# ---- block 1 ----
**Block 1: routed metal per tile**

25 x 25 tiles, from dark blue (low) to red (high), scaled to the fullest tile. Values are wire area over tile area, all layers added.
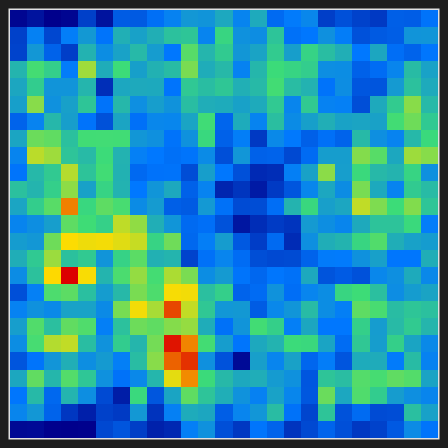
==> src/rtl/ex_issue_stage.sv <==
// ex_issue_stage: decode/issue register feeding the one-hot ALU.
// Holds decoded operands under valid/ready; flush drops held and incoming ops.
module ex_issue_stage #(
  parameter int DATA_WIDTH = 32,
  parameter int OP_WIDTH   = 12
) (
  input  logic                  clk,
  input  logic                  rst,
  input  logic                  flush,
  input  logic                  in_valid,
  output logic                  in_ready,
  input  logic [31:0]           inst,
  input  logic [DATA_WIDTH-1:0] pc,
  input  logic [DATA_WIDTH-1:0] rs1_data,
  input  logic [DATA_WIDTH-1:0] rs2_data,
  output logic                  out_valid,
  input  logic                  out_ready,
  output logic [DATA_WIDTH-1:0] alu_A,
  output logic [DATA_WIDTH-1:0] alu_B,
  output logic [OP_WIDTH-1:0]   alu_op,
  output logic [DATA_WIDTH-1:0] store_data,
  output logic [4:0]            rd,
  output logic                  rf_wen,
  output logic                  is_branch,
  output logic                  is_load,
  output logic                  is_store,
  output logic                  is_jump,
  output logic [2:0]            funct3_q,
  output logic [DATA_WIDTH-1:0] out_pc,
  output logic                  illegal
);

  localparam int OP_ADD   = 0;
  localparam int OP_SUB   = 1;
  localparam int OP_AND   = 2;
  localparam int OP_OR    = 3;
  localparam int OP_AUIPC = 4;
  localparam int OP_XOR   = 5;
  localparam int OP_SLT   = 6;
  localparam int OP_SLTU  = 7;
  localparam int OP_SLL   = 8;
  localparam int OP_SRL   = 9;
  localparam int OP_SRA   = 10;
  localparam int OP_LUI   = 11;

  function automatic logic [OP_WIDTH-1:0] f3_op(input logic [2:0] f);
    logic [OP_WIDTH-1:0] o;
    o = '0;
    unique case (f)
      3'b000: o[OP_ADD]  = 1'b1;
      3'b001: o[OP_SLL]  = 1'b1;
      3'b010: o[OP_SLT]  = 1'b1;
      3'b011: o[OP_SLTU] = 1'b1;
      3'b100: o[OP_XOR]  = 1'b1;
      3'b101: o[OP_SRL]  = 1'b1;
      3'b110: o[OP_OR]   = 1'b1;
      3'b111: o[OP_AND]  = 1'b1;
    endcase
    return o;
  endfunction

  logic [6:0] opc;
  logic [2:0] f3;
  logic [6:0] f7;
  logic [4:0] rd_d;
  logic       f7_z;
  logic       f7_alt;
  logic       shift;

  assign opc    = inst[6:0];
  assign f3     = inst[14:12];
  assign f7     = inst[31:25];
  assign rd_d   = inst[11:7];
  assign f7_z   = (f7 == 7'b0000000);
  assign f7_alt = (f7 == 7'b0100000);
  assign shift  = (f3 == 3'b001) || (f3 == 3'b101);

  logic [31:0] imm_i;
  logic [31:0] imm_s;
  logic [31:0] imm_u;
  logic [31:0] shamt;

  assign imm_i = {{20{inst[31]}}, inst[31:20]};
  assign imm_s = {{20{inst[31]}}, inst[31:25], inst[11:7]};
  assign imm_u = {12'b0, inst[31:12]};
  assign shamt = {27'b0, inst[24:20]};

  logic is_op;
  logic is_opi;
  logic is_lui;
  logic is_auipc;
  logic is_ld;
  logic is_st;
  logic is_br;
  logic is_jal;
  logic is_jalr;

  assign is_op    = (opc == 7'b0110011);
  assign is_opi   = (opc == 7'b0010011);
  assign is_lui   = (opc == 7'b0110111);
  assign is_auipc = (opc == 7'b0010111);
  assign is_ld    = (opc == 7'b0000011);
  assign is_st    = (opc == 7'b0100011);
  assign is_br    = (opc == 7'b1100011);
  assign is_jal   = (opc == 7'b1101111);
  assign is_jalr  = (opc == 7'b1100111);

  logic [OP_WIDTH-1:0]   op_d;
  logic [DATA_WIDTH-1:0] a_d;
  logic [DATA_WIDTH-1:0] b_d;
  logic wen_d, br_d, ld_d, st_d, jp_d, ill_d;

  always_comb begin
    op_d  = '0;
    a_d   = '0;
    b_d   = '0;
    wen_d = 1'b0;
    br_d  = 1'b0;
    ld_d  = 1'b0;
    st_d  = 1'b0;
    jp_d  = 1'b0;
    ill_d = 1'b0;
    unique case (1'b1)
      is_op: begin
        a_d   = rs1_data;
        b_d   = rs2_data;
        wen_d = 1'b1;
        if (f7_z) op_d = f3_op(f3);
        else if (f7_alt && f3 == 3'b000) op_d[OP_SUB] = 1'b1;
        else if (f7_alt && f3 == 3'b101) op_d[OP_SRA] = 1'b1;
        else ill_d = 1'b1;
      end
      is_opi: begin
        a_d   = rs1_data;
        b_d   = shift ? shamt : imm_i;
        wen_d = 1'b1;
        if (!shift || f7_z) op_d = f3_op(f3);
        else if (f7_alt && f3 == 3'b101) op_d[OP_SRA] = 1'b1;
        else ill_d = 1'b1;
      end
      is_lui: begin
        op_d[OP_LUI] = 1'b1;
        b_d   = imm_u;
        wen_d = 1'b1;
      end
      is_auipc: begin
        op_d[OP_AUIPC] = 1'b1;
        a_d   = pc;
        b_d   = imm_u;
        wen_d = 1'b1;
      end
      is_ld: begin
        op_d[OP_ADD] = 1'b1;
        a_d   = rs1_data;
        b_d   = imm_i;
        ld_d  = 1'b1;
        wen_d = 1'b1;
      end
      is_st: begin
        op_d[OP_ADD] = 1'b1;
        a_d  = rs1_data;
        b_d  = imm_s;
        st_d = 1'b1;
      end
      is_br: begin
        a_d  = rs1_data;
        b_d  = rs2_data;
        br_d = 1'b1;
        unique case (f3[2:1])
          2'b00:   op_d[OP_SUB]  = 1'b1;
          2'b10:   op_d[OP_SLT]  = 1'b1;
          2'b11:   op_d[OP_SLTU] = 1'b1;
          default: ill_d = 1'b1;
        endcase
      end
      is_jal, is_jalr: begin
        op_d[OP_ADD] = 1'b1;
        a_d   = pc;
        b_d   = 32'd4;
        jp_d  = 1'b1;
        wen_d = 1'b1;
        if (is_jalr && f3 != 3'b000) ill_d = 1'b1;
      end
      default: ill_d = 1'b1;
    endcase
    // Illegal ops travel as a clean trap marker with no side effects.
    if (ill_d) begin
      op_d  = '0;
      a_d   = '0;
      b_d   = '0;
      wen_d = 1'b0;
      br_d  = 1'b0;
      ld_d  = 1'b0;
      st_d  = 1'b0;
      jp_d  = 1'b0;
    end
    if (rd_d == 5'd0) wen_d = 1'b0;
  end

  logic                  valid_q;
  logic [DATA_WIDTH-1:0] a_q, b_q, sd_q, pc_q;
  logic [OP_WIDTH-1:0]   op_q;
  logic [4:0]            rd_q;
  logic [2:0]            f3_q;
  logic wen_q, br_q, ld_q, st_q, jp_q, ill_q;
  logic cap;

  assign in_ready = !flush && (!valid_q || out_ready);
  assign cap      = in_valid && in_ready;

  always_ff @(posedge clk) begin
    if (rst) begin
      valid_q <= 1'b0;
      a_q     <= '0;
      b_q     <= '0;
      sd_q    <= '0;
      pc_q    <= '0;
      op_q    <= '0;
      rd_q    <= '0;
      f3_q    <= '0;
      wen_q   <= 1'b0;
      br_q    <= 1'b0;
      ld_q    <= 1'b0;
      st_q    <= 1'b0;
      jp_q    <= 1'b0;
      ill_q   <= 1'b0;
    end else if (flush) begin
      valid_q <= 1'b0;
    end else if (cap) begin
      valid_q <= 1'b1;
      a_q     <= a_d;
      b_q     <= b_d;
      sd_q    <= rs2_data;
      pc_q    <= pc;
      op_q    <= op_d;
      rd_q    <= rd_d;
      f3_q    <= f3;
      wen_q   <= wen_d;
      br_q    <= br_d;
      ld_q    <= ld_d;
      st_q    <= st_d;
      jp_q    <= jp_d;
      ill_q   <= ill_d;
    end else if (valid_q && out_ready) begin
      valid_q <= 1'b0;
    end
  end

  assign out_valid  = valid_q;
  assign alu_A      = a_q;
  assign alu_B      = b_q;
  assign alu_op     = op_q;
  assign store_data = sd_q;
  assign rd         = rd_q;
  assign rf_wen     = wen_q;
  assign is_branch  = br_q;
  assign is_load    = ld_q;
  assign is_store   = st_q;
  assign is_jump    = jp_q;
  assign funct3_q   = f3_q;
  assign out_pc     = pc_q;
  assign illegal    = ill_q;

endmodule

==> config.mk <==
export PLATFORM = sky130hd
export DESIGN_NAME = ex_issue_stage
export DESIGN_NICKNAME = d
export VERILOG_FILES = /design/src/rtl/ex_issue_stage.sv
export SDC_FILE = /design/constraint.sdc
export NUM_CORES = 1
export LEC_CHECK = 0
export ABC_AREA = 1
export CORE_MARGIN = 2
export CORE_UTILIZATION = 47
export DETAILED_ROUTE_END_ITERATION = 16
export GPL_ROUTABILITY_DRIVEN = 0
export PLACE_DENSITY_LB_ADDON = 0.08
export SLEW_MARGIN = 10
export SYNTH_ARGS = -nofsm -noshare
export SYNTH_HDL_FRONTEND = slang
export SYNTH_SLANG_ARGS = --single-unit
==> constraint.sdc <==
create_clock -name clk -period 3.6 [get_ports clk]
set_input_delay 0.36 -clock clk [delete_from_list [all_inputs] [get_ports clk]]
set_output_delay 0.36 -clock clk [all_outputs]
set_load 0.01 [all_outputs]
==> impl_metrics.py <==
# Synthesis and PnR figures
metrics = {
    "status": {
        "status": "finished, final reports clean",
    },
    "critical_path": {
        "crit_family": "simple AND/OR/NAND/NOR gates",
        "critPathSlowestCell": "and2_1",
        "critPathMostFrequentCell": "nand2_1",
    },
    "clocking": {
        "max-clock-path-buffers": 2,
        "clock_latency_ns": 0.42,
        "cts-htree-levels": 4,
    },
    "floorplan": {
        "fp-utilization_pct": 48.1,
        "core_sq_um": 14500,
        "rows": 44,
    },
    "synth": {
        "area_leaders": "dfxtp_1 (45%), nand2_1 (22%), a21oi_1 (12%)",
        "ys_sh_adder_pct": 0,
        "synth-xor-area-share_pct": 0,
        "top_cells_by_count": "nand2_1 (413), a21oi_1 (171), dfxtp_1 (155)",
    },
    "routing": {
        "vias_per_cell": 5.31,
        "first_iter_violations": 933,
        "met1_length_mm": 9.77,
    },
    "global_routing": {
        "grt_first_pass_wirelength_mm": 37.6,
        "grt_use_met1_pct": 37.1,
    },
    "layout": {
        "flop_area_sq_um": 3100,
    },
    "power": {
        "p_leak_nw": 4.07,
        "netSwitchingFraction_pct": 23.4,
        "p_sw_mw": 0.982,
        "clockPowerShare_pct": 45.9,
    },
    "flow_run": {
        "cap_violations": 0,
    },
    "sta": {
        "hold_viol_final": 0,
    },
}
About 'routed metal per tile' of block 1:
The fullest tile reaches 0.71. The densest ninth of the die: west. The emptiest ninth of the die: centre. 16% of the tiles are over half the peak. 1.1% of the tiles are nearly empty.
Overall Global Routing Usage: 29.5%
post-DR wirelength/cell: 16.2 microns

[final timing paths]
kind / to / slack (ns) / startpoint / cells after the start
min reg2reg: alu_B[27] / 0.46 / alu_B[27] / 2
max reg2reg: alu_B[28] / 1.59 / out_valid / 8
min: alu_B[27] / 0.46 / alu_B[27] / 2
max: alu_B[20] / 1.04 / inst[1] / 11
[final cells by class]
cell class | count | share of cell area, %
clock buffer | 22 | 4.52
inverter | 37 | 1.35
clock inverter | 10 | 1.53
sequential | 155 | 29.6
timing repair buffer | 299 | 28.6
multi-input combinational | 758 | 32.2
tap | 184 | 2.20

# ---- block 2 ----
===== src/rtl/fetch_pc_unit_pkg.sv =====
`default_nettype none
// +--------------------------------------------------------------------------+
// | fetch_pc_unit_pkg : shared CPU constants, opcode field, fetch FSM states  |
// | Revision 1.0                                                              |
// +--------------------------------------------------------------------------+
package fetch_pc_unit_pkg;

  localparam int CPU_DATA_W = 16;
  localparam int OPC_MSB    = 15;
  localparam int OPC_LSB    = 12;
  localparam int OPC_W      = OPC_MSB - OPC_LSB + 1;

  localparam logic [OPC_W-1:0] CPU_HALT_OP = 4'hF;

  typedef enum logic [0:0] {
    ST_RUN  = 1'b0,
    ST_HALT = 1'b1
  } fetch_state_e;

endpackage
`default_nettype wire


===== src/rtl/fetch_out_reg.sv =====
`default_nettype none
// +--------------------------------------------------------------------------+
// | fetch_out_reg : valid/ready pipeline output register, holds on stall      |
// | Revision 1.0                                                              |
// +--------------------------------------------------------------------------+
module fetch_out_reg
  import fetch_pc_unit_pkg::*;
#(
  parameter int DATA_W = CPU_DATA_W
) (
  input  logic              clk,
  input  logic              rst_n,
  input  logic              flush,
  input  logic              load,
  input  logic [DATA_W-1:0] in_instr,
  input  logic [DATA_W-1:0] in_pc,
  input  logic              out_ready,
  output logic              slot_free,
  output logic              out_valid,
  output logic [DATA_W-1:0] out_instr,
  output logic [DATA_W-1:0] out_pc
);

  logic              r_valid;
  logic [DATA_W-1:0] r_instr;
  logic [DATA_W-1:0] r_pc;

  // Flush wins over everything, including a stalled consumer.
  always_ff @(posedge clk or negedge rst_n) begin
    if (!rst_n) begin
      r_valid <= 1'b0;
      r_instr <= '0;
      r_pc    <= '0;
    end else if (flush) begin
      r_valid <= 1'b0;
    end else if (load) begin
      r_valid <= 1'b1;
      r_instr <= in_instr;
      r_pc    <= in_pc;
    end else if (r_valid && out_ready) begin
      r_valid <= 1'b0;
    end
  end

  assign slot_free = ~r_valid | out_ready;
  assign out_valid = r_valid;
  assign out_instr = r_instr;
  assign out_pc    = r_pc;

endmodule
`default_nettype wire


===== src/rtl/fetch_pc_unit.sv =====
`default_nettype none
// +--------------------------------------------------------------------------+
// | fetch_pc_unit : PC, sync-read imem fetch, branch redirect and HALT stop   |
// | Revision 1.0                                                              |
// +--------------------------------------------------------------------------+
module fetch_pc_unit
  import fetch_pc_unit_pkg::*;
#(
  parameter int               DATA_W   = CPU_DATA_W,
  parameter logic [DATA_W-1:0] RESET_PC = '0,
  parameter logic [OPC_W-1:0]  HALT_OP  = CPU_HALT_OP
) (
  input  logic              clk,
  input  logic              rst_n,
  output logic [DATA_W-1:0] imem_addr,
  output logic              imem_en,
  input  logic [DATA_W-1:0] imem_rdata,
  input  logic              branch_taken,
  input  logic [DATA_W-1:0] branch_target,
  output logic              out_valid,
  input  logic              out_ready,
  output logic [DATA_W-1:0] out_instr,
  output logic [DATA_W-1:0] out_pc,
  output logic              halted
);

  fetch_state_e      r_state;
  logic [DATA_W-1:0] r_pc;
  logic              r_pend;
  logic [DATA_W-1:0] r_pend_pc;

  fetch_state_e      w_state_nxt;
  logic [DATA_W-1:0] w_pc_nxt;
  logic              w_pend_nxt;
  logic [DATA_W-1:0] w_pend_pc_nxt;
  logic              w_slot_free;
  logic              w_accept;
  logic              w_halt_hit;
  logic              w_fetch_seq;
  logic              w_en;
  logic [DATA_W-1:0] w_addr;

  always_ff @(posedge clk or negedge rst_n) begin
    if (!rst_n) begin
      r_state   <= ST_RUN;
      r_pc      <= RESET_PC;
      r_pend    <= 1'b0;
      r_pend_pc <= '0;
    end else begin
      r_state   <= w_state_nxt;
      r_pc      <= w_pc_nxt;
      r_pend    <= w_pend_nxt;
      r_pend_pc <= w_pend_pc_nxt;
    end
  end

  always_comb begin
    w_state_nxt   = r_state;
    w_pc_nxt      = r_pc;
    w_pend_nxt    = r_pend;
    w_pend_pc_nxt = r_pend_pc;

    w_accept    = r_pend & w_slot_free & ~branch_taken;
    w_halt_hit  = w_accept & (imem_rdata[OPC_MSB:OPC_LSB] == HALT_OP);
    // A HALT word being accepted must not launch the fetch behind it.
    w_fetch_seq = (r_state == ST_RUN) & (~r_pend | w_accept) & ~w_halt_hit;
    w_en        = branch_taken | w_fetch_seq;
    w_addr      = branch_taken ? branch_target : r_pc;

    if (branch_taken) begin
      w_pc_nxt      = branch_target + DATA_W'(1);
      w_pend_nxt    = 1'b1;
      w_pend_pc_nxt = branch_target;
      w_state_nxt   = ST_RUN;
    end else begin
      if (w_fetch_seq) begin
        w_pc_nxt      = r_pc + DATA_W'(1);
        w_pend_nxt    = 1'b1;
        w_pend_pc_nxt = r_pc;
      end else if (w_accept) begin
        w_pend_nxt = 1'b0;
      end
      if (w_halt_hit) begin
        w_state_nxt = ST_HALT;
      end
    end
  end

  fetch_out_reg #(
    .DATA_W (DATA_W)
  ) u_out_reg (
    .clk       (clk),
    .rst_n     (rst_n),
    .flush     (branch_taken),
    .load      (w_accept),
    .in_instr  (imem_rdata),
    .in_pc     (r_pend_pc),
    .out_ready (out_ready),
    .slot_free (w_slot_free),
    .out_valid (out_valid),
    .out_instr (out_instr),
    .out_pc    (out_pc)
  );

  assign imem_addr = w_addr;
  assign imem_en   = w_en;
  assign halted    = (r_state == ST_HALT);

endmodule
`default_nettype wire


===== config.mk =====
export PLATFORM = sky130hd
export DESIGN_NAME = fetch_pc_unit
export DESIGN_NICKNAME = d
export VERILOG_FILES = /design/src/rtl/fetch_pc_unit_pkg.sv /design/src/rtl/fetch_out_reg.sv /design/src/rtl/fetch_pc_unit.sv
export SDC_FILE = /design/constraint.sdc
export NUM_CORES = 1
export LEC_CHECK = 0
export CAP_MARGIN = 15
export CELL_PAD_IN_SITES_DETAIL_PLACEMENT = 0
export CELL_PAD_IN_SITES_GLOBAL_PLACEMENT = 1
export CORE_ASPECT_RATIO = 2
export CORE_MARGIN = 10
export CORE_UTILIZATION = 30
export DETAILED_ROUTE_END_ITERATION = 12
export HOLD_SLACK_MARGIN = 0.1
export PLACE_DENSITY = 0.69
export SLEW_MARGIN = 40
export SYNTH_ARGS = -nofsm -noshare
export SYNTH_HDL_FRONTEND = slang
export SYNTH_SLANG_ARGS = --single-unit

===== constraint.sdc =====
create_clock -name clk -period 5.25 [get_ports clk]
set_clock_uncertainty 0.15 [all_clocks]
set_input_delay 0.7875 -clock clk [delete_from_list [all_inputs] [get_ports clk]]
set_output_delay 0.7875 -clock clk [all_outputs]
set_load 0.01 [all_outputs]

==> impl_metrics.py <==
# Synthesis and PnR figures
metrics = {
    "status": {
        "status": "finished, final reports clean",
    },
    "global_routing": {
        "grt_first_pass_wirelength_mm": 13.1,
        "grt-busiest-layer": "met2",
        "grt_use_met1_pct": 11.0,
    },
    "power": {
        "clockPowerShare_pct": 33.8,
        "p_comb_share_pct": 27.0,
        "p_comb_mw": 0.493,
        "seq_power_share_pct": 39.1,
    },
    "critical_path": {
        "critPathLaunchType": "primary input",
        "arrival_ns": 2.93,
        "crit_buf_inv": 2,
    },
    "hold_path": {
        "hp-class": "primary input to async pin",
    },
    "floorplan": {
        "dieArea_sq_um": 15300,
    },
    "layout": {
        "antennaDiodeCount": 0,
    },
    "synth": {
        "ys.flop_type": "dfrtp_1",
        "syn_area_per_cell_sq_um": 12.4,
        "syn_nets": 291,
        "simple_gate_share_pct": 11.7,
        "ys_cells": 254,
        "syn_area_sq_um": 3150,
        "area_leaders": "dfrtp_1 (53%), mux2_2 (15%), a21oi_1 (3.5%)",
    },
    "routing": {
        "num_vias": 2199,
        "first_iter_violations": 79,
    },
    "clocking": {
        "numCtsBuffers": 9,
    },
}
==> layout make-up <==
class                   instances  area, sq um
clock buffers                  12          267
multi-input cells             161         1320
well taps                     135          169
repair buffers                 88          871
fillers                       976         5820
flip-flops and latches         67         1680
clock inverters                 4         47.5
inverters                      12         45.0
==> sequential cells by signal, indices dropped and copies added, names as in the netlist <==
signal / cells
r_pc: 16
r_pend_pc: 16
u_out_reg.out_instr: 16
u_out_reg.out_pc: 16
halted: 1
r_pend: 1
u_out_reg.out_valid: 1
**Block 2: drive-strength map**

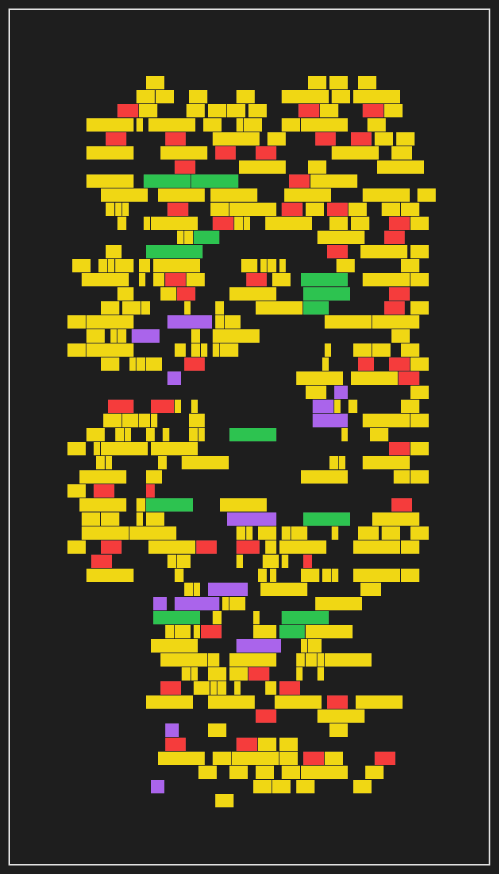
Green is _6 and larger, cells 13, share 3.8%. Yellow is _0 and _1 cells, cells 270, share 78%. Red is _2 cells, cells 48, share 14%. Purple is _3 and _4 cells, cells 13, share 3.8%.
post-route worst setup slack: 1.38 ns
Non-CTS buffers: 88
Area Overhead vs Synth: 39.5%

**Block 2: placed standard cells**

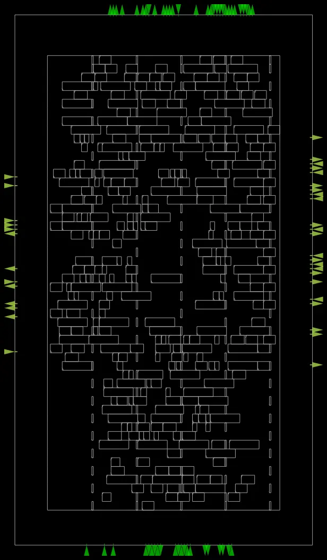
Post-Layout Cell Count: 479
fillers: 976
post-layout util: 43.1%


# ---- block 3 ----
**Block 3: routed metal per tile**

21 x 21 tiles, from dark blue (low) to red (high), scaled to the fullest tile. Values are wire area over tile area, all layers added.
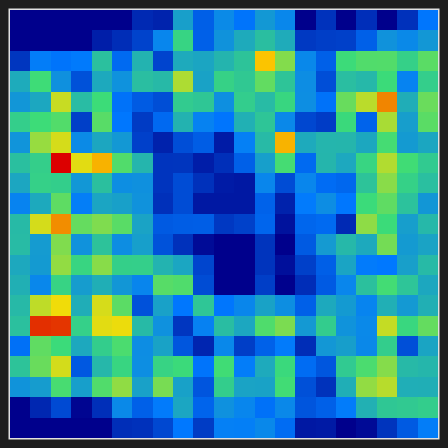
[config.mk]
export PLATFORM = sky130hd
export DESIGN_NAME = apb_master
export DESIGN_NICKNAME = d
export VERILOG_FILES = /design/src/rtl/apb_pkg.sv /design/src/rtl/apb_wait_timer.sv /design/src/rtl/apb_master.sv
export SDC_FILE = /design/constraint.sdc
export NUM_CORES = 1
export LEC_CHECK = 0
export CORE_MARGIN = 4
export CORE_UTILIZATION = 42
export CTS_CLUSTER_DIAMETER = 150
export DETAILED_ROUTE_END_ITERATION = 10
export GPL_TIMING_DRIVEN = 0
export PLACE_DENSITY = 0.89
export SLEW_MARGIN = 30
export SYNTH_ARGS = -nofsm -noshare
export SYNTH_HDL_FRONTEND = slang
export SYNTH_SLANG_ARGS = --single-unit
[constraint.sdc]
create_clock -name Pclk -period 3.3 [get_ports Pclk]
set_input_delay 0.825 -clock Pclk [delete_from_list [all_inputs] [get_ports Pclk]]
set_output_delay 0.825 -clock Pclk [all_outputs]
set_load 0.02 [all_outputs]
[src/rtl/apb_pkg.sv]
// apb_pkg: shared state encoding and default widths for the APB master.
// The state encoding matches the memory-backed APB slave.
package apb_pkg;

    localparam int DEF_ADDR_W = 32;
    localparam int DEF_DATA_W = 32;

    typedef enum logic [1:0] {
        IDLE   = 2'b00,
        SETUP  = 2'b01,
        ACCESS = 2'b10
    } apb_state_t;

endpackage

[src/rtl/apb_wait_timer.sv]
// apb_wait_timer: counts ACCESS cycles spent with Pready low.
// Flags expiry on the cycle whose edge would reach TIMEOUT_CYCLES.
module apb_wait_timer #(
    parameter int TIMEOUT_CYCLES = 16
) (
    input  logic clk,
    input  logic rst,
    input  logic in_access,
    input  logic ready,
    output logic expired
);

    localparam int CNT_W = $clog2(TIMEOUT_CYCLES + 1);
    localparam logic [CNT_W-1:0] LAST = CNT_W'(TIMEOUT_CYCLES - 1);

    logic [CNT_W-1:0] cnt;

    // Held at zero outside ACCESS so each transfer starts from a clean count.
    always_ff @(posedge clk) begin
        if (rst || !in_access) begin
            cnt <= '0;
        end else if (!ready) begin
            cnt <= cnt + 1'b1;
        end
    end

    assign expired = in_access && !ready && (cnt == LAST);

endmodule

[src/rtl/apb_master.sv]
// apb_master: valid/ready command port to APB requester, one transfer at a time.
// Define APB_MASTER_TIMEOUT_EN to abort ACCESS after TIMEOUT_CYCLES wait cycles.
module apb_master
    import apb_pkg::*;
#(
    parameter int ADDR_W         = DEF_ADDR_W,
    parameter int DATA_W         = DEF_DATA_W,
    parameter int TIMEOUT_CYCLES = 16
) (
    input  logic              Pclk,
    input  logic              Prst,
    input  logic              req_valid,
    output logic              req_ready,
    input  logic              req_write,
    input  logic [ADDR_W-1:0] req_addr,
    input  logic [DATA_W-1:0] req_wdata,
    output logic              rsp_valid,
    input  logic              rsp_ready,
    output logic [DATA_W-1:0] rsp_rdata,
    output logic              rsp_err,
    output logic              Pselx,
    output logic              Penable,
    output logic              Pwrite,
    output logic [ADDR_W-1:0] Paddr,
    output logic [DATA_W-1:0] Pwdata,
    input  logic              Pready,
    input  logic              Pslverr,
    input  logic [DATA_W-1:0] Prdata
);

    apb_state_t state;
    apb_state_t next_state;

    logic req_fire;
    logic in_access;
    logic timeout_hit;
    logic access_end;

    assign req_ready  = (state == IDLE) && !rsp_valid && !Prst;
    assign req_fire   = req_valid && req_ready;
    assign in_access  = (state == ACCESS);
    assign access_end = Pready || timeout_hit;

`ifdef APB_MASTER_TIMEOUT_EN
    apb_wait_timer #(
        .TIMEOUT_CYCLES(TIMEOUT_CYCLES)
    ) u_wait_timer (
        .clk      (Pclk),
        .rst      (Prst),
        .in_access(in_access),
        .ready    (Pready),
        .expired  (timeout_hit)
    );
`else
    assign timeout_hit = 1'b0;
`endif

    // State register; reset drops any transfer in flight.
    always_ff @(posedge Pclk) begin
        if (Prst) begin
            state <= IDLE;
        end else begin
            state <= next_state;
        end
    end

    // Next state and APB phase strobes.
    always_comb begin
        next_state = state;
        Pselx      = 1'b0;
        Penable    = 1'b0;
        unique case (state)
            IDLE: begin
                if (req_fire) begin
                    next_state = SETUP;
                end
            end
            SETUP: begin
                Pselx      = 1'b1;
                next_state = ACCESS;
            end
            ACCESS: begin
                Pselx   = 1'b1;
                Penable = 1'b1;
                if (access_end) begin
                    next_state = IDLE;
                end
            end
            default: begin
                next_state = IDLE;
            end
        endcase
    end

    // Command capture; held through SETUP/ACCESS and kept in IDLE.
    always_ff @(posedge Pclk) begin
        if (Prst) begin
            Pwrite <= 1'b0;
            Paddr  <= '0;
            Pwdata <= '0;
        end else if (req_fire) begin
            Pwrite <= req_write;
            Paddr  <= req_addr;
            Pwdata <= req_wdata;
        end
    end

    // Response register; Pready wins over a timeout on the same edge.
    always_ff @(posedge Pclk) begin
        if (Prst) begin
            rsp_valid <= 1'b0;
            rsp_err   <= 1'b0;
            rsp_rdata <= '0;
        end else if (in_access && Pready) begin
            rsp_valid <= 1'b1;
            rsp_err   <= Pslverr;
            rsp_rdata <= Pwrite ? '0 : Prdata;
        end else if (in_access && timeout_hit) begin
            rsp_valid <= 1'b1;
            rsp_err   <= 1'b1;
            rsp_rdata <= '0;
        end else if (rsp_valid && rsp_ready) begin
            rsp_valid <= 1'b0;
        end
    end

endmodule

==> impl_metrics.py <==
# Synthesis and PnR figures
metrics = {
    "synth": {
        "yosysMostFrequentCell": "nand2_1",
        "synth_flop_count": 101,
        "syn_area_per_cell_sq_um": 8.32,
        "ys_area_sq_um": 3780,
        "top_area_share_pct": 53.4,
        "area_leaders": "dfxtp_1 (53%), nand2_1 (16%), a21oi_1 (13%)",
    },
    "critical_path": {
        "rrSetupSlack_ns": 1.71,
        "cp-startpoint": "Prst",
    },
    "sta": {
        "worst_slew_pin_slew_ns": 0.549,
    },
    "status": {
        "status": "finished, final reports clean",
    },
    "global_routing": {
        "grt-busiest-layer": "met2",
    },
    "routing": {
        "top_layer": "met4",
        "wl_met3_mm": 1.33,
    },
    "placement": {
        "dp_hpwl_mm": 9.07,
    },
    "floorplan": {
        "pin_count": 205,
    },
    "layout": {
        "n_all_inverters": 2,
        "logic_gate_count": 313,
        "comb_share_pct": 25.1,
        "seq_area_share_pct": 32.7,
    },
    "power": {
        "powerClk_mw": 0.882,
    },
    "clocking": {
        "clockRootBuffer": "clkbuf_8",
    },
}
## Picture notes: 'routed metal per tile' of block 3
The mean over all tiles is 0.19. 6.6% of the tiles are nearly empty. The emptiest ninth of the die: centre. 16% of the tiles are over half the peak.
final wirelength: 11.6 mm
Overall Global Routing Usage: 21.2%
post-DR wirelength/cell: 14.9 microns
Vias: 3915

-- critical path, cell delays in order --
cell and delay [ns]:
clkdlybuf4s50_1 0.50, clkbuf_4 0.28, nor3b_1 0.19, dlygate4sd2_1 0.37
-- registers in the layout, indices dropped and copies added (netlist names) --
name and count:
Pwrite 1, state 2, Paddr 32, Pwdata 32, rsp_valid 1, rsp_rdata 32, rsp_err 1

# ---- block 4 ----
`src/rtl/multi_blink_pkg.sv`:
```
// multi_blink shared types.
// Channel modes, burst FSM states and gap length multiplier.
package multi_blink_pkg;

  typedef enum logic [1:0] {
    OFF   = 2'd0,
    ON    = 2'd1,
    BLINK = 2'd2,
    BURST = 2'd3
  } mode_e;

  typedef enum logic [1:0] {
    PULSE_HI = 2'd0,
    PULSE_LO = 2'd1,
    GAP      = 2'd2
  } burst_st_e;

  localparam int GAP_MULT = 4;

endpackage

```
`src/rtl/blink_chan.sv`:
```
// One LED channel: config registers, counters and BLINK/BURST sequencing.
// Advances only on the shared prescaler tick; a config write wins over a tick.
module blink_chan
  import multi_blink_pkg::*;
#(
  parameter int PBITS = 8,
  parameter int BBITS = 4
) (
  input  logic             clk,
  input  logic             rst_n,
  input  logic             tick,
  input  logic             wr,
  input  logic [1:0]       cfg_mode,
  input  logic [PBITS-1:0] cfg_half,
  input  logic [BBITS-1:0] cfg_burst,
  output logic             led,
  output logic             flg
);

  localparam int GW = PBITS + 2;

  mode_e            mode_q, mode_d, cmode;
  burst_st_e        st_q, st_d;
  logic [PBITS-1:0] half_q, half_d;
  logic [PBITS-1:0] phase_q, phase_d;
  logic [BBITS-1:0] burst_q, burst_d;
  logic [BBITS-1:0] pcnt_q, pcnt_d;
  logic [GW-1:0]    gcnt_q, gcnt_d;
  logic [GW-1:0]    gap_last;
  logic             led_q, led_d;
  logic             flg_q, flg_d;
  logic             ph_hit, gap_hit, last_pair;

  assign cmode     = mode_e'(cfg_mode);
  assign gap_last  = GW'(GAP_MULT * (int'(half_q) + 1) - 1);
  assign ph_hit    = phase_q == half_q;
  assign gap_hit   = gcnt_q == gap_last;
  assign last_pair = BBITS'(pcnt_q + 1) == burst_q;

  always_ff @(posedge clk or negedge rst_n) begin
    if (!rst_n) begin
      mode_q  <= OFF;
      st_q    <= PULSE_HI;
      half_q  <= '0;
      phase_q <= '0;
      burst_q <= '0;
      pcnt_q  <= '0;
      gcnt_q  <= '0;
      led_q   <= 1'b0;
      flg_q   <= 1'b0;
    end else begin
      mode_q  <= mode_d;
      st_q    <= st_d;
      half_q  <= half_d;
      phase_q <= phase_d;
      burst_q <= burst_d;
      pcnt_q  <= pcnt_d;
      gcnt_q  <= gcnt_d;
      led_q   <= led_d;
      flg_q   <= flg_d;
    end
  end

  always_comb begin
    mode_d  = mode_q;
    st_d    = st_q;
    half_d  = half_q;
    phase_d = phase_q;
    burst_d = burst_q;
    pcnt_d  = pcnt_q;
    gcnt_d  = gcnt_q;
    if (wr) begin
      mode_d  = cmode;
      half_d  = cfg_half;
      burst_d = cfg_burst;
      phase_d = '0;
      pcnt_d  = '0;
      gcnt_d  = '0;
      st_d    = (cfg_burst == '0) ? GAP : PULSE_HI;
    end else if (tick) begin
      unique case (mode_q)
        BLINK: phase_d = ph_hit ? '0 : PBITS'(phase_q + 1);
        BURST: begin
          unique case (st_q)
            PULSE_HI: begin
              phase_d = ph_hit ? '0 : PBITS'(phase_q + 1);
              if (ph_hit) st_d = PULSE_LO;
            end
            PULSE_LO: begin
              phase_d = ph_hit ? '0 : PBITS'(phase_q + 1);
              if (ph_hit) begin
                pcnt_d = BBITS'(pcnt_q + 1);
                st_d   = last_pair ? GAP : PULSE_HI;
              end
            end
            GAP: begin
              gcnt_d = gap_hit ? '0 : GW'(gcnt_q + 1);
              if (gap_hit) begin
                pcnt_d = '0;
                st_d   = (burst_q == '0) ? GAP : PULSE_HI;
              end
            end
            default: st_d = GAP;
          endcase
        end
        default: ;
      endcase
    end
  end

  always_comb begin
    led_d = led_q;
    flg_d = 1'b0;
    if (wr) begin
      led_d = (cmode == ON) ||
              (cmode == BURST && cfg_burst != '0);
    end else begin
      unique case (mode_q)
        OFF: led_d = 1'b0;
        ON:  led_d = 1'b1;
        BLINK: begin
          if (tick && ph_hit) begin
            led_d = !led_q;
            flg_d = led_q;
          end
        end
        BURST: begin
          if (tick) begin
            unique case (st_q)
              PULSE_HI: if (ph_hit) led_d = 1'b0;
              PULSE_LO: if (ph_hit) led_d = !last_pair;
              GAP: begin
                if (gap_hit) begin
                  led_d = burst_q != '0;
                  flg_d = 1'b1;
                end
              end
              default: led_d = 1'b0;
            endcase
          end
        end
        default: ;
      endcase
    end
  end

  assign led = led_q;
  assign flg = flg_q;

  a_flg_pulse: assert property (@(posedge clk) disable iff (!rst_n)
    flg_q |=> !flg_q);
  a_flg_mode: assert property (@(posedge clk) disable iff (!rst_n)
    flg_q |-> (mode_q == BLINK || mode_q == BURST));
  a_flg_tick: assert property (@(posedge clk) disable iff (!rst_n)
    flg_q |-> $past(tick));
  a_blink_led: assert property (@(posedge clk) disable iff (!rst_n)
    (mode_q == BLINK && !$past(wr) && led_q != $past(led_q))
      |-> $past(tick));

endmodule

```
`src/rtl/multi_blink.sv`:
```
// Shared prescaler feeding NCH independently configured LED channels.
// Config writes to a channel index outside 0..NCH-1 match no channel.
module multi_blink
  import multi_blink_pkg::*;
#(
  parameter int CBITS = 16,
  parameter int NCH   = 4,
  parameter int PBITS = 8,
  parameter int BBITS = 4,
  localparam int CHW  = (NCH > 1) ? $clog2(NCH) : 1
) (
  input  logic             clk,
  input  logic             rst_n,
  input  logic             en,
  input  logic             cfg_we,
  input  logic [CHW-1:0]   cfg_ch,
  input  logic [1:0]       cfg_mode,
  input  logic [PBITS-1:0] cfg_half,
  input  logic [BBITS-1:0] cfg_burst,
  output logic             tick,
  output logic [NCH-1:0]   led,
  output logic [NCH-1:0]   flg
);

  logic [CBITS-1:0] cnt;
  logic             tick_i;

  assign tick_i = en && (&cnt);

  always_ff @(posedge clk or negedge rst_n) begin
    if (!rst_n) begin
      cnt  <= '0;
      tick <= 1'b0;
    end else begin
      tick <= tick_i;
      if (en) cnt <= CBITS'(cnt + 1);
    end
  end

  for (genvar i = 0; i < NCH; i++) begin : g_ch
    logic wr;
    assign wr = cfg_we && (cfg_ch == CHW'(i));

    blink_chan #(
      .PBITS(PBITS),
      .BBITS(BBITS)
    ) u_chan (
      .clk      (clk),
      .rst_n    (rst_n),
      .tick     (tick_i),
      .wr       (wr),
      .cfg_mode (cfg_mode),
      .cfg_half (cfg_half),
      .cfg_burst(cfg_burst),
      .led      (led[i]),
      .flg      (flg[i])
    );
  end

endmodule

```
`config.mk`:
```
export PLATFORM = sky130hd
export DESIGN_NAME = multi_blink
export DESIGN_NICKNAME = d
export VERILOG_FILES = /design/src/rtl/multi_blink_pkg.sv /design/src/rtl/blink_chan.sv /design/src/rtl/multi_blink.sv
export SDC_FILE = /design/constraint.sdc
export NUM_CORES = 1
export LEC_CHECK = 0
export CAP_MARGIN = 20
export CELL_PAD_IN_SITES_DETAIL_PLACEMENT = 0
export CELL_PAD_IN_SITES_GLOBAL_PLACEMENT = 1
export CORE_ASPECT_RATIO = 0.8
export CORE_MARGIN = 10
export CORE_UTILIZATION = 36
export DETAILED_ROUTE_END_ITERATION = 6
export HOLD_SLACK_MARGIN = 0.06
export PLACE_DENSITY = 0.68
export SYNTH_ARGS = -nofsm -noshare
export SYNTH_HDL_FRONTEND = slang
export SYNTH_SLANG_ARGS = --single-unit
export TNS_END_PERCENT = 5
```
`constraint.sdc`:
```
create_clock -name clk -period 2.64 [get_ports clk]
set_input_delay 0.66 -clock clk [delete_from_list [all_inputs] [get_ports clk]]
set_output_delay 0.66 -clock clk [all_outputs]
set_load 0.02 [all_outputs]
```
**Block 4: sequential cells coloured by netlist name**

Bar = 50 microns.
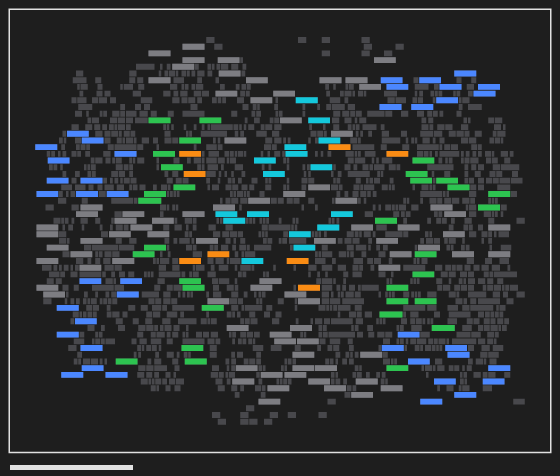
Cyan is g_ch.u_chan.burst_q, flops 16, where centre. Green is g_ch.u_chan.half_q, flops 32. Blue is g_ch.u_chan.gcnt_q, flops 40, where spread over the die. Orange is g_ch.u_chan.st_q, flops 8, where centre.
Another 81 sequential cells are not coloured.
seq pwr: 3.22 mW
register area: 4430 sq um

==> impl_metrics.py <==
# Synthesis and PnR figures
metrics = {
    "layout": {
        "utilization_pct": 45.3,
        "clkbuf_count": 20,
        "n_fill_cell": 3080,
    },
    "clocking": {
        "clk_pin_slew_ns": 0.08,
        "numCtsBuffers": 17,
        "cts-htree-levels": 4,
    },
    "sta": {
        "worst_slack_ns": -0.186,
        "clock.fmax_mhz": 354,
        "setup_viol": 43,
        "rsz0062_at_grt": "yes",
    },
    "critical_path": {
        "crit_cells": 13,
        "critPathSlowestCell": "dfrtp_2",
        "crit_family": "AND-OR/OR-AND gates",
        "crit_buf_inv": 3,
        "cpPeakStageDelay_ns": 0.45,
    },
    "hold_path": {
        "hp-class": "primary input to async pin",
    },
    "status": {
        "violations": "setup timing",
        "status": "finished with violations",
    },
    "synth": {
        "ys_sh_adder_pct": 4.05,
        "ys_area_sq_um": 11400,
        "synthAoiAreaFrac_pct": 15.4,
        "area_leaders": "dfrtp_1 (39%), nand2_1 (8.1%), xnor2_1 (6.6%)",
        "synth_cells": 1362,
    },
    "global_routing": {
        "antenna_found_initial": 0,
    },
    "routing": {
        "drcViolationCount": 0,
        "route.detailed.wl_per_inst_microns": 16.6,
    },
    "power": {
        "vdd_drop_max_uv": 443,
    },
}
**Block 4: routed clock nets over the placement**

Bar = 50 microns.
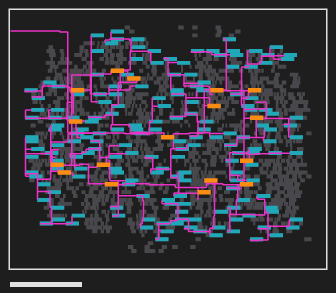
Cyan is flip-flops, count 177. Orange is clock drivers, count 17. Magenta is clock wires, length 2660 microns.
There are 18 routed clock nets.

## power by group
group	internal, mW	switching [mW]
logic	0.890	1.01
clock network	1.59	1.15
registers	2.93	0.294
## metrics by stage
step	hold slack, ns	total power [mW]
2_1_floorplan	0.364	4.33
5_1_grt	0.178	8.29
3_3_place_gp	0.452	4.99
3_5_place_dp	0.462	5.01
4_1_cts	0.167	7.90
6_report	0.156	7.87
## per-layer routing
metal / track usage [%] / part of all wire (%) / vias up
met2: 24.7 / 46 / 156
met4: 3.94 / 1.2 / 0
met3: 2.58 / 3.0 / 23
met5: 0 / 0 / -
li1: - / - / 5036
met1: 22.9 / 50 / 4792

# ---- block 5 ----
**Block 5: sequential cells coloured by netlist name**

Bar = 20 microns.
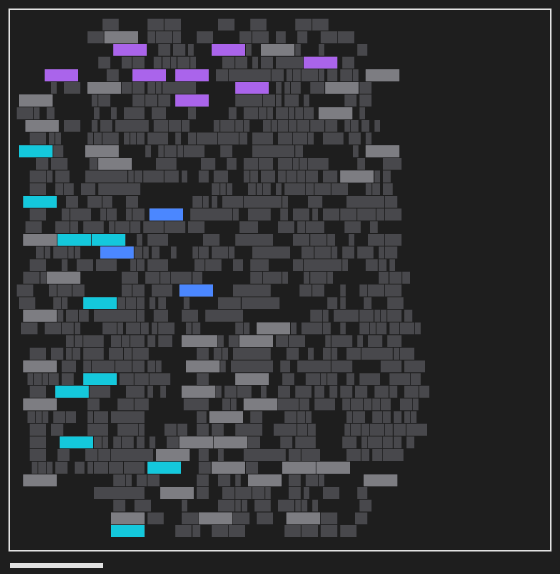
**Block 5: routed metal per tile**

23 x 23 tiles, from dark blue (low) to red (high), scaled to the fullest tile. Values are wire area over tile area, all layers added.
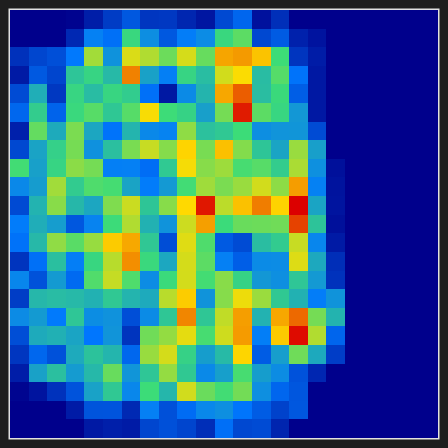
### config.mk
export PLATFORM = sky130hd
export DESIGN_NAME = cordic_iterative_flat
export DESIGN_NICKNAME = d
export VERILOG_FILES = /design/src/rtl/cordic_pkg.sv /design/src/rtl/cordic_iterative_if.sv /design/src/rtl/cordic_saturate.sv /design/src/rtl/cordic_iterative.sv /design/src/flat_wrapper.sv
export SDC_FILE = /design/constraint.sdc
export NUM_CORES = 1
export LEC_CHECK = 0
export CAP_MARGIN = 20
export CORE_UTILIZATION = 40
export CTS_CLUSTER_DIAMETER = 80
export CTS_CLUSTER_SIZE = 8
export DETAILED_ROUTE_END_ITERATION = 16
export PLACE_DENSITY = 0.69
export SLEW_MARGIN = 0
export SYNTH_ARGS = -nofsm -noshare
export SYNTH_HDL_FRONTEND = slang
export SYNTH_SLANG_ARGS = --single-unit
### constraint.sdc
create_clock -name clk_i -period 5.9 [get_ports clk_i]
set_input_delay 0.885 -clock clk_i [delete_from_list [all_inputs] [get_ports clk_i]]
set_output_delay 0.885 -clock clk_i [all_outputs]
set_load 0.005 [all_outputs]
### src/rtl/cordic_pkg.sv
// Shared CORDIC constants: angle scaling, atan table, guard width and gain-compensation shifts.
package cordic_pkg;

   localparam int N_FRAC_DEF = 7;
   localparam int ITER_MAX   = 8;

   // Angles are in units of pi, so +/-0.5 pi is +/-2^(N_FRAC-1)
   localparam logic signed [N_FRAC_DEF:0] HALF       = 8'sh40;
   localparam logic signed [N_FRAC_DEF:0] MINUS_HALF = 8'shC0;

   // atan(2^-i)/pi at 16 fractional bits; rescaled to the port precision by atan_at()
   localparam int ATAN_Q16 [ITER_MAX] = '{16384, 9672, 5110, 2594, 1302, 652, 326, 163};

   // 1/K ~ v/2 + v/8 - v/64 - v/512
   localparam int COMP_ADD_SH [2] = '{1, 3};
   localparam int COMP_SUB_SH [2] = '{6, 9};

   typedef enum logic {S_IDLE, S_ROTATE} state_t;

   // Two guard bits above the sign: covers the K ~ 1.65 growth of a full-scale diagonal vector
   function automatic int guard_w(input int nfrac);
      return nfrac + 3;
   endfunction

   function automatic int atan_at(input int i, input int nfrac);
      return (ATAN_Q16[i] + (1 << (15 - nfrac))) >>> (16 - nfrac);
   endfunction

endpackage

### src/rtl/cordic_iterative_if.sv
// Sample handshake between the convergence stage, the CORDIC core and the wave-output logic.
interface cordic_iterative_if #(
   parameter int N_FRAC = 7
);
   logic signed [N_FRAC:0] x_i, y_i, z_i;
   logic                   data_in_valid_strobe_i;
   logic                   ready_o;
   logic signed [N_FRAC:0] x_o, y_o, z_o;
   logic                   data_out_valid_strobe_o;

   modport master (
      output x_i, y_i, z_i, data_in_valid_strobe_i,
      input  ready_o, x_o, y_o, z_o, data_out_valid_strobe_o
   );

   modport slave (
      input  x_i, y_i, z_i, data_in_valid_strobe_i,
      output ready_o, x_o, y_o, z_o, data_out_valid_strobe_o
   );
endinterface

### src/rtl/cordic_saturate.sv
// Signed clamp from W_IN bits down to W_OUT bits.
module cordic_saturate #(
   parameter int W_IN  = 10,
   parameter int W_OUT = 8
) (
   input  logic signed [W_IN-1:0]  i_d,
   output logic signed [W_OUT-1:0] o_q
);
   localparam logic signed [W_IN-1:0] MAX_V = W_IN'((1 << (W_OUT - 1)) - 1);
   localparam logic signed [W_IN-1:0] MIN_V = ~MAX_V;

   always_comb begin
      if (i_d > MAX_V)      o_q = MAX_V[W_OUT-1:0];
      else if (i_d < MIN_V) o_q = MIN_V[W_OUT-1:0];
      else                  o_q = i_d[W_OUT-1:0];
   end
endmodule

### src/rtl/cordic_iterative.sv
// Sequential rotation-mode CORDIC, one micro-rotation per clock.
// `CORDIC_GAIN_COMP_EN applies the 1/K shift-add correction to x/y in the final cycle.
module cordic_iterative
   import cordic_pkg::*;
#(
   parameter int N_FRAC = N_FRAC_DEF,
   parameter int N_ITER = 7
) (
   input logic              clk_i,
   input logic              rst_i,
   cordic_iterative_if.slave io
);
   localparam int         W    = guard_w(N_FRAC);
   localparam logic [2:0] LAST = 3'(N_ITER - 1);

   state_t                 r_state, w_state_nxt;
   logic [2:0]             r_iter;
   logic signed [W-1:0]    r_x, r_y, r_z;
   logic signed [W-1:0]    w_xs, w_ys, w_atan;
   logic signed [W-1:0]    w_x_nxt, w_y_nxt, w_z_nxt;
   logic signed [W-1:0]    w_x_fin, w_y_fin;
   logic signed [N_FRAC:0] w_x_sat, w_y_sat;
   logic                   w_accept, w_last, w_pos;

   assign io.ready_o = (r_state == S_IDLE);
   assign w_accept   = io.data_in_valid_strobe_i && (r_state == S_IDLE);
   assign w_last     = (r_state == S_ROTATE) && (r_iter == LAST);

   always_ff @(posedge clk_i) begin
      if (rst_i) r_state <= S_IDLE;
      else       r_state <= w_state_nxt;
   end

   always_comb begin
      w_state_nxt = r_state;
      case (r_state)
         S_IDLE:   if (w_accept) w_state_nxt = S_ROTATE;
         S_ROTATE: if (w_last)   w_state_nxt = S_IDLE;
         default:  w_state_nxt = S_IDLE;
      endcase
   end

   // d = +1 when the residual angle is non-negative
   assign w_pos   = ~r_z[W-1];
   assign w_xs    = r_x >>> r_iter;
   assign w_ys    = r_y >>> r_iter;
   assign w_atan  = W'(atan_at(int'(r_iter), N_FRAC));
   assign w_x_nxt = w_pos ? (r_x - w_ys)   : (r_x + w_ys);
   assign w_y_nxt = w_pos ? (r_y + w_xs)   : (r_y - w_xs);
   assign w_z_nxt = w_pos ? (r_z - w_atan) : (r_z + w_atan);

`ifdef CORDIC_GAIN_COMP_EN
   assign w_x_fin = (w_x_nxt >>> COMP_ADD_SH[0]) + (w_x_nxt >>> COMP_ADD_SH[1])
                  - (w_x_nxt >>> COMP_SUB_SH[0]) - (w_x_nxt >>> COMP_SUB_SH[1]);
   assign w_y_fin = (w_y_nxt >>> COMP_ADD_SH[0]) + (w_y_nxt >>> COMP_ADD_SH[1])
                  - (w_y_nxt >>> COMP_SUB_SH[0]) - (w_y_nxt >>> COMP_SUB_SH[1]);
`else
   assign w_x_fin = w_x_nxt;
   assign w_y_fin = w_y_nxt;
`endif

   cordic_saturate #(.W_IN(W), .W_OUT(N_FRAC + 1)) u_sat_x (.i_d(w_x_fin), .o_q(w_x_sat));
   cordic_saturate #(.W_IN(W), .W_OUT(N_FRAC + 1)) u_sat_y (.i_d(w_y_fin), .o_q(w_y_sat));

   always_ff @(posedge clk_i) begin
      if (rst_i) begin
         r_iter                     <= '0;
         r_x                        <= '0;
         r_y                        <= '0;
         r_z                        <= '0;
         io.x_o                     <= '0;
         io.y_o                     <= '0;
         io.z_o                     <= '0;
         io.data_out_valid_strobe_o <= 1'b0;
      end else begin
         io.data_out_valid_strobe_o <= w_last;
         if (w_accept) begin
            r_iter <= '0;
            r_x    <= {{(W - N_FRAC - 1){io.x_i[N_FRAC]}}, io.x_i};
            r_y    <= {{(W - N_FRAC - 1){io.y_i[N_FRAC]}}, io.y_i};
            r_z    <= {{(W - N_FRAC - 1){io.z_i[N_FRAC]}}, io.z_i};
         end else if (r_state == S_ROTATE) begin
            r_iter <= r_iter + 3'd1;
            r_x    <= w_x_nxt;
            r_y    <= w_y_nxt;
            r_z    <= w_z_nxt;
         end
         if (w_last) begin
            io.x_o <= w_x_sat;
            io.y_o <= w_y_sat;
            io.z_o <= w_z_nxt[N_FRAC:0];
         end
      end
   end
endmodule

### src/flat_wrapper.sv
// flat-port wrapper written by rule: the top's interface ports become plain ports
module cordic_iterative_flat import cordic_pkg::*;
#(
   parameter int N_FRAC = N_FRAC_DEF,
   parameter int N_ITER = 7
)
  (clk_i, rst_i, io_x_i, io_y_i, io_z_i, io_data_in_valid_strobe_i, io_ready_o, io_x_o, io_y_o, io_z_o, io_data_out_valid_strobe_o);
  cordic_iterative_if #(.N_FRAC(N_FRAC)) io_i ();
  input logic clk_i;
  input logic rst_i;
  input wire logic [$bits(io_i.x_i)-1:0] io_x_i;
  input wire logic [$bits(io_i.y_i)-1:0] io_y_i;
  input wire logic [$bits(io_i.z_i)-1:0] io_z_i;
  input wire logic [$bits(io_i.data_in_valid_strobe_i)-1:0] io_data_in_valid_strobe_i;
  output wire logic [$bits(io_i.ready_o)-1:0] io_ready_o;
  output wire logic [$bits(io_i.x_o)-1:0] io_x_o;
  output wire logic [$bits(io_i.y_o)-1:0] io_y_o;
  output wire logic [$bits(io_i.z_o)-1:0] io_z_o;
  output wire logic [$bits(io_i.data_out_valid_strobe_o)-1:0] io_data_out_valid_strobe_o;
  assign io_i.x_i = io_x_i;
  assign io_i.y_i = io_y_i;
  assign io_i.z_i = io_z_i;
  assign io_i.data_in_valid_strobe_i = io_data_in_valid_strobe_i;
  assign io_ready_o = io_i.ready_o;
  assign io_x_o = io_i.x_o;
  assign io_y_o = io_i.y_o;
  assign io_z_o = io_i.z_o;
  assign io_data_out_valid_strobe_o = io_i.data_out_valid_strobe_o;
  cordic_iterative #(.N_FRAC(N_FRAC), .N_ITER(N_ITER)) u_core (.clk_i(clk_i), .rst_i(rst_i), .io(io_i));
endmodule
==> impl_metrics.py <==
# Synthesis and PnR figures
metrics = {
    "sta": {
        "period_used_pct": 86.7,
        "clock_skew_ns": 0.00690,
    },
    "routing": {
        "drt_pass1_iterations": 5,
        "met1_length_mm": 6.18,
    },
    "hold_path": {
        "whs_endpoint": "u_core.io.x_o[0]",
    },
    "status": {
        "status": "finished, final reports clean",
    },
    "global_routing": {
        "grt_use_met1_pct": 28.8,
        "use_met3_pct": 3.40,
    },
    "layout": {
        "utilization_pct": 48.0,
        "n_all_buffers": 58,
        "layout.nets": 731,
        "antennaDiodeCount": 0,
        "ff_count": 59,
    },
    "synth": {
        "synthAoiAreaFrac_pct": 23.7,
        "syn_area_sq_um": 5200,
        "synth-seq-area-share_pct": 22.7,
        "yosysMostFrequentCell": "nor2_1",
        "ys_sh_adder_pct": 10.1,
    },
    "clocking": {
        "cts.sinks": 59,
        "clock_latency_ns": 0.33,
    },
    "floorplan": {
        "rows": 41,
    },
    "critical_path": {
        "rrSetupSlack_ns": 0.78,
        "crit_path_end": "u_core.io.x_o[1]",
        "path_max_fanout": 14,
    },
    "power": {
        "p_comb_share_pct": 57.4,
    },
    "placement": {
        "dpl.cell_count": 824,
    },
}
Notes on 'sequential cells coloured by netlist name' of block 5 above:
Blue is u_core.r_iter, flops 3. Purple is u_core.io.x_o, flops 8. Cyan is u_core.r_z, flops 10.
Another 38 sequential cells are not coloured.

Notes on 'routed metal per tile' of block 5 above:
The densest ninth of the die: centre. The mean over all tiles is 0.16. 28% of the tiles are nearly empty. The fullest tile reaches 0.55. The emptiest ninth of the die: north-east.
Overall Global Routing Usage: 21.7%
final wirelength: 13.8 mm
Vias: 4800
post-DR wirelength/cell: 16.4 microns

## worst max-delay path, cell delays in order, from the launching register on
cell	delay, ns
dfxtp_1	0.77
mux4_2	0.64
mux2i_2	0.29
ha_1	0.25
inv_1	0.05
nor4_1	0.48
a21oi_1	0.15
xor2_1	0.16
nor2_1	0.08
a21oi_1	0.05
ha_1	0.33
o21a_1	0.21
o21a_1	0.16
o21ai_0	0.14
a31oi_1	0.09
xnor2_1	0.20
xnor2_2	0.52
o21bai_1	0.17
a211oi_1	0.27

# ---- block 6 ----
**Block 6: drive-strength map**

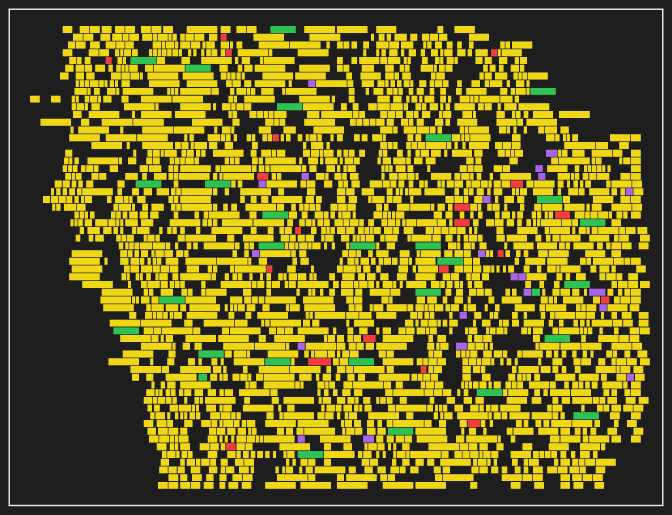
**Block 6: sequential cells coloured by netlist name**

Bar = 50 microns.
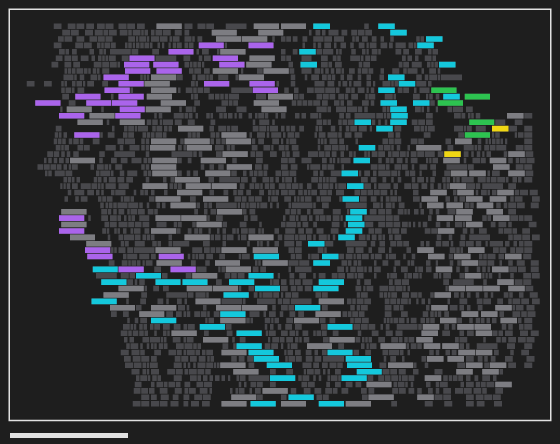
[src/rtl/mdu_hilo_pkg.sv]
// Shared definitions for the multiply/divide unit: op codes, FSM states and
// small op-decode helpers.
package mdu_hilo_pkg;

    typedef enum logic [1:0] {
        MDU_MULT  = 2'd0,
        MDU_MULTU = 2'd1,
        MDU_DIV   = 2'd2,
        MDU_DIVU  = 2'd3
    } mdu_op_t;

    typedef enum logic [1:0] {
        ST_IDLE = 2'd0,
        ST_MUL  = 2'd1,
        ST_DIV  = 2'd2,
        ST_DONE = 2'd3
    } mdu_state_t;

    function automatic logic op_is_div(input mdu_op_t o);
        return (o == MDU_DIV) || (o == MDU_DIVU);
    endfunction

    function automatic logic op_is_signed(input mdu_op_t o);
        return (o == MDU_MULT) || (o == MDU_DIV);
    endfunction

endpackage

[src/rtl/mdu_hilo_div_iter.sv]
// Radix-2 restoring divider core on unsigned magnitudes. One quotient bit per
// cycle after load; last flags the cycle whose edge produces the final bit.
// Divide by zero yields quot = all ones, rem = dividend.
module mdu_div_iter #(
    parameter int WIDTH = 32
) (
    input  logic             clk,
    input  logic             resetn,
    input  logic             load,
    input  logic [WIDTH-1:0] dividend,
    input  logic [WIDTH-1:0] divisor,
    output logic [WIDTH-1:0] quot,
    output logic [WIDTH-1:0] rem,
    output logic             last
);

    localparam int CW = $clog2(WIDTH);

    logic [WIDTH-1:0] q, r, d;
    logic [CW-1:0]    cnt;
    logic             run;
    logic [WIDTH:0]   r_sh;
    logic [WIDTH:0]   diff;

    // Trial subtraction of the divisor from the shifted partial remainder
    always_comb begin
        r_sh = {r, q[WIDTH-1]};
        diff = r_sh - {1'b0, d};
    end

    assign last = run && (cnt == CW'(WIDTH - 1));
    assign quot = q;
    assign rem  = r;

    // Iteration register: load operands, then shift/subtract until the last bit
    always_ff @(posedge clk) begin
        if (!resetn) begin
            run <= 1'b0;
        end else if (load) begin
            q   <= dividend;
            r   <= '0;
            d   <= divisor;
            cnt <= '0;
            run <= 1'b1;
        end else if (run) begin
            if (!diff[WIDTH]) begin
                r <= diff[WIDTH-1:0];
                q <= {q[WIDTH-2:0], 1'b1};
            end else begin
                r <= r_sh[WIDTH-1:0];
                q <= {q[WIDTH-2:0], 1'b0};
            end
            cnt <= cnt + 1'b1;
            if (last)
                run <= 1'b0;
        end
    end

endmodule

[src/rtl/mdu_hilo.sv]
// MIPS EX-stage multiply/divide unit with the architectural HI/LO registers.
// Optional macro MDU_FAST_MUL_EN: MULT/MULTU use a single registered 33x33
// multiply (done in cycle 2) instead of the 32-step shift-add loop.
module mdu_hilo
    import mdu_hilo_pkg::*;
#(
    parameter int WIDTH = 32
) (
    input  logic             clk,
    input  logic             resetn,
    input  logic             start,
    input  logic [1:0]       op,
    input  logic [WIDTH-1:0] A,
    input  logic [WIDTH-1:0] B,
    input  logic             flush,
    input  logic             hi_we,
    input  logic             lo_we,
    input  logic [WIDTH-1:0] wdata,
    output logic             busy,
    output logic             done,
    output logic [WIDTH-1:0] hi,
    output logic [WIDTH-1:0] lo
);

    mdu_state_t state, state_next;

    logic             accept, op_signed, div_last;
    logic [WIDTH-1:0] mag_a, mag_b, quot, rem;
    logic [WIDTH-1:0] res_hi, res_lo;
    logic [2*WIDTH-1:0] prod;
    logic [WIDTH-1:0] mcand;
    logic             is_div, neg_lo, neg_hi;

    assign accept    = (state == ST_IDLE) && start && !flush;
    assign op_signed = op_is_signed(mdu_op_t'(op));
    assign busy      = (state != ST_IDLE);

    // Operand magnitudes; -2^WIDTH-1 maps onto itself as an unsigned magnitude
    always_comb begin
        mag_a = (op_signed && A[WIDTH-1]) ? ('0 - A) : A;
        mag_b = (op_signed && B[WIDTH-1]) ? ('0 - B) : B;
    end

    // The divider is loaded for every op; its last flag also paces the iterative multiply
    mdu_div_iter #(.WIDTH(WIDTH)) u_div (
        .clk      (clk),
        .resetn   (resetn),
        .load     (accept),
        .dividend (mag_a),
        .divisor  (mag_b),
        .quot     (quot),
        .rem      (rem),
        .last     (div_last)
    );

    // State register
    always_ff @(posedge clk) begin
        if (!resetn)
            state <= ST_IDLE;
        else
            state <= state_next;
    end

    // Next-state logic
    always_comb begin
        state_next = state;
        case (state)
            ST_IDLE: if (accept)
                         state_next = op_is_div(mdu_op_t'(op)) ? ST_DIV : ST_MUL;
`ifdef MDU_FAST_MUL_EN
            ST_MUL:  state_next = flush ? ST_IDLE : ST_DONE;
`else
            ST_MUL:  if (flush) state_next = ST_IDLE;
                     else if (div_last) state_next = ST_DONE;
`endif
            ST_DIV:  if (flush) state_next = ST_IDLE;
                     else if (div_last) state_next = ST_DONE;
            ST_DONE: state_next = ST_IDLE;
            default: state_next = ST_IDLE;
        endcase
    end

    // done is high for exactly the cycle spent in DONE
    always_ff @(posedge clk) begin
        if (!resetn)
            done <= 1'b0;
        else
            done <= (state_next == ST_DONE);
    end

    // Op attributes captured at the accepting edge
    always_ff @(posedge clk) begin
        if (accept) begin
            is_div <= op_is_div(mdu_op_t'(op));
            neg_lo <= op_signed && (A[WIDTH-1] ^ B[WIDTH-1])
                      && !(op_is_div(mdu_op_t'(op)) && (B == '0));
            neg_hi <= op_signed && A[WIDTH-1];
        end
    end

`ifdef MDU_FAST_MUL_EN
    logic signed [WIDTH:0]     fa, fb;
    logic signed [2*WIDTH-1:0] fp;
    always_comb begin
        fa = $signed({1'b0, prod[WIDTH-1:0]});
        fb = $signed({1'b0, mcand});
        fp = (2*WIDTH)'(fa) * (2*WIDTH)'(fb);
    end
`else
    logic [WIDTH:0] add_sum;
    always_comb begin
        add_sum = {1'b0, prod[2*WIDTH-1:WIDTH]} + (prod[0] ? {1'b0, mcand} : '0);
    end
`endif

    // Multiplier datapath: multiplier sits in prod's low half and shifts out
    always_ff @(posedge clk) begin
        if (accept) begin
            prod  <= {{WIDTH{1'b0}}, mag_a};
            mcand <= mag_b;
        end else if (state == ST_MUL) begin
`ifdef MDU_FAST_MUL_EN
            prod <= fp;
`else
            prod <= {add_sum, prod[WIDTH-1:1]};
`endif
        end
    end

    // Sign fix-up of the unsigned core result
    always_comb begin
        if (is_div) begin
            res_lo = neg_lo ? ('0 - quot) : quot;
            res_hi = neg_hi ? ('0 - rem) : rem;
        end else begin
            {res_hi, res_lo} = neg_lo ? ('0 - prod) : prod;
        end
    end

    // HI/LO: commit on leaving DONE unless flushed; MTHI/MTLO only while idle
    always_ff @(posedge clk) begin
        if (!resetn) begin
            hi <= '0;
            lo <= '0;
        end else if (state == ST_DONE) begin
            if (!flush) begin
                hi <= res_hi;
                lo <= res_lo;
            end
        end else if (state == ST_IDLE) begin
            if (hi_we) hi <= wdata;
            if (lo_we) lo <= wdata;
        end
    end

endmodule
[config.mk]
export PLATFORM = sky130hd
export DESIGN_NAME = mdu_hilo
export DESIGN_NICKNAME = d
export VERILOG_FILES = /design/src/rtl/mdu_hilo_pkg.sv /design/src/rtl/mdu_hilo_div_iter.sv /design/src/rtl/mdu_hilo.sv
export SDC_FILE = /design/constraint.sdc
export NUM_CORES = 1
export LEC_CHECK = 0
export ABC_CLOCK_PERIOD_IN_PS = 6200
export CAP_MARGIN = 10
export CORE_ASPECT_RATIO = 0.75
export CORE_MARGIN = 4
export CORE_UTILIZATION = 50
export CTS_CLUSTER_DIAMETER = 80
export CTS_CLUSTER_SIZE = 12
export DETAILED_ROUTE_END_ITERATION = 16
export PLACE_DENSITY_LB_ADDON = 0.3
export SYNTH_ARGS = -nofsm -noshare
export SYNTH_HDL_FRONTEND = slang
export SYNTH_SLANG_ARGS = --single-unit
[constraint.sdc]
create_clock -name clk -period 6.2 [get_ports clk]
set_clock_uncertainty 0.1 [all_clocks]
set_input_delay 0.62 -clock clk [delete_from_list [all_inputs] [get_ports clk]]
set_output_delay 0.62 -clock clk [all_outputs]
set_load 0.005 [all_outputs]
==> impl_metrics.py <==
# Synthesis and PnR figures
metrics = {
    "layout": {
        "regMostFlops": "prod",
        "lay_top_count": "nand2_1",
        "final_cell_mix": "nand2_1 (175), clkdlybuf4s50_1 (169), edfxtp_1 (168), o21ai_0 (161), a21oi_1 (133)",
        "drive_above_1_share_pct": 3.21,
    },
    "clocking": {
        "cts_tree": "yes",
        "cts.sinks": 268,
        "postCtsHoldBufs": 0,
        "clockRootBuffer": "clkbuf_16",
    },
    "critical_path": {
        "cp-startpoint": "u_div.quot[31]",
        "crit_path_end_kind": "register",
    },
    "power": {
        "internal_power_mw": 3.41,
        "pg_seq_mw": 2.27,
    },
    "sta": {
        "period_used_pct": 77.0,
        "worst_slew_pin_slew_ns": 1.18,
    },
    "hold_path": {
        "holdPathStages": 2,
    },
    "placement": {
        "dp_hpwl_mm": 45.5,
        "io_buffers": 169,
    },
    "routing": {
        "drt_pass1_iterations": 6,
        "route.detailed.wl_per_inst_microns": 22.2,
    },
    "synth": {
        "ys.flop_type": "edfxtp_1",
    },
    "status": {
        "status": "finished, final reports clean",
    },
    "global_routing": {
        "grt_max_degree": 89,
    },
    "floorplan": {
        "die_h_microns": 174,
    },
}
## Picture notes: 'drive-strength map' of block 6
Red is _2 cells, cells 20, share 0.92%. Yellow is _0 and _1 cells, cells 2110, share 97%. Green is _6 and larger, cells 29, share 1.3%. Purple is _3 and _4 cells, cells 21, share 0.96%.

## Picture notes: 'sequential cells coloured by netlist name' of block 6
Purple is u_div.d, flops 32. Yellow is state, flops 2. Cyan is prod, flops 64. Green is u_div.cnt, flops 5, where north-east.

[final cells by class]
type                    instances  area [sq um]
clock buffers                  33           698
clock inverters                 1          8.76
fillers                      3195         15000
inverters                      67           256
multi-input cells            1625         10700
flip-flops and latches        268          7050
well taps                     496           621
repair buffers                186          1820
[layer usage]
metal	GRT usage, %	wire length, microns	share of wire [%]	up-vias
met3	5.73	7410	12	110
met5	0	0	0	-
met1	44.3	26500	45	8036
met2	40.1	24000	40	1025
li1	-	-	-	7829
met4	6.64	1590	2.7	0

# ---- block 7 ----
--- src/rtl/booth_mul_seq.sv ---
// Sequential radix-4 Booth multiplier for RV32M MUL/MULH/MULHSU/MULHU.
// One Booth digit per cycle, valid/ready handshake on both sides.
module booth_mul_seq #(
  parameter int XLEN = 32,
  parameter int ITER = XLEN / 2 + 1
) (
  input  logic            i_clk,
  input  logic            i_rst,
  input  logic            i_valid,
  output logic            o_ready,
  input  logic [1:0]      i_op,
  input  logic [XLEN-1:0] i_rs1,
  input  logic [XLEN-1:0] i_rs2,
  input  logic            i_flush,
  output logic            o_valid,
  input  logic            i_ready,
  output logic [XLEN-1:0] o_result
);

  localparam int EW = XLEN + 2;
  localparam int MW = XLEN + 3;
  localparam int AW = XLEN + 4;
  localparam int CW = $clog2(ITER + 1);

  typedef enum logic [1:0] {
    S_IDLE,
    S_BUSY,
    S_DONE
  } state_e;

  state_e          state_q, state_d;
  logic [CW-1:0]   cnt_q, cnt_d;
  logic [AW-1:0]   acc_q, acc_d;
  logic [MW-1:0]   mul_q, mul_d;
  logic [EW-1:0]   a_q, a_d;
  logic [1:0]      op_q, op_d;
  logic [XLEN-1:0] res_q, res_d;

  logic            sgn1, sgn2;
  logic [EW-1:0]   rs1_ext, rs2_ext;
  logic [AW-1:0]   a_sx, a2, pp, sum;
  logic [2*XLEN-1:0] prod;
  logic [XLEN-1:0] res_sel;

  always_comb begin
    sgn1    = (i_op != 2'b11) & i_rs1[XLEN-1];
    sgn2    = ~i_op[1] & i_rs2[XLEN-1];
    rs1_ext = {{2{sgn1}}, i_rs1};
    rs2_ext = {{2{sgn2}}, i_rs2};
  end

  always_comb begin
    a_sx = {{2{a_q[EW-1]}}, a_q};
    a2   = {a_sx[AW-2:0], 1'b0};
    pp   = '0;
    unique case (mul_q[2:0])
      3'b001, 3'b010: pp = a_sx;
      3'b011:         pp = a2;
      3'b100:         pp = -a2;
      3'b101, 3'b110: pp = -a_sx;
      default:        pp = '0;
    endcase
    sum = acc_q + pp;
  end

  // Product sits one bit above the appended Booth zero.
  always_comb begin
    prod    = {acc_q[XLEN-3:0], mul_q[MW-1:1]};
    res_sel = (op_q == 2'b00) ? prod[XLEN-1:0]
                              : prod[2*XLEN-1:XLEN];
  end

  always_comb begin
    state_d = state_q;
    cnt_d   = cnt_q;
    acc_d   = acc_q;
    mul_d   = mul_q;
    a_d     = a_q;
    op_d    = op_q;
    res_d   = res_q;
    unique case (state_q)
      S_IDLE: begin
        if (i_valid) begin
          state_d = S_BUSY;
          cnt_d   = '0;
          acc_d   = '0;
          mul_d   = {rs2_ext, 1'b0};
          a_d     = rs1_ext;
          op_d    = i_op;
        end
      end
      S_BUSY: begin
        if (cnt_q == CW'(ITER)) begin
          res_d   = res_sel;
          state_d = S_DONE;
          cnt_d   = '0;
        end else begin
          acc_d = {{2{sum[AW-1]}}, sum[AW-1:2]};
          mul_d = {sum[1:0], mul_q[MW-1:2]};
          cnt_d = cnt_q + CW'(1);
        end
      end
      S_DONE: begin
        if (i_ready) state_d = S_IDLE;
      end
      default: state_d = S_IDLE;
    endcase
    if (i_flush) begin
      state_d = S_IDLE;
      cnt_d   = '0;
    end
  end

  always_ff @(posedge i_clk or posedge i_rst) begin
    if (i_rst) begin
      state_q <= S_IDLE;
      cnt_q   <= '0;
      acc_q   <= '0;
      mul_q   <= '0;
      a_q     <= '0;
      op_q    <= '0;
      res_q   <= '0;
    end else begin
      state_q <= state_d;
      cnt_q   <= cnt_d;
      acc_q   <= acc_d;
      mul_q   <= mul_d;
      a_q     <= a_d;
      op_q    <= op_d;
      res_q   <= res_d;
    end
  end

  assign o_ready  = (state_q == S_IDLE);
  assign o_valid  = (state_q == S_DONE);
  assign o_result = res_q;

endmodule

--- config.mk ---
export PLATFORM = sky130hd
export DESIGN_NAME = booth_mul_seq
export DESIGN_NICKNAME = d
export VERILOG_FILES = /design/src/rtl/booth_mul_seq.sv
export SDC_FILE = /design/constraint.sdc
export NUM_CORES = 1
export LEC_CHECK = 0
export ABC_AREA = 0
export CORE_ASPECT_RATIO = 1.5
export CORE_MARGIN = 2
export CORE_UTILIZATION = 49
export CTS_CLUSTER_SIZE = 24
export DETAILED_ROUTE_END_ITERATION = 8
export GPL_TIMING_DRIVEN = 0
export PLACE_DENSITY = 0.71
export SLEW_MARGIN = 20
export SYNTH_ARGS = -nofsm -noshare
export SYNTH_HDL_FRONTEND = slang
export SYNTH_SLANG_ARGS = --single-unit
--- constraint.sdc ---
create_clock -name i_clk -period 5.52 [get_ports i_clk]
set_input_delay 0.552 -clock i_clk [delete_from_list [all_inputs] [get_ports i_clk]]
set_output_delay 0.552 -clock i_clk [all_outputs]
set_load 0.005 [all_outputs]
**Block 7: placed standard cells**

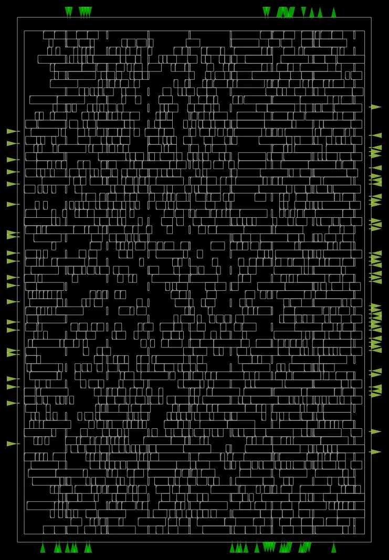
core area: 19200 sq um
FP Rows: 62
flop share of the area: 30.7%
# Taps: 256

**Block 7: sequential cells coloured by netlist name**

Bar = 20 microns.
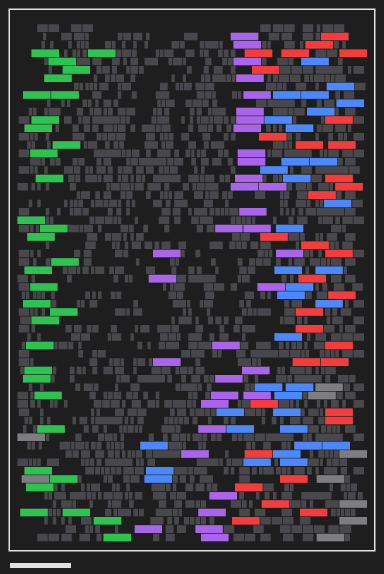
Blue is mul_q, flops 35. Green is a_q, flops 33, where a column on the left. Red is o_result, flops 32, where a column on the right. Purple is acc_q, flops 34.
Another 9 sequential cells are not coloured.
seq pwr: 1.46 mW
post-layout util: 60.5%
register area: 3580 sq um

==> impl_metrics.py <==
# Synthesis and PnR figures
metrics = {
    "clocking": {
        "cts-htree-levels": 4,
        "cts.sinks": 143,
    },
    "critical_path": {
        "r2r-end": "acc_q[34]",
        "critPathLaunchType": "register",
        "cpPeakStageDelay_ns": 0.51,
        "critPathSlowestCell": "or3_1",
        "crit_path_end": "acc_q[34]",
    },
    "floorplan": {
        "die_h_microns": 176,
        "fp-utilization_pct": 50.2,
        "pin_count": 105,
    },
    "synth": {
        "synth_flop_count": 143,
        "synth_area_leader_cell": "dfrtp_1",
        "yosys.cell_types.count": 68,
        "synth-seq-area-share_pct": 37.1,
    },
    "layout": {
        "logic_area_sq_um": 5710,
        "largest_cell_class": "logic gates",
        "fin_cells": 1578,
        "comb_share_pct": 49.0,
    },
    "global_routing": {
        "overflow": 0,
        "grt_first_pass_wirelength_mm": 49.2,
        "antenna_found_initial": 0,
        "grt_use_met1_pct": 34.5,
        "grt_usage_pct": 30.3,
        "grtUsageMet2_pct": 54.6,
    },
    "sta": {
        "setup_viol": 0,
        "finalSetupTns_ns": 0,
    },
    "power": {
        "p_total_mw": 4.76,
    },
    "status": {
        "status": "finished, final reports clean",
    },
    "routing": {
        "route.detailed.wl_per_inst_microns": 19.6,
    },
}
## kinds of logic (layout without fill, tap and decap cells)
family	Yosys count	in the layout	share of synthesized area [%]
buffers and inverters	96	233	3.99
XOR/XNOR	65	65	5.90
multiplexers	67	67	6.95
AND/OR/NAND/NOR	440	440	20.2
adder cells (fa/ha/maj)	39	39	5.13
flip-flops	143	143	37.1
AND-OR/OR-AND	335	335	20.8
## where the power goes
| part | internal (mW) | switching (mW) |
|---|---|---|
| clock | 0.658 | 0.488 |
| combinational | 0.839 | 1.31 |
| sequential | 1.24 | 0.218 |
| total | 2.74 | 2.02 |


## Gallery

Drive-strength map.
shot_01.png
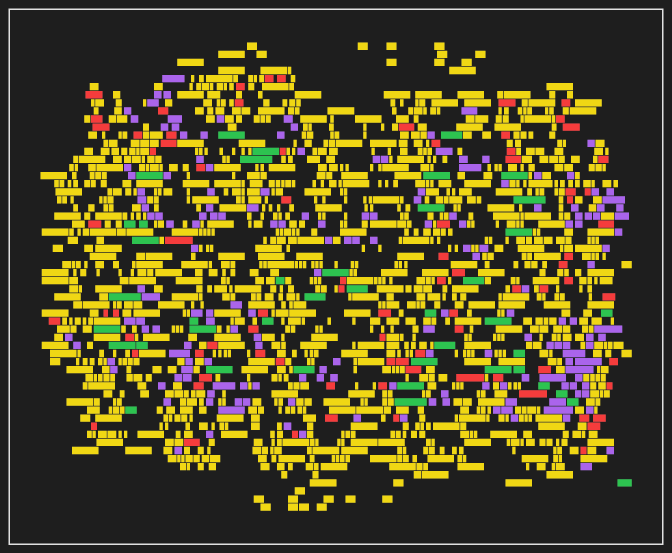
shot_02.png
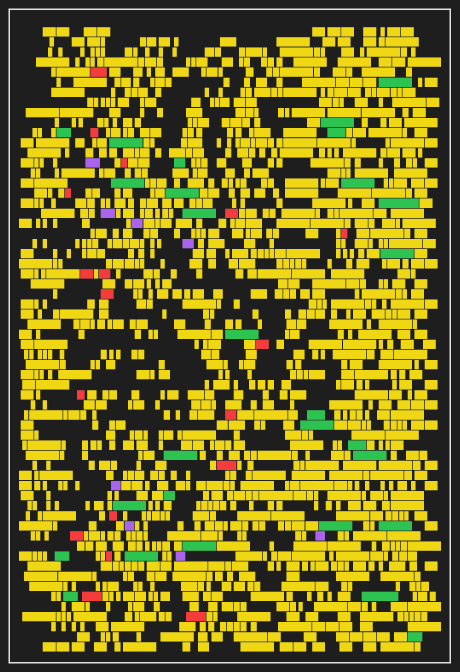
shot_03.png
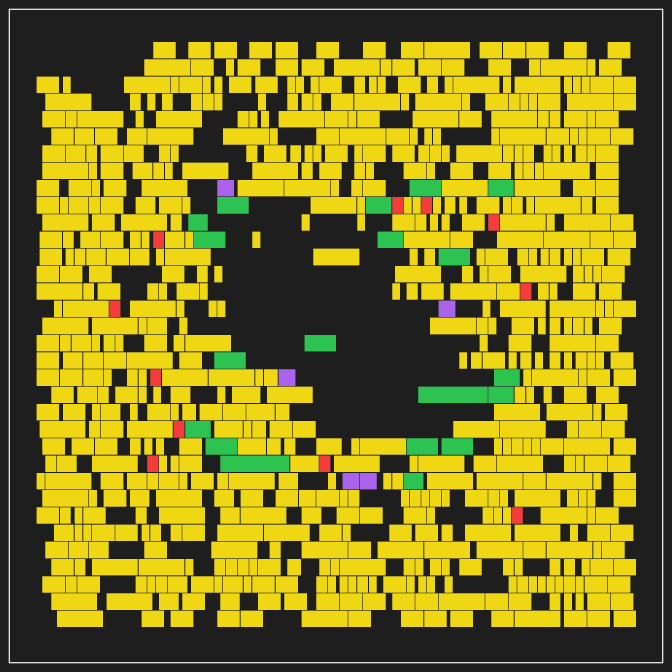
shot_04.png
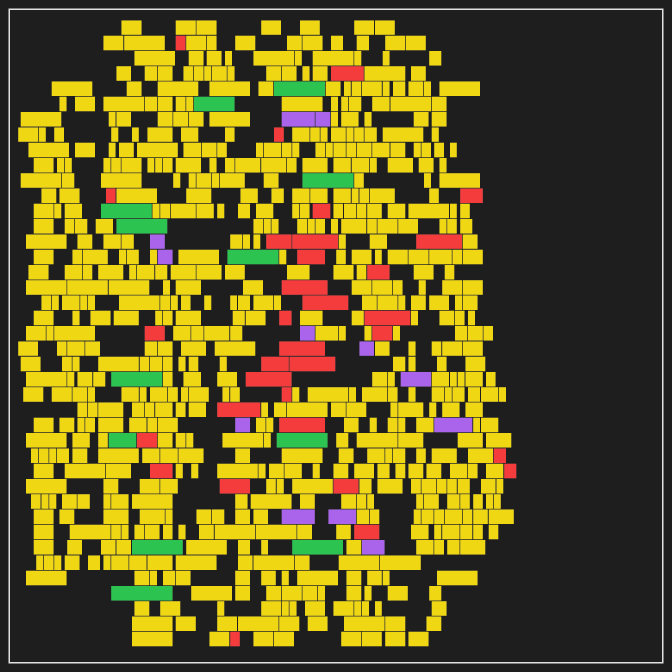
shot_05.png
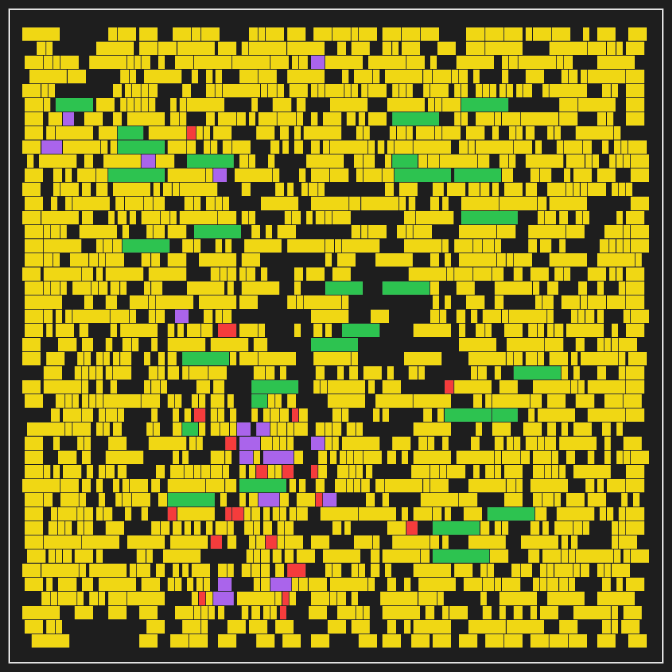
Of these, most cells: shot_01.png
- block 4 = shot_01.png
- block 5 = shot_04.png
- block 7 = shot_02.png
- block 3 = shot_03.png
- block 1 = shot_05.png


==> layout pictures side by side <==
Routed clock nets over the placement.
Plate I
Bar = 50 microns.
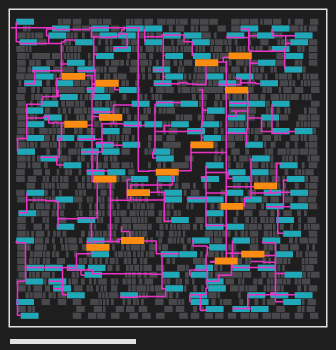
Plate II
Bar = 20 microns.
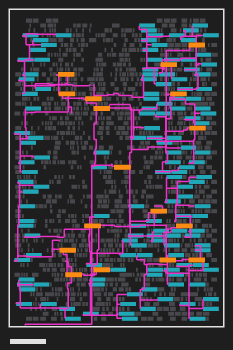
Plate III
Bar = 20 microns.
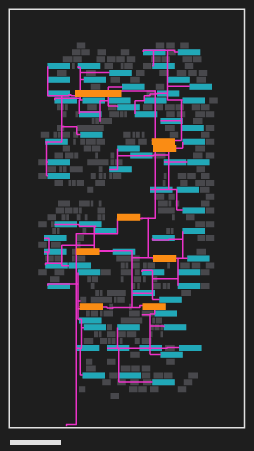
Plate IV
Bar = 50 microns.
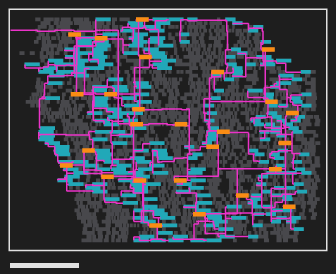
Plate V
Bar = 20 microns.
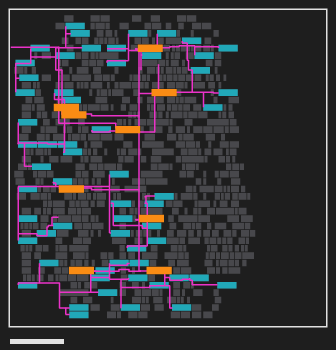
Plate VI
Bar = 20 microns.
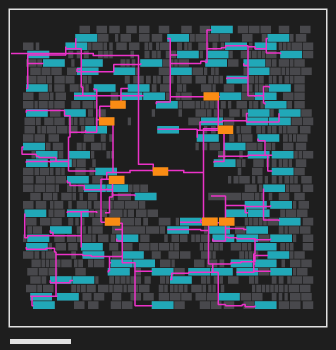
Plate III is block 2.
Plate V is block 5.
Plate VI is block 3.
Plate II is block 7.
Plate IV is block 6.
Plate I is block 1.

Power and IR drop assume default switching activity.
